######## rca_pipe ########
**rca_pipe: cell placement**

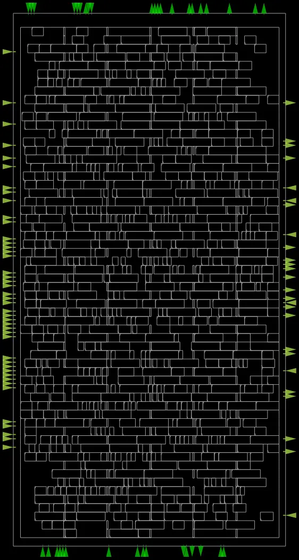

[src/rtl/rca_pipe.sv]
// -----------------------------------------------------------------------------
// rca_pipe
//
// Pipelined ripple-carry adder/subtractor behind valid/ready handshakes.
// The N-bit carry chain is cut into STAGES equal chunks of W = N/STAGES bits.
// Each chunk is added in its own register stage, and the carry ripples from
// one stage to the next. Stage 1 adds bits [W-1:0] and the last stage adds
// the top chunk. The last stage drives S/Co/Ovf/out_valid.
//
// Ports:
//   clk        in   rising-edge clock
//   rst_n      in   asynchronous active-low reset; clears all stages
//   in_valid   in   operand beat valid
//   in_ready   out  block can accept an operand beat
//   Sub        in   0: add (A + B + Ci), 1: subtract (A - B)
//   Ci         in   carry-in, ignored when Sub = 1
//   A, B       in   N-bit operands (unsigned or two's complement)
//   out_valid  out  result beat valid
//   out_ready  in   downstream accepts result
//   S          out  N-bit sum / difference
//   Co         out  carry-out; in subtract mode 1 means no borrow
//   Ovf        out  signed overflow (carry into MSB xor carry out of MSB)
//
// Handshake: a beat moves across an interface at a rising clk edge where
// valid and ready are both high. Once out_valid is high, S/Co/Ovf hold until
// out_ready is seen high. Stage k advances when it is empty or the stage after
// it advances, so bubbles collapse. in_ready drops only when every stage holds
// a beat and out_ready is low. The out_ready -> in_ready path is the only
// combinational path through the block.
// -----------------------------------------------------------------------------
module rca_pipe #(
    parameter int N      = 32,
    parameter int STAGES = 4
) (
    input  logic         clk,
    input  logic         rst_n,
    input  logic         in_valid,
    output logic         in_ready,
    input  logic         Sub,
    input  logic         Ci,
    input  logic [N-1:0] A,
    input  logic [N-1:0] B,
    output logic         out_valid,
    input  logic         out_ready,
    output logic [N-1:0] S,
    output logic         Co,
    output logic         Ovf
);

    localparam int W = N / STAGES;

    if ((N % STAGES) != 0) begin : g_bad_split
        $error("rca_pipe: N must be a multiple of STAGES");
    end

    // Ripple-carry add of one chunk.
    // Returns {carry out of chunk MSB, carry into chunk MSB, chunk sum}.
    function automatic logic [W+1:0] chunk_add(input logic [W-1:0] x,
                                               input logic [W-1:0] y,
                                               input logic         cin);
        logic [W-1:0] s;
        logic         c;
        logic         c_msb;
        s     = '0;
        c     = cin;
        c_msb = cin;
        for (int i = 0; i < W; i++) begin
            if (i == W - 1) c_msb = c;
            s[i] = x[i] ^ y[i] ^ c;
            c    = (x[i] & y[i]) | (x[i] & c) | (y[i] & c);
        end
        return {c, c_msb, s};
    endfunction

    // Stage registers, indexed 1..STAGES.
    // a_q/b_q carry the conditioned operands forward. Only bits above k*W are
    // still needed after stage k. r_q[k] holds the finished result bits
    // [k*W-1:0].
    logic         v_q [1:STAGES];
    logic [N-1:0] a_q [1:STAGES];
    logic [N-1:0] b_q [1:STAGES];
    logic [N-1:0] r_q [1:STAGES];
    logic         c_q [1:STAGES];
    logic         ovf_q;

    // Source of each stage: index 0 is the (conditioned) input port, and
    // index k is stage k.
    logic         src_v [0:STAGES-1];
    logic [N-1:0] src_a [0:STAGES-1];
    logic [N-1:0] src_b [0:STAGES-1];
    logic [N-1:0] src_r [0:STAGES-1];
    logic         src_c [0:STAGES-1];

    // Next-state values for each stage.
    logic         nxt_v  [1:STAGES];
    logic [N-1:0] nxt_a  [1:STAGES];
    logic [N-1:0] nxt_b  [1:STAGES];
    logic [N-1:0] nxt_r  [1:STAGES];
    logic         nxt_c  [1:STAGES];
    logic         nxt_cm [1:STAGES];

    logic [STAGES:1] adv;
    logic [W+1:0]    add;

    always_comb begin
        adv    = '0;
        add    = '0;
        src_v  = '{default: '0};
        src_a  = '{default: '0};
        src_b  = '{default: '0};
        src_r  = '{default: '0};
        src_c  = '{default: '0};
        nxt_v  = '{default: '0};
        nxt_a  = '{default: '0};
        nxt_b  = '{default: '0};
        nxt_r  = '{default: '0};
        nxt_c  = '{default: '0};
        nxt_cm = '{default: '0};

        // Advance enables, computed from the output end back to the input.
        adv[STAGES] = out_ready | ~v_q[STAGES];
        for (int k = STAGES - 1; k >= 1; k--) begin
            adv[k] = adv[k+1] | ~v_q[k];
        end

        // Subtraction is A + ~B + 1, so Ci is forced to 1 when Sub is set.
        src_v[0] = in_valid;
        src_a[0] = A;
        src_b[0] = Sub ? ~B : B;
        src_r[0] = '0;
        src_c[0] = Sub | Ci;
        for (int k = 1; k < STAGES; k++) begin
            src_v[k] = v_q[k];
            src_a[k] = a_q[k];
            src_b[k] = b_q[k];
            src_r[k] = r_q[k];
            src_c[k] = c_q[k];
        end

        // Stage k adds chunk k-1 with the carry left by the previous stage.
        for (int k = 1; k <= STAGES; k++) begin
            add = chunk_add(src_a[k-1][(k-1)*W +: W],
                            src_b[k-1][(k-1)*W +: W],
                            src_c[k-1]);
            nxt_v[k]               = src_v[k-1];
            nxt_a[k]               = src_a[k-1];
            nxt_b[k]               = src_b[k-1];
            nxt_r[k]               = src_r[k-1];
            nxt_r[k][(k-1)*W +: W] = add[W-1:0];
            nxt_c[k]               = add[W+1];
            nxt_cm[k]              = add[W];
        end
    end

    always_ff @(posedge clk or negedge rst_n) begin
        if (!rst_n) begin
            for (int k = 1; k <= STAGES; k++) begin
                v_q[k] <= 1'b0;
                a_q[k] <= '0;
                b_q[k] <= '0;
                r_q[k] <= '0;
                c_q[k] <= 1'b0;
            end
            ovf_q <= 1'b0;
        end else begin
            for (int k = 1; k <= STAGES; k++) begin
                if (adv[k]) begin
                    v_q[k] <= nxt_v[k];
                    a_q[k] <= nxt_a[k];
                    b_q[k] <= nxt_b[k];
                    r_q[k] <= nxt_r[k];
                    c_q[k] <= nxt_c[k];
                end
            end
            // The last stage adds the MSB, so overflow is resolved there.
            if (adv[STAGES]) begin
                ovf_q <= nxt_c[STAGES] ^ nxt_cm[STAGES];
            end
        end
    end

    assign in_ready  = adv[1];
    assign out_valid = v_q[STAGES];
    assign S         = r_q[STAGES];
    assign Co        = c_q[STAGES];
    assign Ovf       = ovf_q;

endmodule
[config.mk]
export PLATFORM = sky130hd
export DESIGN_NAME = rca_pipe
export DESIGN_NICKNAME = d
export VERILOG_FILES = /design/src/rtl/rca_pipe.sv
export SDC_FILE = /design/constraint.sdc
export NUM_CORES = 1
export LEC_CHECK = 0
export CORE_ASPECT_RATIO = 2
export CORE_MARGIN = 2
export CORE_UTILIZATION = 57
export CTS_BUF_LIST = sky130_fd_sc_hd__clkbuf_8
export DETAILED_ROUTE_END_ITERATION = 6
export PLACE_DENSITY_LB_ADDON = 0.05
export SETUP_SLACK_MARGIN = 0.5
export SYNTH_ARGS = -nofsm -noshare
export SYNTH_HDL_FRONTEND = slang
export SYNTH_SLANG_ARGS = --single-unit
[constraint.sdc]
create_clock -name clk -period 4.2 [get_ports clk]
set_clock_uncertainty 0.15 [all_clocks]
set_input_delay 0.63 -clock clk [delete_from_list [all_inputs] [get_ports clk]]
set_output_delay 0.63 -clock clk [all_outputs]
set_load 0.02 [all_outputs]
######## seg_readback ########
File: src/rtl/seg_readback.sv
`timescale 1ns/1ps
// Read-back checker: decodes the two 7-segment drive buses back to hex/DP/blank/err once the pair is stable.
// Latency: with inputs constant from edge 0, the outputs and locked update on edge STABLE_CYCLES+2.
// Backpressure: none. The block only observes the display drive and never stalls it.
module seg_readback #(
    parameter int unsigned STABLE_CYCLES = 8
) (
    input  logic       clk,
    input  logic       rst,
    input  logic [8:0] seg_led_1,
    input  logic [8:0] seg_led_2,
    output logic [3:0] hex_1,
    output logic [3:0] hex_2,
    output logic       dp_1,
    output logic       dp_2,
    output logic       blank_1,
    output logic       blank_2,
    output logic       err_1,
    output logic       err_2,
    output logic       locked,
    output logic       update
);

    // Decoded view of one digit; the field order is also the compare order for update.
    typedef struct packed {
        logic [3:0] hex;
        logic       dp;
        logic       blank;
        logic       err;
    } digit_t;

    typedef enum logic {
        WAIT = 1'b0,
        LOCK = 1'b1
    } state_t;

    localparam logic [7:0] CNT_MAX = 8'(STABLE_CYCLES);
    localparam logic [7:0] CNT_HIT = 8'(STABLE_CYCLES - 1);

    // A blanked digit reports only DP. A lit digit with an unknown pattern reports err.
    // DP never takes part in the pattern match.
    function automatic digit_t decode(input logic [8:0] seg);
        digit_t d;
        d.hex   = 4'h0;
        d.dp    = seg[7];
        d.blank = seg[8];
        d.err   = 1'b0;
        if (!seg[8]) begin
            case (seg[6:0])
                7'h3f:   d.hex = 4'h0;
                7'h06:   d.hex = 4'h1;
                7'h5b:   d.hex = 4'h2;
                7'h4f:   d.hex = 4'h3;
                7'h66:   d.hex = 4'h4;
                7'h6d:   d.hex = 4'h5;
                7'h7d:   d.hex = 4'h6;
                7'h07:   d.hex = 4'h7;
                7'h7f:   d.hex = 4'h8;
                7'h6f:   d.hex = 4'h9;
                7'h77:   d.hex = 4'ha;
                7'h7c:   d.hex = 4'hb;
                7'h39:   d.hex = 4'hc;
                7'h5e:   d.hex = 4'hd;
                7'h79:   d.hex = 4'he;
                7'h71:   d.hex = 4'hf;
                default: d.err = 1'b1;
            endcase
        end
        return d;
    endfunction

    logic [17:0] s_reg;
    logic [17:0] p_reg;
    logic [7:0]  cnt;
    logic        first_lock;
    state_t      state;
    logic        eq;
    digit_t      new_1;
    digit_t      new_2;
    digit_t      held_1;
    digit_t      held_2;

    assign eq     = (s_reg == p_reg);
    assign new_1  = decode(s_reg[8:0]);
    assign new_2  = decode(s_reg[17:9]);
    assign held_1 = '{hex: hex_1, dp: dp_1, blank: blank_1, err: err_1};
    assign held_2 = '{hex: hex_2, dp: dp_2, blank: blank_2, err: err_2};

    // Two-deep sample pipeline; stability is judged on the registered copies only.
    always_ff @(posedge clk or posedge rst) begin
        if (rst) begin
            s_reg <= '0;
            p_reg <= '0;
        end else begin
            s_reg <= {seg_led_2, seg_led_1};
            p_reg <= s_reg;
        end
    end

    // Stability counter, lock FSM and registered outputs. A mismatch always wins over a threshold hit.
    always_ff @(posedge clk or posedge rst) begin
        if (rst) begin
            cnt        <= '0;
            state      <= WAIT;
            first_lock <= 1'b1;
            hex_1      <= '0;
            hex_2      <= '0;
            dp_1       <= 1'b0;
            dp_2       <= 1'b0;
            blank_1    <= 1'b0;
            blank_2    <= 1'b0;
            err_1      <= 1'b0;
            err_2      <= 1'b0;
            locked     <= 1'b0;
            update     <= 1'b0;
        end else begin
            update <= 1'b0;
            if (!eq) begin
                cnt <= '0;
            end else if (cnt < CNT_MAX) begin
                cnt <= cnt + 8'd1;
            end
            case (state)
                WAIT: begin
                    if (eq && (cnt == CNT_HIT)) begin
                        state      <= LOCK;
                        locked     <= 1'b1;
                        first_lock <= 1'b0;
                        update     <= first_lock || (new_1 != held_1) || (new_2 != held_2);
                        hex_1      <= new_1.hex;
                        dp_1       <= new_1.dp;
                        blank_1    <= new_1.blank;
                        err_1      <= new_1.err;
                        hex_2      <= new_2.hex;
                        dp_2       <= new_2.dp;
                        blank_2    <= new_2.blank;
                        err_2      <= new_2.err;
                    end
                end
                LOCK: begin
                    if (!eq) begin
                        state  <= WAIT;
                        locked <= 1'b0;
                    end
                end
                default: begin
                    state  <= WAIT;
                    locked <= 1'b0;
                end
            endcase
        end
    end

endmodule

File: config.mk
export PLATFORM = sky130hd
export DESIGN_NAME = seg_readback
export DESIGN_NICKNAME = d
export VERILOG_FILES = /design/src/rtl/seg_readback.sv
export SDC_FILE = /design/constraint.sdc
export NUM_CORES = 1
export LEC_CHECK = 0
export ABC_AREA = 1
export CAP_MARGIN = 20
export CORE_MARGIN = 2
export CORE_UTILIZATION = 50
export DETAILED_ROUTE_END_ITERATION = 7
export GPL_TIMING_DRIVEN = 0
export PLACE_DENSITY = 0.75
export RECOVER_POWER = 50
export SLEW_MARGIN = 25
export SYNTH_ARGS = -nofsm -noshare
export SYNTH_HDL_FRONTEND = slang
export SYNTH_SLANG_ARGS = --single-unit
File: constraint.sdc
create_clock -name clk -period 1.9 [get_ports clk]
set_input_delay 0.285 -clock clk [delete_from_list [all_inputs] [get_ports clk]]
set_output_delay 0.285 -clock clk [all_outputs]
set_load 0.01 [all_outputs]
######## uart_wb_loader ########
===== src/rtl/uart_wb_loader.sv =====
// uart_wb_loader: receives 8N1 UART packets (A5, ADDR, D3, D2, D1, D0) and
// issues one 32-bit Wishbone pipelined write per packet to a row address.
// Optional build macro UART_WB_LOADER_CKSUM_EN adds a trailing XOR checksum
// byte (CK = ADDR^D3^D2^D1^D0) verified before the bus cycle is started.
module uart_wb_loader #(
  parameter int CLK_HZ      = 100000000,
  parameter int BAUD        = 115200,
  parameter int ACK_TIMEOUT = 255
) (
  input  logic        clk,
  input  logic        reset,
  input  logic        i_rx,
  output logic        o_wb_cyc,
  output logic        o_wb_stb,
  output logic        o_wb_we,
  output logic [2:0]  o_wb_addr,
  output logic [3:0]  o_wb_sel,
  output logic [31:0] o_wb_wdata,
  input  logic        i_wb_ack,
  input  logic        i_wb_stall,
  input  logic [31:0] i_wb_rdata,
  output logic        o_busy,
  output logic        o_err,
  output logic [7:0]  o_wr_count
);
  localparam int CLKS_PER_BIT = CLK_HZ / BAUD;
  localparam int HALF_BIT     = CLKS_PER_BIT / 2;
  localparam int CW           = $clog2(CLKS_PER_BIT + 1);
  localparam int TW           = $clog2(ACK_TIMEOUT + 1);
  localparam logic [7:0] SYNC_BYTE = 8'hA5;

  typedef enum logic [1:0] {RX_IDLE, RX_START, RX_DATA, RX_STOP} rx_state_t;
`ifdef UART_WB_LOADER_CKSUM_EN
  typedef enum logic [2:0] {P_IDLE, P_ADDR, P_DATA, P_CKSUM, P_WB_REQ, P_WB_WAIT} p_state_t;
`else
  typedef enum logic [2:0] {P_IDLE, P_ADDR, P_DATA, P_WB_REQ, P_WB_WAIT} p_state_t;
`endif

  // Read data is never consumed by a write-only master.
  logic w_unused_rdata;
  assign w_unused_rdata = ^i_wb_rdata;

  logic            r_rx_s1, r_rx_s2, r_rx_prev;
  rx_state_t       r_rx_state, w_rx_next;
  logic [CW-1:0]   r_rx_cnt;
  logic [2:0]      r_rx_bit;
  logic [7:0]      r_rx_shift;
  logic            w_rx_cnt_clr, w_rx_sample, w_rx_valid, w_rx_ferr;
  logic [7:0]      w_rx_byte;

  p_state_t        r_pstate, w_p_next;
  logic            r_cyc, r_stb, r_err;
  logic [7:0]      r_count;
  logic [2:0]      r_addr;
  logic [31:0]     r_data;
  logic [1:0]      r_dcnt;
  logic [TW-1:0]   r_to_cnt;
  logic            w_cyc_nxt, w_stb_nxt, w_err_nxt;
  logic            w_done, w_addr_ld, w_data_ld, w_to_clr;

  assign w_rx_byte = r_rx_shift;

  // RX next-state: start check at half bit, data and stop sampled at mid-bit.
  always_comb begin
    w_rx_next    = r_rx_state;
    w_rx_cnt_clr = 1'b0;
    w_rx_sample  = 1'b0;
    w_rx_valid   = 1'b0;
    w_rx_ferr    = 1'b0;
    case (r_rx_state)
      RX_IDLE: if (r_rx_prev && !r_rx_s2) begin
        w_rx_next    = RX_START;
        w_rx_cnt_clr = 1'b1;
      end
      RX_START: if (r_rx_cnt == CW'(HALF_BIT - 1)) begin
        w_rx_cnt_clr = 1'b1;
        w_rx_next    = r_rx_s2 ? RX_IDLE : RX_DATA;
      end
      RX_DATA: if (r_rx_cnt == CW'(CLKS_PER_BIT - 1)) begin
        w_rx_cnt_clr = 1'b1;
        w_rx_sample  = 1'b1;
        if (r_rx_bit == 3'd7) w_rx_next = RX_STOP;
      end
      RX_STOP: if (r_rx_cnt == CW'(CLKS_PER_BIT - 1)) begin
        w_rx_cnt_clr = 1'b1;
        w_rx_next    = RX_IDLE;
        w_rx_valid   = r_rx_s2;
        w_rx_ferr    = !r_rx_s2;
      end
      default: w_rx_next = RX_IDLE;
    endcase
  end

  // RX synchronizer, state register, bit timer and LSB-first shift register.
  always_ff @(posedge clk) begin
    if (reset) begin
      r_rx_s1    <= 1'b1;
      r_rx_s2    <= 1'b1;
      r_rx_prev  <= 1'b1;
      r_rx_state <= RX_IDLE;
      r_rx_cnt   <= '0;
      r_rx_bit   <= 3'd0;
    end else begin
      r_rx_s1    <= i_rx;
      r_rx_s2    <= r_rx_s1;
      r_rx_prev  <= r_rx_s2;
      r_rx_state <= w_rx_next;
      r_rx_cnt   <= w_rx_cnt_clr ? '0 : r_rx_cnt + CW'(1);
      if (r_rx_state == RX_START) r_rx_bit <= 3'd0;
      if (w_rx_sample)            r_rx_bit <= r_rx_bit + 3'd1;
    end
    if (w_rx_sample) r_rx_shift <= {r_rx_s2, r_rx_shift[7:1]};
  end

`ifdef UART_WB_LOADER_CKSUM_EN
  logic [7:0] w_ck;
  assign w_ck = {5'd0, r_addr} ^ r_data[31:24] ^ r_data[23:16] ^ r_data[15:8] ^ r_data[7:0];
`endif

  // Parser next-state and bus control; framing errors abort a partial packet.
  always_comb begin
    w_p_next  = r_pstate;
    w_cyc_nxt = r_cyc;
    w_stb_nxt = r_stb;
    w_err_nxt = w_rx_ferr;
    w_done    = 1'b0;
    w_addr_ld = 1'b0;
    w_data_ld = 1'b0;
    w_to_clr  = 1'b0;
    case (r_pstate)
      P_IDLE: if (w_rx_valid && w_rx_byte == SYNC_BYTE) w_p_next = P_ADDR;
      P_ADDR: begin
        if (w_rx_ferr) w_p_next = P_IDLE;
        else if (w_rx_valid) begin
          if (w_rx_byte[7:3] != 5'd0) begin
            w_err_nxt = 1'b1;
            w_p_next  = P_IDLE;
          end else begin
            w_addr_ld = 1'b1;
            w_p_next  = P_DATA;
          end
        end
      end
      P_DATA: begin
        if (w_rx_ferr) w_p_next = P_IDLE;
        else if (w_rx_valid) begin
          w_data_ld = 1'b1;
          if (r_dcnt == 2'd3) begin
`ifdef UART_WB_LOADER_CKSUM_EN
            w_p_next  = P_CKSUM;
`else
            w_p_next  = P_WB_REQ;
            w_cyc_nxt = 1'b1;
            w_stb_nxt = 1'b1;
`endif
          end
        end
      end
`ifdef UART_WB_LOADER_CKSUM_EN
      P_CKSUM: begin
        if (w_rx_ferr) w_p_next = P_IDLE;
        else if (w_rx_valid) begin
          if (w_rx_byte == w_ck) begin
            w_p_next  = P_WB_REQ;
            w_cyc_nxt = 1'b1;
            w_stb_nxt = 1'b1;
          end else begin
            w_err_nxt = 1'b1;
            w_p_next  = P_IDLE;
          end
        end
      end
`endif
      P_WB_REQ: begin
        if (w_rx_valid) w_err_nxt = 1'b1;
        if (!i_wb_stall) begin
          w_stb_nxt = 1'b0;
          w_to_clr  = 1'b1;
          if (i_wb_ack) begin
            w_cyc_nxt = 1'b0;
            w_done    = 1'b1;
            w_p_next  = P_IDLE;
          end else begin
            w_p_next  = P_WB_WAIT;
          end
        end
      end
      P_WB_WAIT: begin
        if (w_rx_valid) w_err_nxt = 1'b1;
        if (i_wb_ack) begin
          w_cyc_nxt = 1'b0;
          w_done    = 1'b1;
          w_p_next  = P_IDLE;
        end else if (r_to_cnt == TW'(ACK_TIMEOUT - 1)) begin
          w_cyc_nxt = 1'b0;
          w_err_nxt = 1'b1;
          w_p_next  = P_IDLE;
        end
      end
      default: w_p_next = P_IDLE;
    endcase
  end

  // Parser state, bus registers, packet fields and ack timeout counter.
  always_ff @(posedge clk) begin
    if (reset) begin
      r_pstate <= P_IDLE;
      r_cyc    <= 1'b0;
      r_stb    <= 1'b0;
      r_err    <= 1'b0;
      r_count  <= 8'd0;
      r_addr   <= 3'd0;
      r_data   <= 32'd0;
      r_dcnt   <= 2'd0;
      r_to_cnt <= '0;
    end else begin
      r_pstate <= w_p_next;
      r_cyc    <= w_cyc_nxt;
      r_stb    <= w_stb_nxt;
      r_err    <= w_err_nxt;
      r_to_cnt <= w_to_clr ? '0 : r_to_cnt + TW'(1);
      if (w_done) r_count <= r_count + 8'd1;
      if (w_addr_ld) begin
        r_addr <= w_rx_byte[2:0];
        r_dcnt <= 2'd0;
      end
      if (w_data_ld) begin
        r_data <= {r_data[23:0], w_rx_byte};
        r_dcnt <= r_dcnt + 2'd1;
      end
    end
  end

  assign o_wb_cyc   = r_cyc;
  assign o_wb_stb   = r_stb;
  assign o_wb_we    = r_cyc;
  assign o_wb_sel   = {4{r_cyc}};
  assign o_wb_addr  = r_addr;
  assign o_wb_wdata = r_data;
  assign o_busy     = (r_pstate != P_IDLE);
  assign o_err      = r_err;
  assign o_wr_count = r_count;
endmodule


===== config.mk =====
export PLATFORM = sky130hd
export DESIGN_NAME = uart_wb_loader
export DESIGN_NICKNAME = d
export VERILOG_FILES = /design/src/rtl/uart_wb_loader.sv
export SDC_FILE = /design/constraint.sdc
export NUM_CORES = 1
export LEC_CHECK = 0
export CAP_MARGIN = 20
export CORE_MARGIN = 8
export CORE_UTILIZATION = 47
export CTS_BUF_LIST = sky130_fd_sc_hd__clkbuf_4 sky130_fd_sc_hd__clkbuf_8
export CTS_CLUSTER_DIAMETER = 100
export DETAILED_ROUTE_END_ITERATION = 6
export PLACE_DENSITY = 0.76
export SLEW_MARGIN = 20
export SYNTH_ARGS = -nofsm -noshare
export SYNTH_HDL_FRONTEND = slang
export SYNTH_SLANG_ARGS = --single-unit

===== constraint.sdc =====
create_clock -name clk -period 2.07 [get_ports clk]
set_clock_uncertainty 0.2 [all_clocks]
set_input_delay 0.207 -clock clk [delete_from_list [all_inputs] [get_ports clk]]
set_output_delay 0.207 -clock clk [all_outputs]
set_load 0.01 [all_outputs]

######## lzrw1_job_arbiter ########
===== src/rtl/lzrw1_pkg.sv =====
// lzrw1_pkg: shared constants and FSM state type for the LZRW1 job arbiter.
//   BYTE_W        : data byte width shared by requesters, core and output.
//   CORE_RESET_ON : level that restarts the compression core.
//   state_e       : job FSM states IDLE -> CLEAR -> STREAM -> DRAIN -> DONE.
package lzrw1_pkg;
   localparam int   BYTE_W        = 8;
   localparam logic CORE_RESET_ON = 1'b1;
   typedef enum logic [2:0] {
      ST_IDLE   = 3'd0,
      ST_CLEAR  = 3'd1,
      ST_STREAM = 3'd2,
      ST_DRAIN  = 3'd3,
      ST_DONE   = 3'd4
   } state_e;
endpackage


===== src/rtl/lzrw1_rr_grant.sv =====
// lzrw1_rr_grant: two-way round-robin grant selection.
//   req_i        : request vector (bit N = requester N valid).
//   last_grant_i : requester granted by the previous completed job.
//   grant_o      : selected requester; only meaningful when any req_i bit is set.
module lzrw1_rr_grant (
   input  logic [1:0] req_i,
   input  logic       last_grant_i,
   output logic       grant_o
);
   // Contention goes to the requester not served last; otherwise the lone requester wins.
   always_comb grant_o = (&req_i) ? ~last_grant_i : req_i[1];
endmodule


===== src/rtl/lzrw1_job_arbiter.sv =====
// lzrw1_job_arbiter: shares one LZRW1 compression core between two byte requesters.
//   clock, reset            : rising-edge clock, synchronous active-low reset.
//   reqN_valid/byte/last    : requester N byte stream; reqN_ready accepts it.
//   core_reset              : core restart (one CLEAR cycle per job, and during reset).
//   core_valid/core_byte    : accepted byte, presented one cycle after the handshake.
//   core_out_valid/byte     : core output, forwarded as out_valid/out_byte/out_owner.
//   core_finished           : core completion, honoured only in DRAIN.
//   job_done/job_owner      : one-cycle completion pulse and the job's requester.
//   timeout_err             : one-cycle pulse when DRAIN expires without core_finished.
module lzrw1_job_arbiter
   import lzrw1_pkg::*;
#(
   parameter int BLOCK_LEN     = 16,
   parameter int DRAIN_TIMEOUT = 255
) (
   input  logic              clock,
   input  logic              reset,
   input  logic              req0_valid,
   input  logic [BYTE_W-1:0] req0_byte,
   input  logic              req0_last,
   output logic              req0_ready,
   input  logic              req1_valid,
   input  logic [BYTE_W-1:0] req1_byte,
   input  logic              req1_last,
   output logic              req1_ready,
   output logic              core_reset,
   output logic              core_valid,
   output logic [BYTE_W-1:0] core_byte,
   input  logic              core_out_valid,
   input  logic [BYTE_W-1:0] core_out_byte,
   input  logic              core_finished,
   output logic              out_valid,
   output logic [BYTE_W-1:0] out_byte,
   output logic              out_owner,
   output logic              job_done,
   output logic              job_owner,
   output logic              timeout_err
);
   localparam logic [7:0] LAST_IDX = 8'(BLOCK_LEN - 1);
   localparam logic [7:0] TMO_IDX  = 8'(DRAIN_TIMEOUT - 1);

   state_e            state_q, state_d;
   logic              grant_q, last_grant_q, rr_grant;
   logic [7:0]        cnt_q, drain_q;
   logic              core_valid_q, out_valid_q, out_owner_q, timeout_q;
   logic [BYTE_W-1:0] core_byte_q, out_byte_q;
   logic              sel_valid, sel_last, accept, fwd, any_req, tmo_hit;
   logic [BYTE_W-1:0] sel_byte;

   lzrw1_rr_grant u_rr (
      .req_i        ({req1_valid, req0_valid}),
      .last_grant_i (last_grant_q),
      .grant_o      (rr_grant)
   );

   always_comb begin
      any_req   = req0_valid | req1_valid;
      sel_valid = grant_q ? req1_valid : req0_valid;
      sel_byte  = grant_q ? req1_byte  : req0_byte;
      sel_last  = grant_q ? req1_last  : req0_last;
      accept    = (state_q == ST_STREAM) && sel_valid;
      fwd       = core_out_valid && (state_q == ST_STREAM || state_q == ST_DRAIN);
      // Finishing on the expiry cycle itself is treated as success.
      tmo_hit   = (state_q == ST_DRAIN) && !core_finished && (drain_q == TMO_IDX);
   end

   always_comb begin
      state_d = state_q;
      case (state_q)
         ST_IDLE:   state_d = any_req ? ST_CLEAR : ST_IDLE;
         ST_CLEAR:  state_d = ST_STREAM;
         // Whichever of last-flag or block-length comes first ends the job; both together is one exit.
         ST_STREAM: state_d = (accept && (sel_last || cnt_q == LAST_IDX)) ? ST_DRAIN : ST_STREAM;
         ST_DRAIN:  state_d = (core_finished || drain_q == TMO_IDX) ? ST_DONE : ST_DRAIN;
         default:   state_d = ST_IDLE;
      endcase
   end

   always_ff @(posedge clock) begin
      if (!reset) begin
         state_q      <= ST_IDLE;
         grant_q      <= 1'b0;
         last_grant_q <= 1'b1;
         cnt_q        <= '0;
         drain_q      <= '0;
         core_valid_q <= 1'b0;
         core_byte_q  <= '0;
         out_valid_q  <= 1'b0;
         out_byte_q   <= '0;
         out_owner_q  <= 1'b0;
         timeout_q    <= 1'b0;
      end else begin
         state_q      <= state_d;
         grant_q      <= (state_q == ST_IDLE && any_req) ? rr_grant : grant_q;
         last_grant_q <= (state_q == ST_DONE) ? grant_q : last_grant_q;
         cnt_q        <= (state_q == ST_CLEAR) ? '0 : (accept ? cnt_q + 8'd1 : cnt_q);
         drain_q      <= (state_q == ST_DRAIN) ? drain_q + 8'd1 : '0;
         core_valid_q <= accept;
         core_byte_q  <= accept ? sel_byte : '0;
         out_valid_q  <= fwd;
         out_byte_q   <= fwd ? core_out_byte : '0;
         out_owner_q  <= fwd & grant_q;
         timeout_q    <= tmo_hit;
      end
   end

   always_comb begin
      req0_ready  = (state_q == ST_STREAM) && !grant_q;
      req1_ready  = (state_q == ST_STREAM) && grant_q;
      core_reset  = (!reset || state_q == ST_CLEAR) ? CORE_RESET_ON : ~CORE_RESET_ON;
      core_valid  = core_valid_q;
      core_byte   = core_byte_q;
      out_valid   = out_valid_q;
      out_byte    = out_byte_q;
      out_owner   = out_owner_q;
      job_done    = (state_q == ST_DONE);
      job_owner   = (state_q == ST_DONE) & grant_q;
      timeout_err = timeout_q;
   end
endmodule

===== config.mk =====
export PLATFORM = sky130hd
export DESIGN_NAME = lzrw1_job_arbiter
export DESIGN_NICKNAME = d
export VERILOG_FILES = /design/src/rtl/lzrw1_pkg.sv /design/src/rtl/lzrw1_rr_grant.sv /design/src/rtl/lzrw1_job_arbiter.sv
export SDC_FILE = /design/constraint.sdc
export NUM_CORES = 1
export LEC_CHECK = 0
export CAP_MARGIN = 15
export CORE_MARGIN = 4
export CORE_UTILIZATION = 35
export CTS_CLUSTER_DIAMETER = 50
export DETAILED_ROUTE_END_ITERATION = 16
export PLACE_DENSITY = 0.66
export SLEW_MARGIN = 25
export SYNTH_ARGS = -nofsm -noshare
export SYNTH_HDL_FRONTEND = slang
export SYNTH_HIERARCHICAL = 1
export SYNTH_SLANG_ARGS = --single-unit

===== constraint.sdc =====
create_clock -name clock -period 1.6 [get_ports clock]
set_clock_uncertainty 0.2 [all_clocks]
set_input_delay 0.24 -clock clock [delete_from_list [all_inputs] [get_ports clock]]
set_output_delay 0.24 -clock clock [all_outputs]
set_load 0.03 [all_outputs]

**lzrw1_job_arbiter: supply network**

Bar = 20 um. Pins as bars on the die edge.
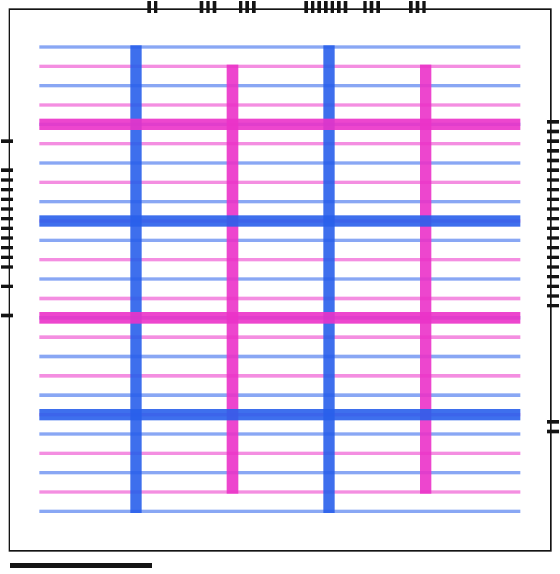
Blue is VSS. Magenta is VDD.
25 met1 rails follow the rows. 4 straps on met4. The core has 24 rows. 4 straps on met5.

==> Changelog: implementation, lzrw1_job_arbiter <==
## Implementation

- Outcome: complete, but fails checks
- Violated checks: setup timing
- Initial antenna violation count: 0
- Gpl congestion: 0.8332
- Die Ht: 75.91 um
- Max transition margin: 69.75%
- Cell area after layout: 2517 um2
- Yosys Instances: 165
- Crit Reg-Reg Startpoint: state_q[2]$_SDFF_PN0_
- CP startpoint: state_q[1]$_SDFF_PN0_
- GR peak layer: met2
- Seq pwr: 1.06 mW
- Synth Net Count: 200
- Final setup viols: 4
- Gate power share: 16.5%
- Fin worst setup slack: -0.07290 ns
- Placed instance area: 2307 um2
==> lzrw1_job_arbiter: logic make-up after synthesis <==
kind of cell    share of synthesized area, %
simple gates                           24.57
flops                                  50.85
xor+xnor                               6.512
buf+inv                                3.720
mux                                    7.829
compound gates                         4.186
fa+ha+maj                              2.326
==> lzrw1_job_arbiter: state kept, by name, summed over array words and instances, names as in the netlist <==
register / flops
timeout_err: 1
out_byte: 8
state_q: 3
out_owner: 1
cnt_q: 8
core_byte: 8
last_grant_q: 1
grant_q: 1
drain_q: 8
out_valid: 1
core_valid: 1
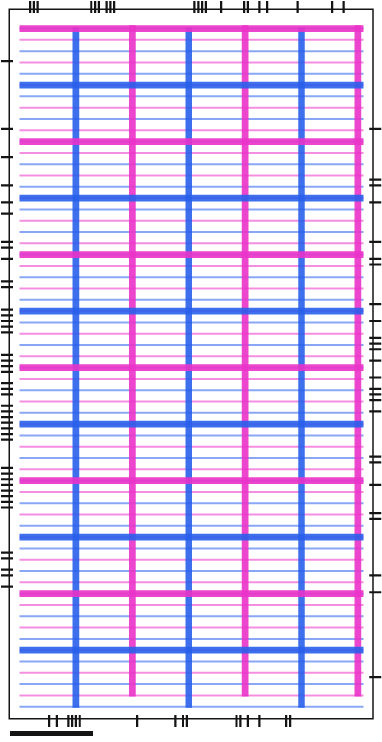
**Above:** rca_pipe (supply network).
Bar = 20 um. Pins as bars on the die edge.
Magenta is VDD. Blue is VSS.
106 signal pins sit on the boundary. 6 straps on met4. 12 straps on met5. 61 met1 rails follow the rows. The core has 60 rows.

Notes on 'cell placement' of rca_pipe above:
Layout fillers: 981
flip-flops: 185
Post-Layout Cell Count: 907

==> Changelog: implementation, rca_pipe <==
## Implementation

- Outcome: completed
- Slew @ Worst Pin: 0.9617 ns
- DRC violations left: 0
- Initial antenna violation count: 0
- Placed instance area: 9082 um2
- Layout non-clock buf frac: 12.00%
- Critical R2R Capture: nxt_r[23]$_DFFE_PN0P_
- Reg area: 4629 um2
- First DRT Iteration DRCs: 256
- Clk network pwr share: 21.9%
- Combinational power: 1.68 mW
- Psw: 1.755 mW
- HPWL Detailed: 10,330 um
- Seq pwr: 2.63 mW
- Met3 wire len: 494 um
- Row count: 60
- Tapcells: 155
- Mux area share: 13.37%
- WP buf/inv: 3
## rca_pipe: repair_timing
action	CTS	global route
setup buffers	0	3
gates cloned	0	0
resized	19	12
pin swaps	8	8
endpoints found under the setup margin	11	5
## rca_pipe: state kept, by name (all words and copies together), names as in the netlist
name	cells
b_q	48
a_q	48
out_valid	1
nxt_v	3
S	32
nxt_r	48
Co	1
c_q	3
Ovf	1
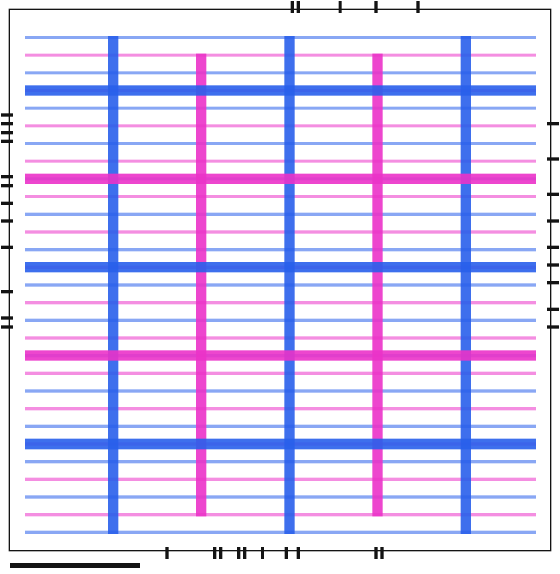
**Above:** seg_readback (supply network).
Bar = 20 um. Pins as bars on the die edge.
Magenta is VDD. Blue is VSS.
5 straps on met5. 36 signal pins sit on the boundary. 5 straps on met4. The core has 28 rows. 29 met1 rails follow the rows.
maximum vdd drop: 0.5598 mV
Die Ht: 83.13 um
die width: 83.13 um
Core Area: 5991 um2

==> Changelog: implementation, seg_readback <==
## Implementation

- Outcome: completed
- Wire per inst: 12.04 um
- WL met1: 2957 um
- Vias after detailed routing: 2,570
- Hold path cells: 0
- Gate power share: 8.2%
- Slew @ Worst Pin: 0.7308 ns
- TNS Setup: 0 ns
- Post-Syn Area per Cell: 8.006 um2
- Hold Startpoint: s_reg[15]$_DFF_PP0_
- Count leader, synth: nand2_1
- Logic area: 1385 um2
- Diode count: 0
- Sequential power share: 50.4%
- Worst R2R Setup Slack: 0.05 ns
- Chip area: 6910 um2
- Layout Skew: 0.007723 ns
- DR vias/cell: 4.923
- Cell Area, Synth: 3131 um2
- Critical path cell sequence: inv_2 > or2_1 > nand3_1 > nor4_1 > nand2_1 > nor3_4 > nand4_4 > buf_2 > o21ai_2
- Final wirelength: 6283 um
- Fin worst setup slack: 0.04571 ns
- DRC violations left: 0
- Row count: 28
- WHS: 0.3739 ns
- Clock-cell share: 5.092%
- Slowest stage delay, CP: 0.45 ns
- Non-clk bufs: 48
- Invs w/o clock: 53
- Critical R2R Capture: hex_1[3]$_DFFE_PP0P_
[seg_readback: cells by family (layout without fill, tap and decap cells)]
| family | count (synthesis) | after routing | synth area share (%) |
|---|---|---|---|
| adder cells (fa/ha/maj) | 1 | 1 | 0.3996 |
| AND/OR/NAND/NOR | 227 | 227 | 31.77 |
| XOR/XNOR | 13 | 13 | 3.637 |
| AND-OR/OR-AND | 27 | 27 | 6.275 |
| buffers and inverters | 61 | 117 | 8.313 |
| flip-flops | 62 | 62 | 49.60 |
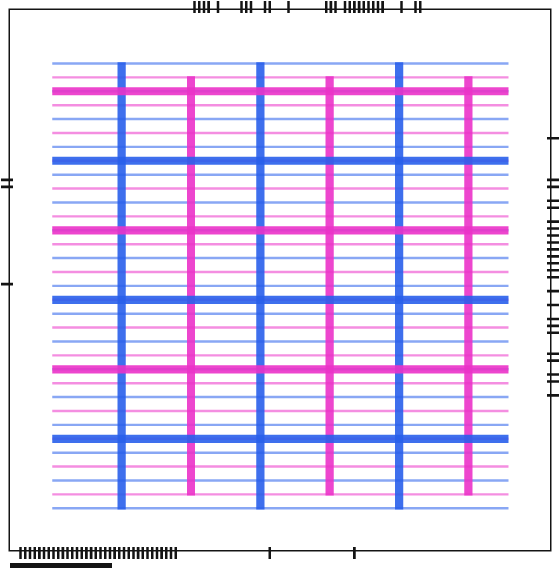
**Above:** uart_wb_loader (supply network).
Bar = 20 um. Pins as bars on the die edge.
Blue is VSS. Magenta is VDD.
6 straps on met4. The core has 32 rows.
Die Ht: 105.7 um
die width: 105.7 um
maximum vdd drop: 0.2836 mV
Core Area: 7767 um2

==> Changelog: implementation, uart_wb_loader <==
## Implementation

- DR top layer: met4
- Post-synth EDFFs: 8
- Outcome: completed
- Clkbuf count: 10
- M2 GR Usage: 25.60%
- RSZ-0062 raised after global routing: false
- Vias in the first global route: 3,073
- Final wirelength: 9008 um
- Max reg flops: 32
- DRC violations left: 0
- Worst setup path end: r_pstate[1]$_SDFFE_PP0P_
- Flop share of the area: 37.99%
- Vias after detailed routing: 3,241
- Layout fillers: 679
- CP startpoint: r_rx_cnt[0]$_SDFF_PP0_
- Synth Warn #: 0
- Worst Path Required: 2.12 ns
- Fmax: 511.9 MHz
- ANT nets after route: 0
- First-pass GRT wire length: 15,010 um
- Slew @ Worst Pin: 0.4048 ns
## uart_wb_loader: timing repair
item	4_1_cts	5_1_grt
hold buffers	1	0
resized	4	3
pin swaps	1	0
endpoints found under the hold margin	1	0
endpoints found under the setup margin	2	2
buffers inserted	1	0
## uart_wb_loader: critical path: stages (launching register included)
cell	delay [ns]
dfxtp_2	0.35
ha_2	0.21
and4bb_2	0.27
and4_4	0.21
o211ai_1	0.24
mux2_2	0.37

==> screenshots <==
Wiring by layer.
Only two layers are drawn.
(a)
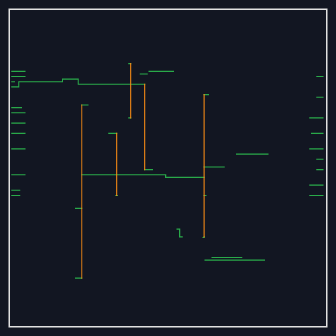
(b)
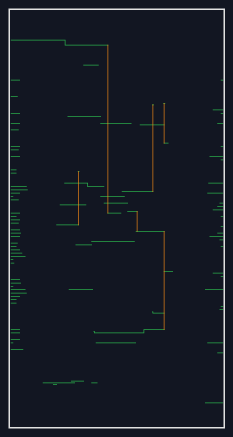
(c)
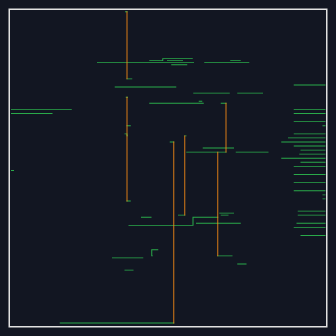
(d)
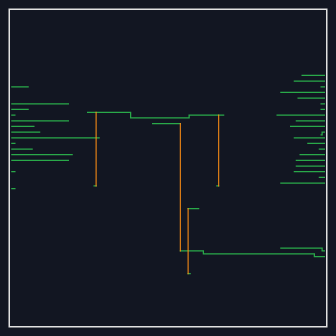
- uart_wb_loader = (c)
- rca_pipe = (b)
- lzrw1_job_arbiter = (d)
- seg_readback = (a)
The one with the most wire is (b).

Key to (b):
Green is M3, wire length 495 um. Orange is M4, wire length 190 um.


######## replay_sched ########
**replay_sched: cell placement**

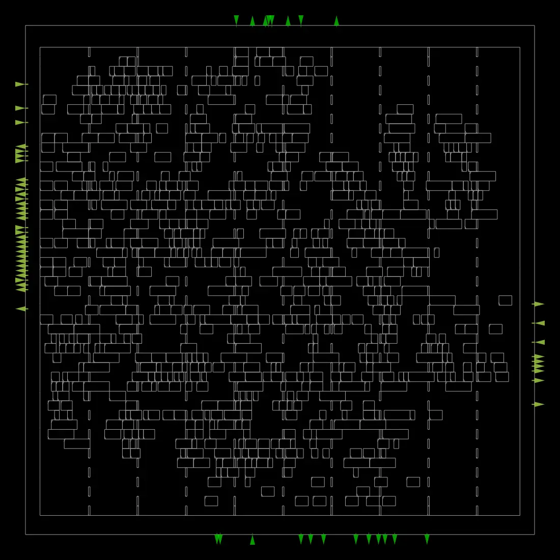

$ cat config.mk
export PLATFORM = sky130hd
export DESIGN_NAME = replay_sched
export DESIGN_NICKNAME = d
export VERILOG_FILES = /design/src/rtl/replay_pkg.sv /design/src/rtl/replay_timer.sv /design/src/rtl/replay_sched.sv
export SDC_FILE = /design/constraint.sdc
export NUM_CORES = 1
export LEC_CHECK = 0
export CAP_MARGIN = 20
export CORE_MARGIN = 4
export CORE_UTILIZATION = 30
export CTS_BUF_LIST = sky130_fd_sc_hd__clkbuf_8
export CTS_CLUSTER_DIAMETER = 50
export DETAILED_ROUTE_END_ITERATION = 6
export MAX_ROUTING_LAYER = met4
export PLACE_DENSITY = 0.5
export SYNTH_ARGS = -nofsm -noshare
export SYNTH_HDL_FRONTEND = slang
export SYNTH_SLANG_ARGS = --single-unit
export TNS_END_PERCENT = 50
$ cat constraint.sdc
create_clock -name clk -period 10.3 [get_ports clk]
set_clock_uncertainty 0.15 [all_clocks]
set_input_delay 1.03 -clock clk [delete_from_list [all_inputs] [get_ports clk]]
set_output_delay 1.03 -clock clk [all_outputs]
set_load 0.02 [all_outputs]
$ cat src/rtl/replay_pkg.sv
// Shared types and helpers for the replay sequencing controller.
// Sequence numbers are 12-bit and wrap modulo 4096.
package replay_pkg;

    localparam int SEQ_W = 12;

    typedef logic [SEQ_W-1:0] seq_t;

    localparam logic [1:0] ACKNAK_NONE = 2'b00;
    localparam logic [1:0] ACKNAK_ACK  = 2'b01;
    localparam logic [1:0] ACKNAK_NAK  = 2'b10;

    typedef enum logic [2:0] {
        IDLE,
        ACK_FWD,
        NAK_FWD,
        TO_FWD,
        REP_WAIT
    } state_t;

    function automatic seq_t seq_diff(input seq_t a, input seq_t b);
        return a - b;
    endfunction

endpackage

$ cat src/rtl/replay_timer.sv
// Replay timer: counts enabled cycles and pulses expire on the last one.
// The count restarts from zero after expiry or on clear.
module replay_timer
#(
    parameter int REPLAY_TIMEOUT = 1024
)
(
    input  logic clk,
    input  logic reset,
    input  logic clear,
    input  logic enable,
    output logic expire
);

    localparam int CW = $clog2(REPLAY_TIMEOUT + 1);

    logic [CW-1:0] count;

    assign expire = enable && (count == CW'(REPLAY_TIMEOUT - 1));

    always_ff @(posedge clk) begin
        if (reset || clear || expire) begin
            count <= '0;
        end else if (enable) begin
            count <= count + 1'b1;
        end
    end

endmodule

$ cat src/rtl/replay_sched.sv
// Replay buffer sequencing: tracks sequence numbers, validates ACK/NAK
// DLLPs, runs the replay timer and drives the buffer control pulses.
module replay_sched
    import replay_pkg::*;
#(
    parameter int WORDS_PER_TLP   = 10,
    parameter int MAX_OUTSTANDING = 8,
    parameter int REPLAY_TIMEOUT  = 1024
)
(
    input  logic             clk,
    input  logic             reset,
    input  logic             tlp_sent,
    input  logic             dllp_valid,
    input  logic             dllp_nak,
    input  logic [SEQ_W-1:0] dllp_seq,
    input  logic             buf_ready,
    output logic [1:0]       acknak,
    output logic [SEQ_W-1:0] num_to_rep,
    output logic             tim_out,
    output logic [SEQ_W-1:0] next_seq,
    output logic [SEQ_W-1:0] ackd_seq,
    output logic             tx_stall,
    output logic             retrain,
    output logic             dllp_err
);

    state_t     state, state_nxt;
    logic [1:0] replay_num, rnum_nxt, rn_src;
    seq_t       next_nxt, ackd_nxt, ntr_nxt;
    seq_t       outstanding, d, ackd_upd, out_upd;
    logic       retrain_nxt, err_nxt, seen_busy, seen_nxt;
    logic       dllp_ok, advance, tmr_clr, tmr_en, tmr_exp;

    function automatic seq_t rep_words(input seq_t n);
        logic [15:0] p;
        p = 16'(n) * 16'(WORDS_PER_TLP);
        return seq_t'(p - 16'd1);
    endfunction

    assign outstanding = seq_diff(next_seq, ackd_seq) - seq_t'(1);
    assign d           = seq_diff(dllp_seq, ackd_seq);
    assign dllp_ok     = dllp_valid && (d <= outstanding);
    assign advance     = dllp_ok && (d != '0);
    assign ackd_upd    = advance ? dllp_seq : ackd_seq;
    assign out_upd     = seq_diff(next_seq, ackd_upd) - seq_t'(1);
    assign rn_src      = advance ? 2'd0 : replay_num;

    assign tx_stall = (outstanding == seq_t'(MAX_OUTSTANDING))
                   || (state != IDLE);
    assign tmr_en   = (state == IDLE) && (outstanding != '0);

    replay_timer #(
        .REPLAY_TIMEOUT(REPLAY_TIMEOUT)
    ) u_timer (
        .clk    (clk),
        .reset  (reset),
        .clear  (tmr_clr || (outstanding == '0)),
        .enable (tmr_en),
        .expire (tmr_exp)
    );

    always_ff @(posedge clk) begin
        if (reset) begin
            state      <= IDLE;
            next_seq   <= '0;
            ackd_seq   <= '1;
            replay_num <= '0;
            num_to_rep <= '0;
            retrain    <= 1'b0;
            dllp_err   <= 1'b0;
            seen_busy  <= 1'b0;
        end else begin
            state      <= state_nxt;
            next_seq   <= next_nxt;
            ackd_seq   <= ackd_nxt;
            replay_num <= rnum_nxt;
            num_to_rep <= ntr_nxt;
            retrain    <= retrain_nxt;
            dllp_err   <= err_nxt;
            seen_busy  <= seen_nxt;
        end
    end

    always_comb begin
        state_nxt   = state;
        next_nxt    = next_seq;
        ackd_nxt    = ackd_seq;
        rnum_nxt    = replay_num;
        ntr_nxt     = num_to_rep;
        retrain_nxt = 1'b0;
        err_nxt     = 1'b0;
        seen_nxt    = seen_busy;
        tmr_clr     = 1'b0;
        acknak      = ACKNAK_NONE;
        tim_out     = 1'b0;
        if (tlp_sent && !tx_stall) begin
            next_nxt = next_seq + seq_t'(1);
        end
        unique case (state)
            IDLE: begin
                seen_nxt = 1'b0;
                err_nxt  = dllp_valid && !dllp_ok;
                // A NAK that still leaves TLPs outstanding starts a replay;
                // otherwise any forward-moving DLLP acts as an ACK.
                if (dllp_ok && dllp_nak && (out_upd != '0)) begin
                    ackd_nxt    = ackd_upd;
                    rnum_nxt    = rn_src + 2'd1;
                    retrain_nxt = (rn_src == 2'd3);
                    ntr_nxt     = rep_words(out_upd);
                    tmr_clr     = 1'b1;
                    state_nxt   = NAK_FWD;
                end else if (advance) begin
                    ackd_nxt  = dllp_seq;
                    rnum_nxt  = 2'd0;
                    tmr_clr   = 1'b1;
                    state_nxt = ACK_FWD;
                end else if (tmr_exp) begin
                    rnum_nxt    = replay_num + 2'd1;
                    retrain_nxt = (replay_num == 2'd3);
                    ntr_nxt     = rep_words(outstanding);
                    state_nxt   = TO_FWD;
                end
            end
            ACK_FWD: begin
                acknak    = ACKNAK_ACK;
                state_nxt = IDLE;
            end
            NAK_FWD: begin
                acknak    = ACKNAK_NAK;
                state_nxt = REP_WAIT;
            end
            TO_FWD: begin
                tim_out   = 1'b1;
                state_nxt = REP_WAIT;
            end
            REP_WAIT: begin
                if (!buf_ready) begin
                    seen_nxt = 1'b1;
                end else if (seen_busy) begin
                    ntr_nxt   = '0;
                    state_nxt = IDLE;
                end
            end
            default: state_nxt = IDLE;
        endcase
    end

endmodule

######## l0_tile_scheduler ########
**src/rtl/l0_tile_scheduler_pkg.sv**
```systemverilog
// Shared definitions for the L0 tile scheduler.
//   state_t           : scheduler FSM states
//   STAT_*            : 2-bit buffer status codes reported per L0 buffer
//   SEL_*             : 2-bit buffer-select codes used on mem_sel / l0_wr_sel
//   calc_l0_steps     : compute steps per tile (weight x output beats plus drain)
//   calc_total_steps  : compute steps per layer
package l0_tile_scheduler_pkg;

  typedef enum logic [3:0] {
    ST_IDLE,
    ST_REQ_W,
    ST_BEAT_W,
    ST_REQ_I,
    ST_BEAT_I,
    ST_REQ_O,
    ST_BEAT_O,
    ST_COMPUTE,
    ST_FIN
  } state_t;

  localparam logic [1:0] STAT_IDLE    = 2'b00;
  localparam logic [1:0] STAT_LOADING = 2'b01;
  localparam logic [1:0] STAT_LOADED  = 2'b10;
  localparam logic [1:0] STAT_DONE    = 2'b11;

  localparam logic [1:0] SEL_NONE   = 2'b00;
  localparam logic [1:0] SEL_WEIGHT = 2'b01;
  localparam logic [1:0] SEL_INPUT  = 2'b10;
  localparam logic [1:0] SEL_OUTPUT = 2'b11;

  function automatic int calc_l0_steps(input int weight_nums, input int output_nums,
                                       input int pipeline_tail);
    return weight_nums * output_nums + pipeline_tail;
  endfunction

  function automatic int calc_total_steps(input int tile_nums, input int l0_steps);
    return tile_nums * l0_steps;
  endfunction

endpackage

```
**src/rtl/l0_beat_counter.sv**
```systemverilog
// Beat counter shared by the weight, input and output loads.
//   clk, rst_n : clock and asynchronous active-low reset
//   clr        : return the count to zero (wins over inc)
//   inc        : one beat accepted this cycle
//   len        : beat count of the current load
//   count      : beats accepted so far in the current load
//   last       : count is on the final beat of the load (count == len-1)
module l0_beat_counter
  import l0_tile_scheduler_pkg::*;
(
  input  logic       clk,
  input  logic       rst_n,
  input  logic       clr,
  input  logic       inc,
  input  logic [3:0] len,
  output logic [3:0] count,
  output logic       last
);

  logic [3:0] count_reg;

  always_ff @(posedge clk or negedge rst_n) begin
    if (!rst_n) begin
      count_reg <= 4'd0;
    end else if (clr) begin
      count_reg <= 4'd0;
    end else if (inc) begin
      count_reg <= count_reg + 4'd1;
    end
  end

  assign count = count_reg;
  assign last  = (count_reg == (len - 4'd1));

endmodule

```
**src/rtl/l0_tile_scheduler.sv**
```systemverilog
// L0 tile scheduler: for each tile, fetches weight, input and output beats
// into the L0 buffers, then strobes the PE array for L0_STEPS cycles; after
// TILE_NUMS tiles it pulses done.
//   clk, rst_n               : clock, asynchronous active-low reset
//   start                    : layer start pulse (honoured only in IDLE)
//   mem_req/mem_sel/mem_len  : memory request, held until mem_gnt
//   mem_gnt, mem_rvalid      : request accept, returned beat
//   l0_wr_en/_sel/_addr      : write strobe into the selected L0 buffer
//   compute_en, l0_step, total_step : PE advance strobe and step counters
//   weight/input/output_status      : per-buffer status codes
//   busy, done               : not-idle flag, layer-complete pulse
module l0_tile_scheduler
  import l0_tile_scheduler_pkg::*;
#(
  parameter int L0_WEIGHT_NUMS = 2,
  parameter int L0_INPUT_NUMS  = 8,
  parameter int L0_OUTPUT_NUMS = 8,
  parameter int PIPELINE_TAIL  = 3,
  parameter int TILE_NUMS      = 4
) (
  input  logic       clk,
  input  logic       rst_n,
  input  logic       start,
  output logic       mem_req,
  output logic [1:0] mem_sel,
  output logic [3:0] mem_len,
  input  logic       mem_gnt,
  input  logic       mem_rvalid,
  output logic       l0_wr_en,
  output logic [1:0] l0_wr_sel,
  output logic [3:0] l0_wr_addr,
  output logic       compute_en,
  output logic [4:0] l0_step,
  output logic [6:0] total_step,
  output logic [1:0] weight_status,
  output logic [1:0] input_status,
  output logic [1:0] output_status,
  output logic       busy,
  output logic       done
);

  localparam int L0_STEPS = calc_l0_steps(L0_WEIGHT_NUMS, L0_OUTPUT_NUMS, PIPELINE_TAIL);
  localparam int TOTAL_STEPS = calc_total_steps(TILE_NUMS, L0_STEPS);
  localparam logic [4:0] L0_LAST   = 5'(L0_STEPS - 1);
  localparam logic [3:0] TILE_LAST = 4'(TILE_NUMS - 1);

  state_t     state_reg, state_next;
  logic [4:0] l0_step_reg;
  logic [6:0] total_step_reg;
  logic [3:0] tile_reg;
  logic [1:0] w_stat_reg, i_stat_reg, o_stat_reg;

  logic       is_req, is_beat;
  logic [1:0] cur_sel;
  logic [3:0] cur_len;
  logic       beat_fire, beat_last, load_done;
  logic [3:0] beat_count;
  logic       step_wrap, final_tile;

  // Buffer selection and length decoded from the state; shared by REQ and BEAT.
  always_comb begin
    cur_sel = SEL_NONE;
    cur_len = 4'd0;
    is_req  = 1'b0;
    is_beat = 1'b0;
    case (state_reg)
      ST_REQ_W, ST_BEAT_W: begin cur_sel = SEL_WEIGHT; cur_len = 4'(L0_WEIGHT_NUMS); end
      ST_REQ_I, ST_BEAT_I: begin cur_sel = SEL_INPUT;  cur_len = 4'(L0_INPUT_NUMS);  end
      ST_REQ_O, ST_BEAT_O: begin cur_sel = SEL_OUTPUT; cur_len = 4'(L0_OUTPUT_NUMS); end
      default: ;
    endcase
    is_req  = (state_reg == ST_REQ_W)  || (state_reg == ST_REQ_I)  || (state_reg == ST_REQ_O);
    is_beat = (state_reg == ST_BEAT_W) || (state_reg == ST_BEAT_I) || (state_reg == ST_BEAT_O);
  end

  // Beats are only accepted in BEAT states, so a beat coincident with a grant is dropped.
  assign beat_fire  = is_beat && mem_rvalid;
  assign load_done  = beat_fire && beat_last;
  assign step_wrap  = (state_reg == ST_COMPUTE) && (l0_step_reg == L0_LAST);
  assign final_tile = (tile_reg == TILE_LAST);

  l0_beat_counter u_beat_counter (
    .clk   (clk),
    .rst_n (rst_n),
    .clr   (load_done),
    .inc   (beat_fire),
    .len   (cur_len),
    .count (beat_count),
    .last  (beat_last)
  );

  // State register
  always_ff @(posedge clk or negedge rst_n) begin
    if (!rst_n) begin
      state_reg <= ST_IDLE;
    end else begin
      state_reg <= state_next;
    end
  end

  // Next-state logic
  always_comb begin
    state_next = state_reg;
    case (state_reg)
      ST_IDLE:    if (start)     state_next = ST_REQ_W;
      ST_REQ_W:   if (mem_gnt)   state_next = ST_BEAT_W;
      ST_BEAT_W:  if (load_done) state_next = ST_REQ_I;
      ST_REQ_I:   if (mem_gnt)   state_next = ST_BEAT_I;
      ST_BEAT_I:  if (load_done) state_next = ST_REQ_O;
      ST_REQ_O:   if (mem_gnt)   state_next = ST_BEAT_O;
      ST_BEAT_O:  if (load_done) state_next = ST_COMPUTE;
      ST_COMPUTE: if (step_wrap) state_next = final_tile ? ST_FIN : ST_REQ_W;
      ST_FIN:     state_next = ST_IDLE;
      default:    state_next = ST_IDLE;
    endcase
  end

  // Step, tile and status registers
  always_ff @(posedge clk or negedge rst_n) begin
    if (!rst_n) begin
      l0_step_reg    <= 5'd0;
      total_step_reg <= 7'd0;
      tile_reg       <= 4'd0;
      w_stat_reg     <= STAT_IDLE;
      i_stat_reg     <= STAT_IDLE;
      o_stat_reg     <= STAT_IDLE;
    end else begin
      case (state_reg)
        ST_IDLE: if (start) begin
          l0_step_reg    <= 5'd0;
          total_step_reg <= 7'd0;
          tile_reg       <= 4'd0;
          w_stat_reg     <= STAT_LOADING;
          i_stat_reg     <= STAT_LOADING;
          o_stat_reg     <= STAT_LOADING;
        end
        ST_BEAT_W: if (load_done) w_stat_reg <= STAT_LOADED;
        ST_BEAT_I: if (load_done) i_stat_reg <= STAT_LOADED;
        ST_BEAT_O: if (load_done) o_stat_reg <= STAT_LOADED;
        ST_COMPUTE: begin
          if (!step_wrap) begin
            l0_step_reg    <= l0_step_reg + 5'd1;
            total_step_reg <= total_step_reg + 7'd1;
          end else if (final_tile) begin
            // Layer finished: counters park at zero, statuses report done.
            l0_step_reg    <= 5'd0;
            total_step_reg <= 7'd0;
            w_stat_reg     <= STAT_DONE;
            i_stat_reg     <= STAT_DONE;
            o_stat_reg     <= STAT_DONE;
          end else begin
            l0_step_reg    <= 5'd0;
            total_step_reg <= total_step_reg + 7'd1;
            tile_reg       <= tile_reg + 4'd1;
            w_stat_reg     <= STAT_LOADING;
            i_stat_reg     <= STAT_LOADING;
            o_stat_reg     <= STAT_LOADING;
          end
        end
        default: ;
      endcase
    end
  end

  // Output logic
  always_comb begin
    mem_req       = is_req;
    mem_sel       = is_req ? cur_sel : SEL_NONE;
    mem_len       = is_req ? cur_len : 4'd0;
    l0_wr_en      = beat_fire;
    l0_wr_sel     = is_beat ? cur_sel : SEL_NONE;
    l0_wr_addr    = is_beat ? beat_count : 4'd0;
    compute_en    = (state_reg == ST_COMPUTE);
    l0_step       = l0_step_reg;
    total_step    = total_step_reg;
    weight_status = w_stat_reg;
    input_status  = i_stat_reg;
    output_status = o_stat_reg;
    busy          = (state_reg != ST_IDLE);
    done          = (state_reg == ST_FIN);
  end

endmodule

```
**config.mk**
```make
export PLATFORM = sky130hd
export DESIGN_NAME = l0_tile_scheduler
export DESIGN_NICKNAME = d
export VERILOG_FILES = /design/src/rtl/l0_tile_scheduler_pkg.sv /design/src/rtl/l0_beat_counter.sv /design/src/rtl/l0_tile_scheduler.sv
export SDC_FILE = /design/constraint.sdc
export NUM_CORES = 1
export LEC_CHECK = 0
export ABC_AREA = 1
export CAP_MARGIN = 40
export CORE_MARGIN = 8
export CORE_UTILIZATION = 35
export CTS_CLUSTER_SIZE = 40
export DETAILED_ROUTE_END_ITERATION = 8
export GPL_ROUTABILITY_DRIVEN = 0
export HOLD_SLACK_MARGIN = 0.15
export PLACE_DENSITY = 0.55
export SLEW_MARGIN = 20
export SYNTH_ARGS = -nofsm -noshare
export SYNTH_HDL_FRONTEND = slang
export SYNTH_SLANG_ARGS = --single-unit
export TNS_END_PERCENT = 1
```
**constraint.sdc**
```tcl
create_clock -name clk -period 2.5 [get_ports clk]
set_clock_uncertainty 0.15 [all_clocks]
set_input_delay 0.375 -clock clk [delete_from_list [all_inputs] [get_ports clk]]
set_output_delay 0.375 -clock clk [all_outputs]
set_load 0.005 [all_outputs]
```
**l0_tile_scheduler: cell placement**

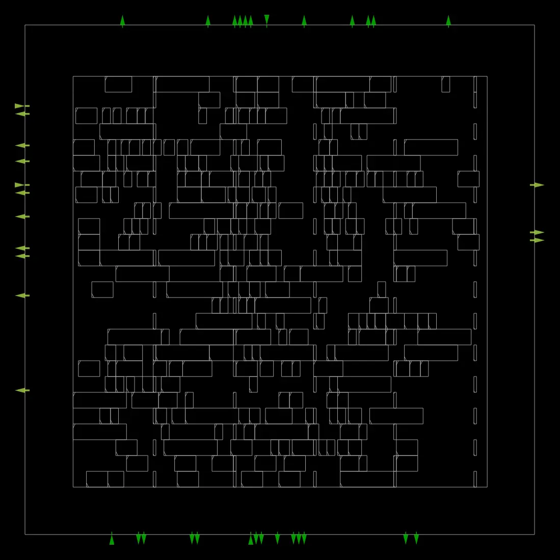
Post-Layout Cell Count: 352
row count: 26
fin util: 48.06%
Core Area: 5042 um2

==> Changelog: implementation, l0_tile_scheduler <==
## Implementation

- Worst setup path end: mem_sel[1]
- Gr usage total: 12.09%
- Area delta synth->final: 34.61%
- Place WS: 0.1159 ns
- Psw: 1.240 mW
- Fin worst setup slack: 0.08942 ns
- Critical R2R Capture: state_reg[2]$_DFFE_PN0P_
- Max reg flops: 7
- Hold_buf cts: 0
- Period utilization: 96.42%
- Mux area share: 0%
- Arrival time worst endpoint: 1.89 ns
- Seq pwr: 0.840 mW
- CP startpoint: state_reg[3]$_DFFE_PN0P_
- Clk network pwr share: 17.1%
- First DRT Iteration DRCs: 55
- Outcome: completed
==> l0_tile_scheduler: area by class of cell <==
| type | count | area, um2 |
|---|---|---|
| timing repair buffer | 42 | 411.6 |
| sequential | 30 | 755.7 |
| fill | 503 | 2619 |
| inverter | 33 | 123.9 |
| tap | 70 | 87.58 |
| multi-input combinational | 170 | 932.1 |
| clock inverter | 1 | 30.03 |
| clock buffer | 6 | 82.58 |
==> l0_tile_scheduler: layer usage <==
metal	GRT usage, %	up-vias	wire length (um)
met2	19.22	29	2066
met4	6.250	0	37
met1	14.33	715	2023
met3	3.659	4	160
met5	0	-	0
li1	-	830	-
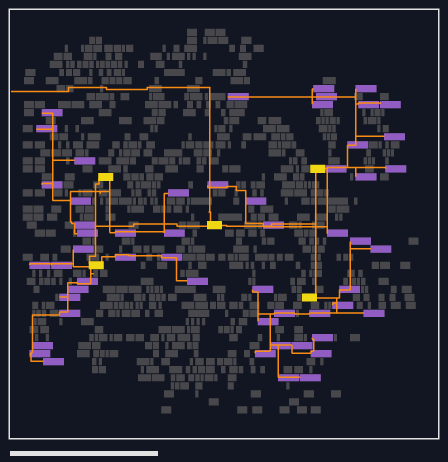
**Above:** replay_sched (routed clock nets over the placement).
Bar = 50 um.
Orange is clock wires, length 901 um. Yellow is clock-net drivers, count 5. Purple is flip-flops, count 55.
There are 6 routed clock nets.

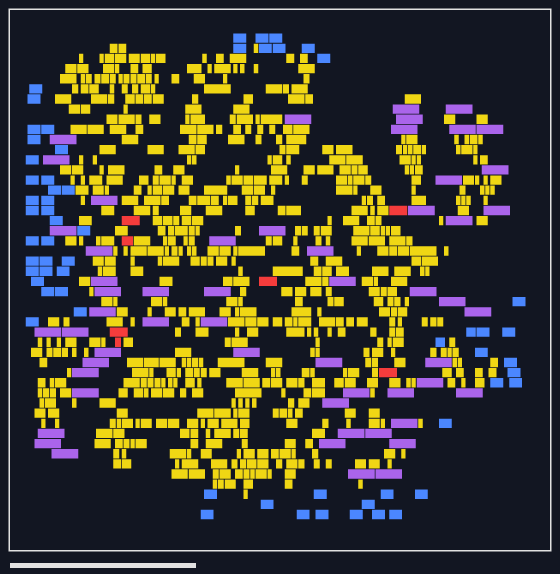
**Above:** replay_sched (cells coloured by class).
Bar = 50 um.
Purple is registers, cells 55, share of their area 18%. Red is clock drivers and dummy loads, cells 7, share of their area 1.3%. Blue is remaining buffers and delay cells, cells 61, share of their area 9.7%. Yellow is remaining logic cells, cells 626, share of their area 71%.
Core Area: 18,210 um2
cell area after layout: 6524 um2

Notes on 'cell placement' of replay_sched above:
fin util: 35.83%
flop share of the area: 16.88%
flip-flops: 55
Post-Layout Cell Count: 978

==> Changelog: implementation, replay_sched <==
## Implementation

- ANT nets after route: 0
- DRC violations left: 0
- Final wirelength: 16,930 um
- Vias after detailed routing: 5,158
- FP Util: 30.89%
- Regs by FF count: ackd_seq: 12 flops, next_seq: 12 flops, num_to_rep: 12 flops
- Arrival time worst endpoint: 8.79 ns
- Outcome: completed
- Gate power share: 78.5%
- Slowest stage delay, CP: 0.43 ns
- WP buf/inv: 1
- Worst setup path end: num_to_rep[11]$_SDFFE_PP0P_
- Asr flop ratio synth: 0%
- Hold crit path type: flop to flop
- First DRT Iteration DRCs: 282
- Met1 Usage GRT: 20.45%
- Gpl congestion: 0.8822
- Met3 GRT Util: 2.245%
- Worst Path Required: 10.38 ns
- Hold_buf cts: 0
- Most frequent logic cells in the routed design: nor2_1, ha_1, inv_1
- Placed instance area: 6441 um2
- Vias in the first global route: 5,261
- Adders+Majority by Area: 19.13%
- Critical Path Start Type: input pin
- CTS sink count: 55
==> replay_sched: power groups by stage <==
stage	Clock, mW	Combinational (mW)	Sequential, mW
after floorplan	0	1.16	0.355
after global placement	0	1.59	0.324
after detailed placement	0	1.61	0.326
after CTS	0.134	1.63	0.321
after global routing	0.139	1.81	0.328
final	0.125	1.62	0.319
==> replay_sched: layout make-up <==
cell class              instances  area (um2)
repair buffers                 61       605.6
flip-flops and latches         55        1101
clock buffers                   5       68.82
fillers                      1879       11690
multi-input cells             564        4215
well taps                     229       286.5
inverters                      62       232.7
clock inverters                 2       13.76

==> gallery <==
Supply network.
picture 1
Bar = 50 um. Pins as bars on the die edge.
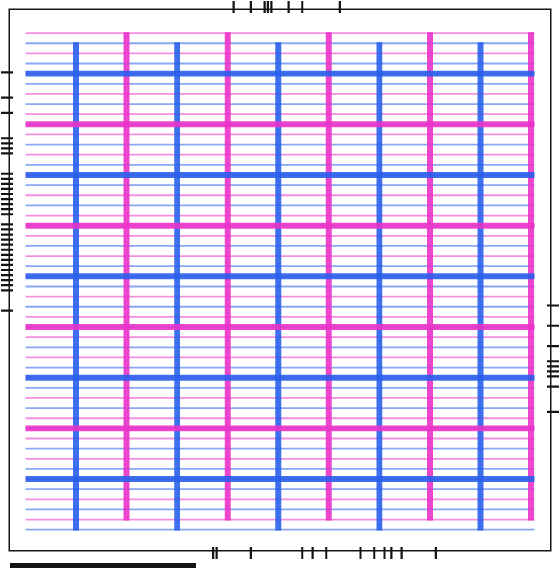
picture 2
Bar = 20 um. Pins as bars on the die edge.
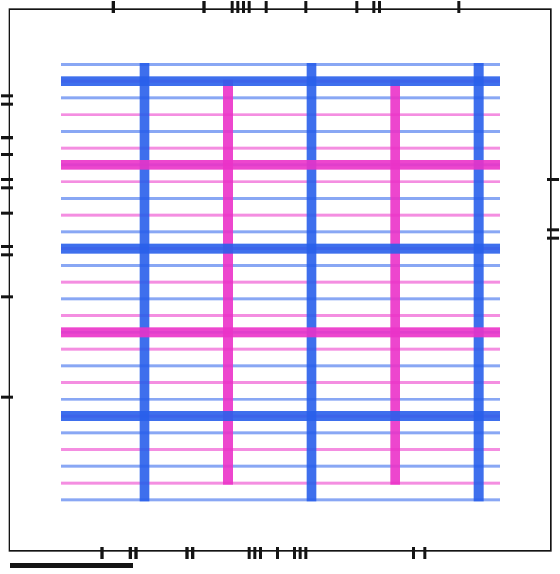
l0_tile_scheduler: picture 2
replay_sched: picture 1
The one with the most pins is picture 1.
The one with the largest die is picture 1.



==> gallery <==
Cells coloured by class.
Bar = 20 um.
image #1
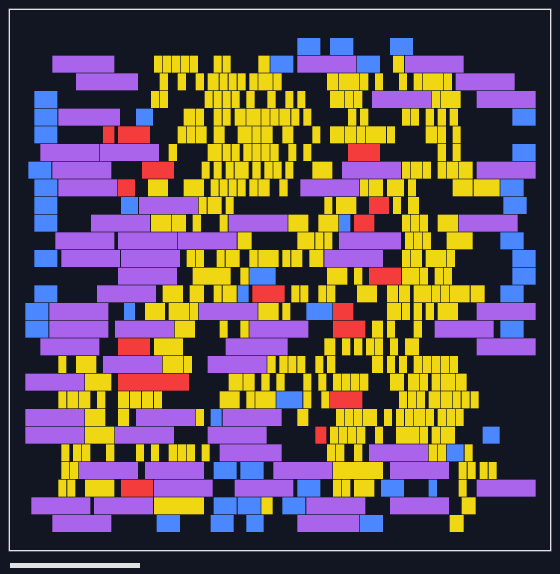
image #2
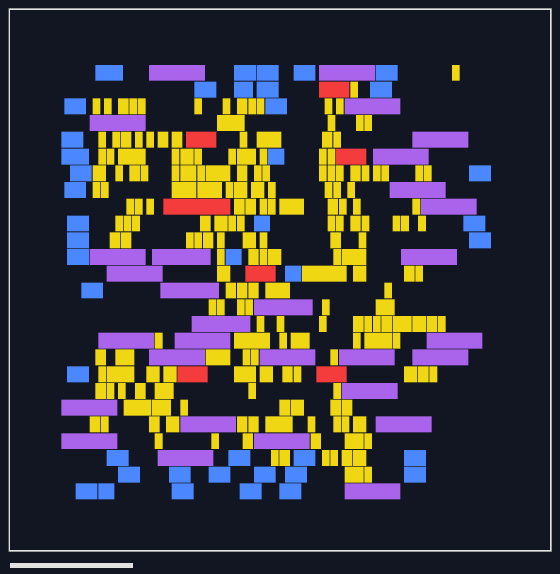
image #3
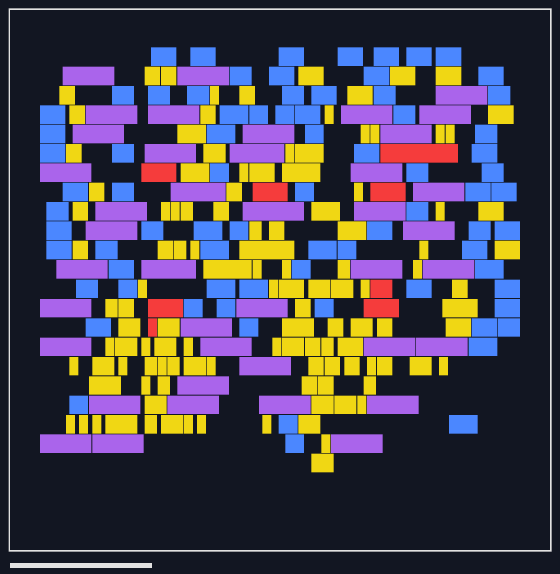
image #4
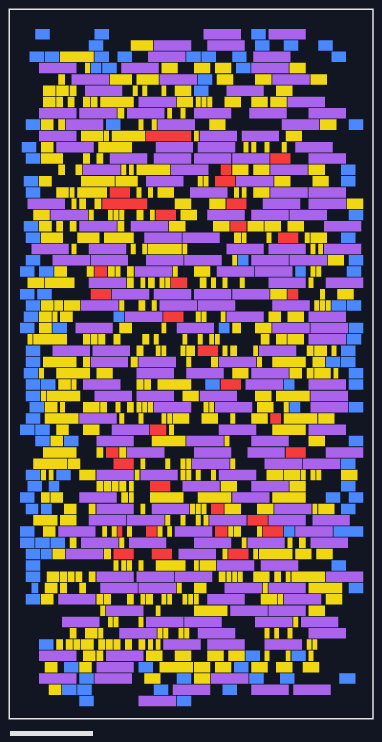
image #5
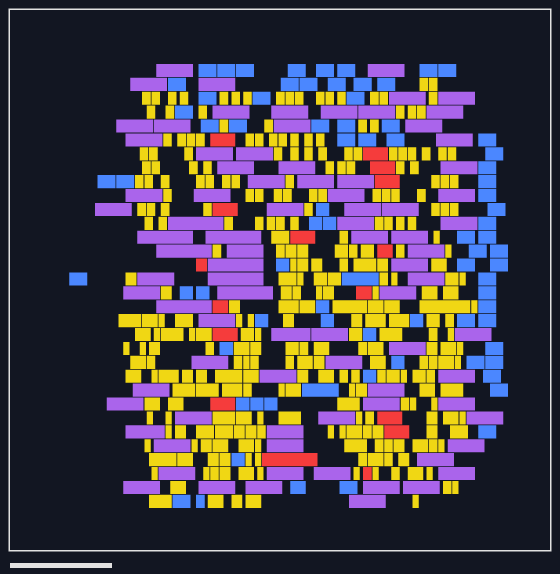
image #4: rca_pipe
image #3: lzrw1_job_arbiter
image #5: uart_wb_loader
image #2: l0_tile_scheduler
image #1: seg_readback
Of these, smallest die: image #3
Of these, fewest sequential cells: image #2


==> notes/layouts.md <==
Pictures saved along the way, in no particular order.

Routed clock nets over the placement.
Bar = 20 um.
Plate I
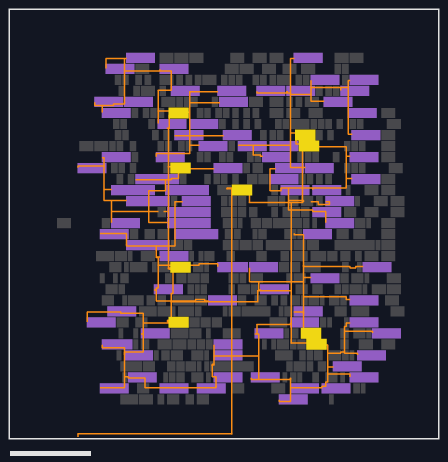
Plate II
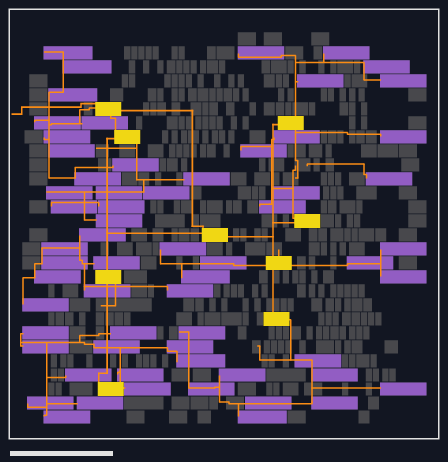
Plate III
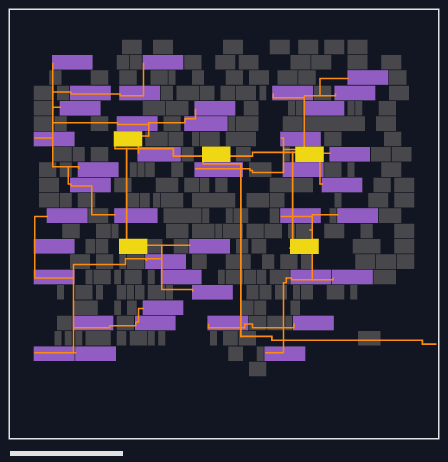
Plate IV
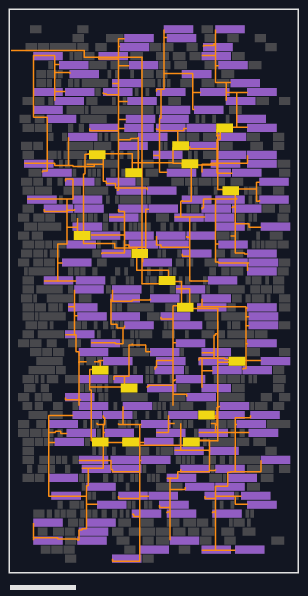
Plate V
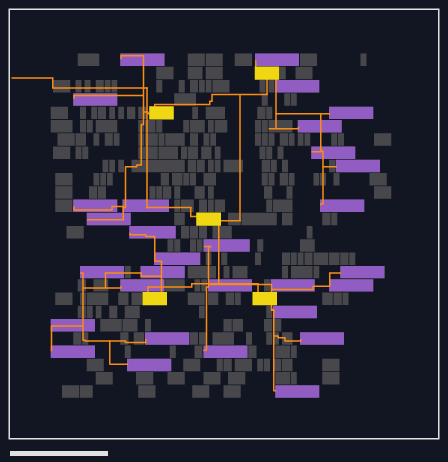
Of these, smallest die: Plate III
Of these, largest die: Plate IV
seg_readback: Plate II
l0_tile_scheduler: Plate V
rca_pipe: Plate IV
lzrw1_job_arbiter: Plate III
uart_wb_loader: Plate I

No activity file was given, so power comes from the tool's default toggle rates.
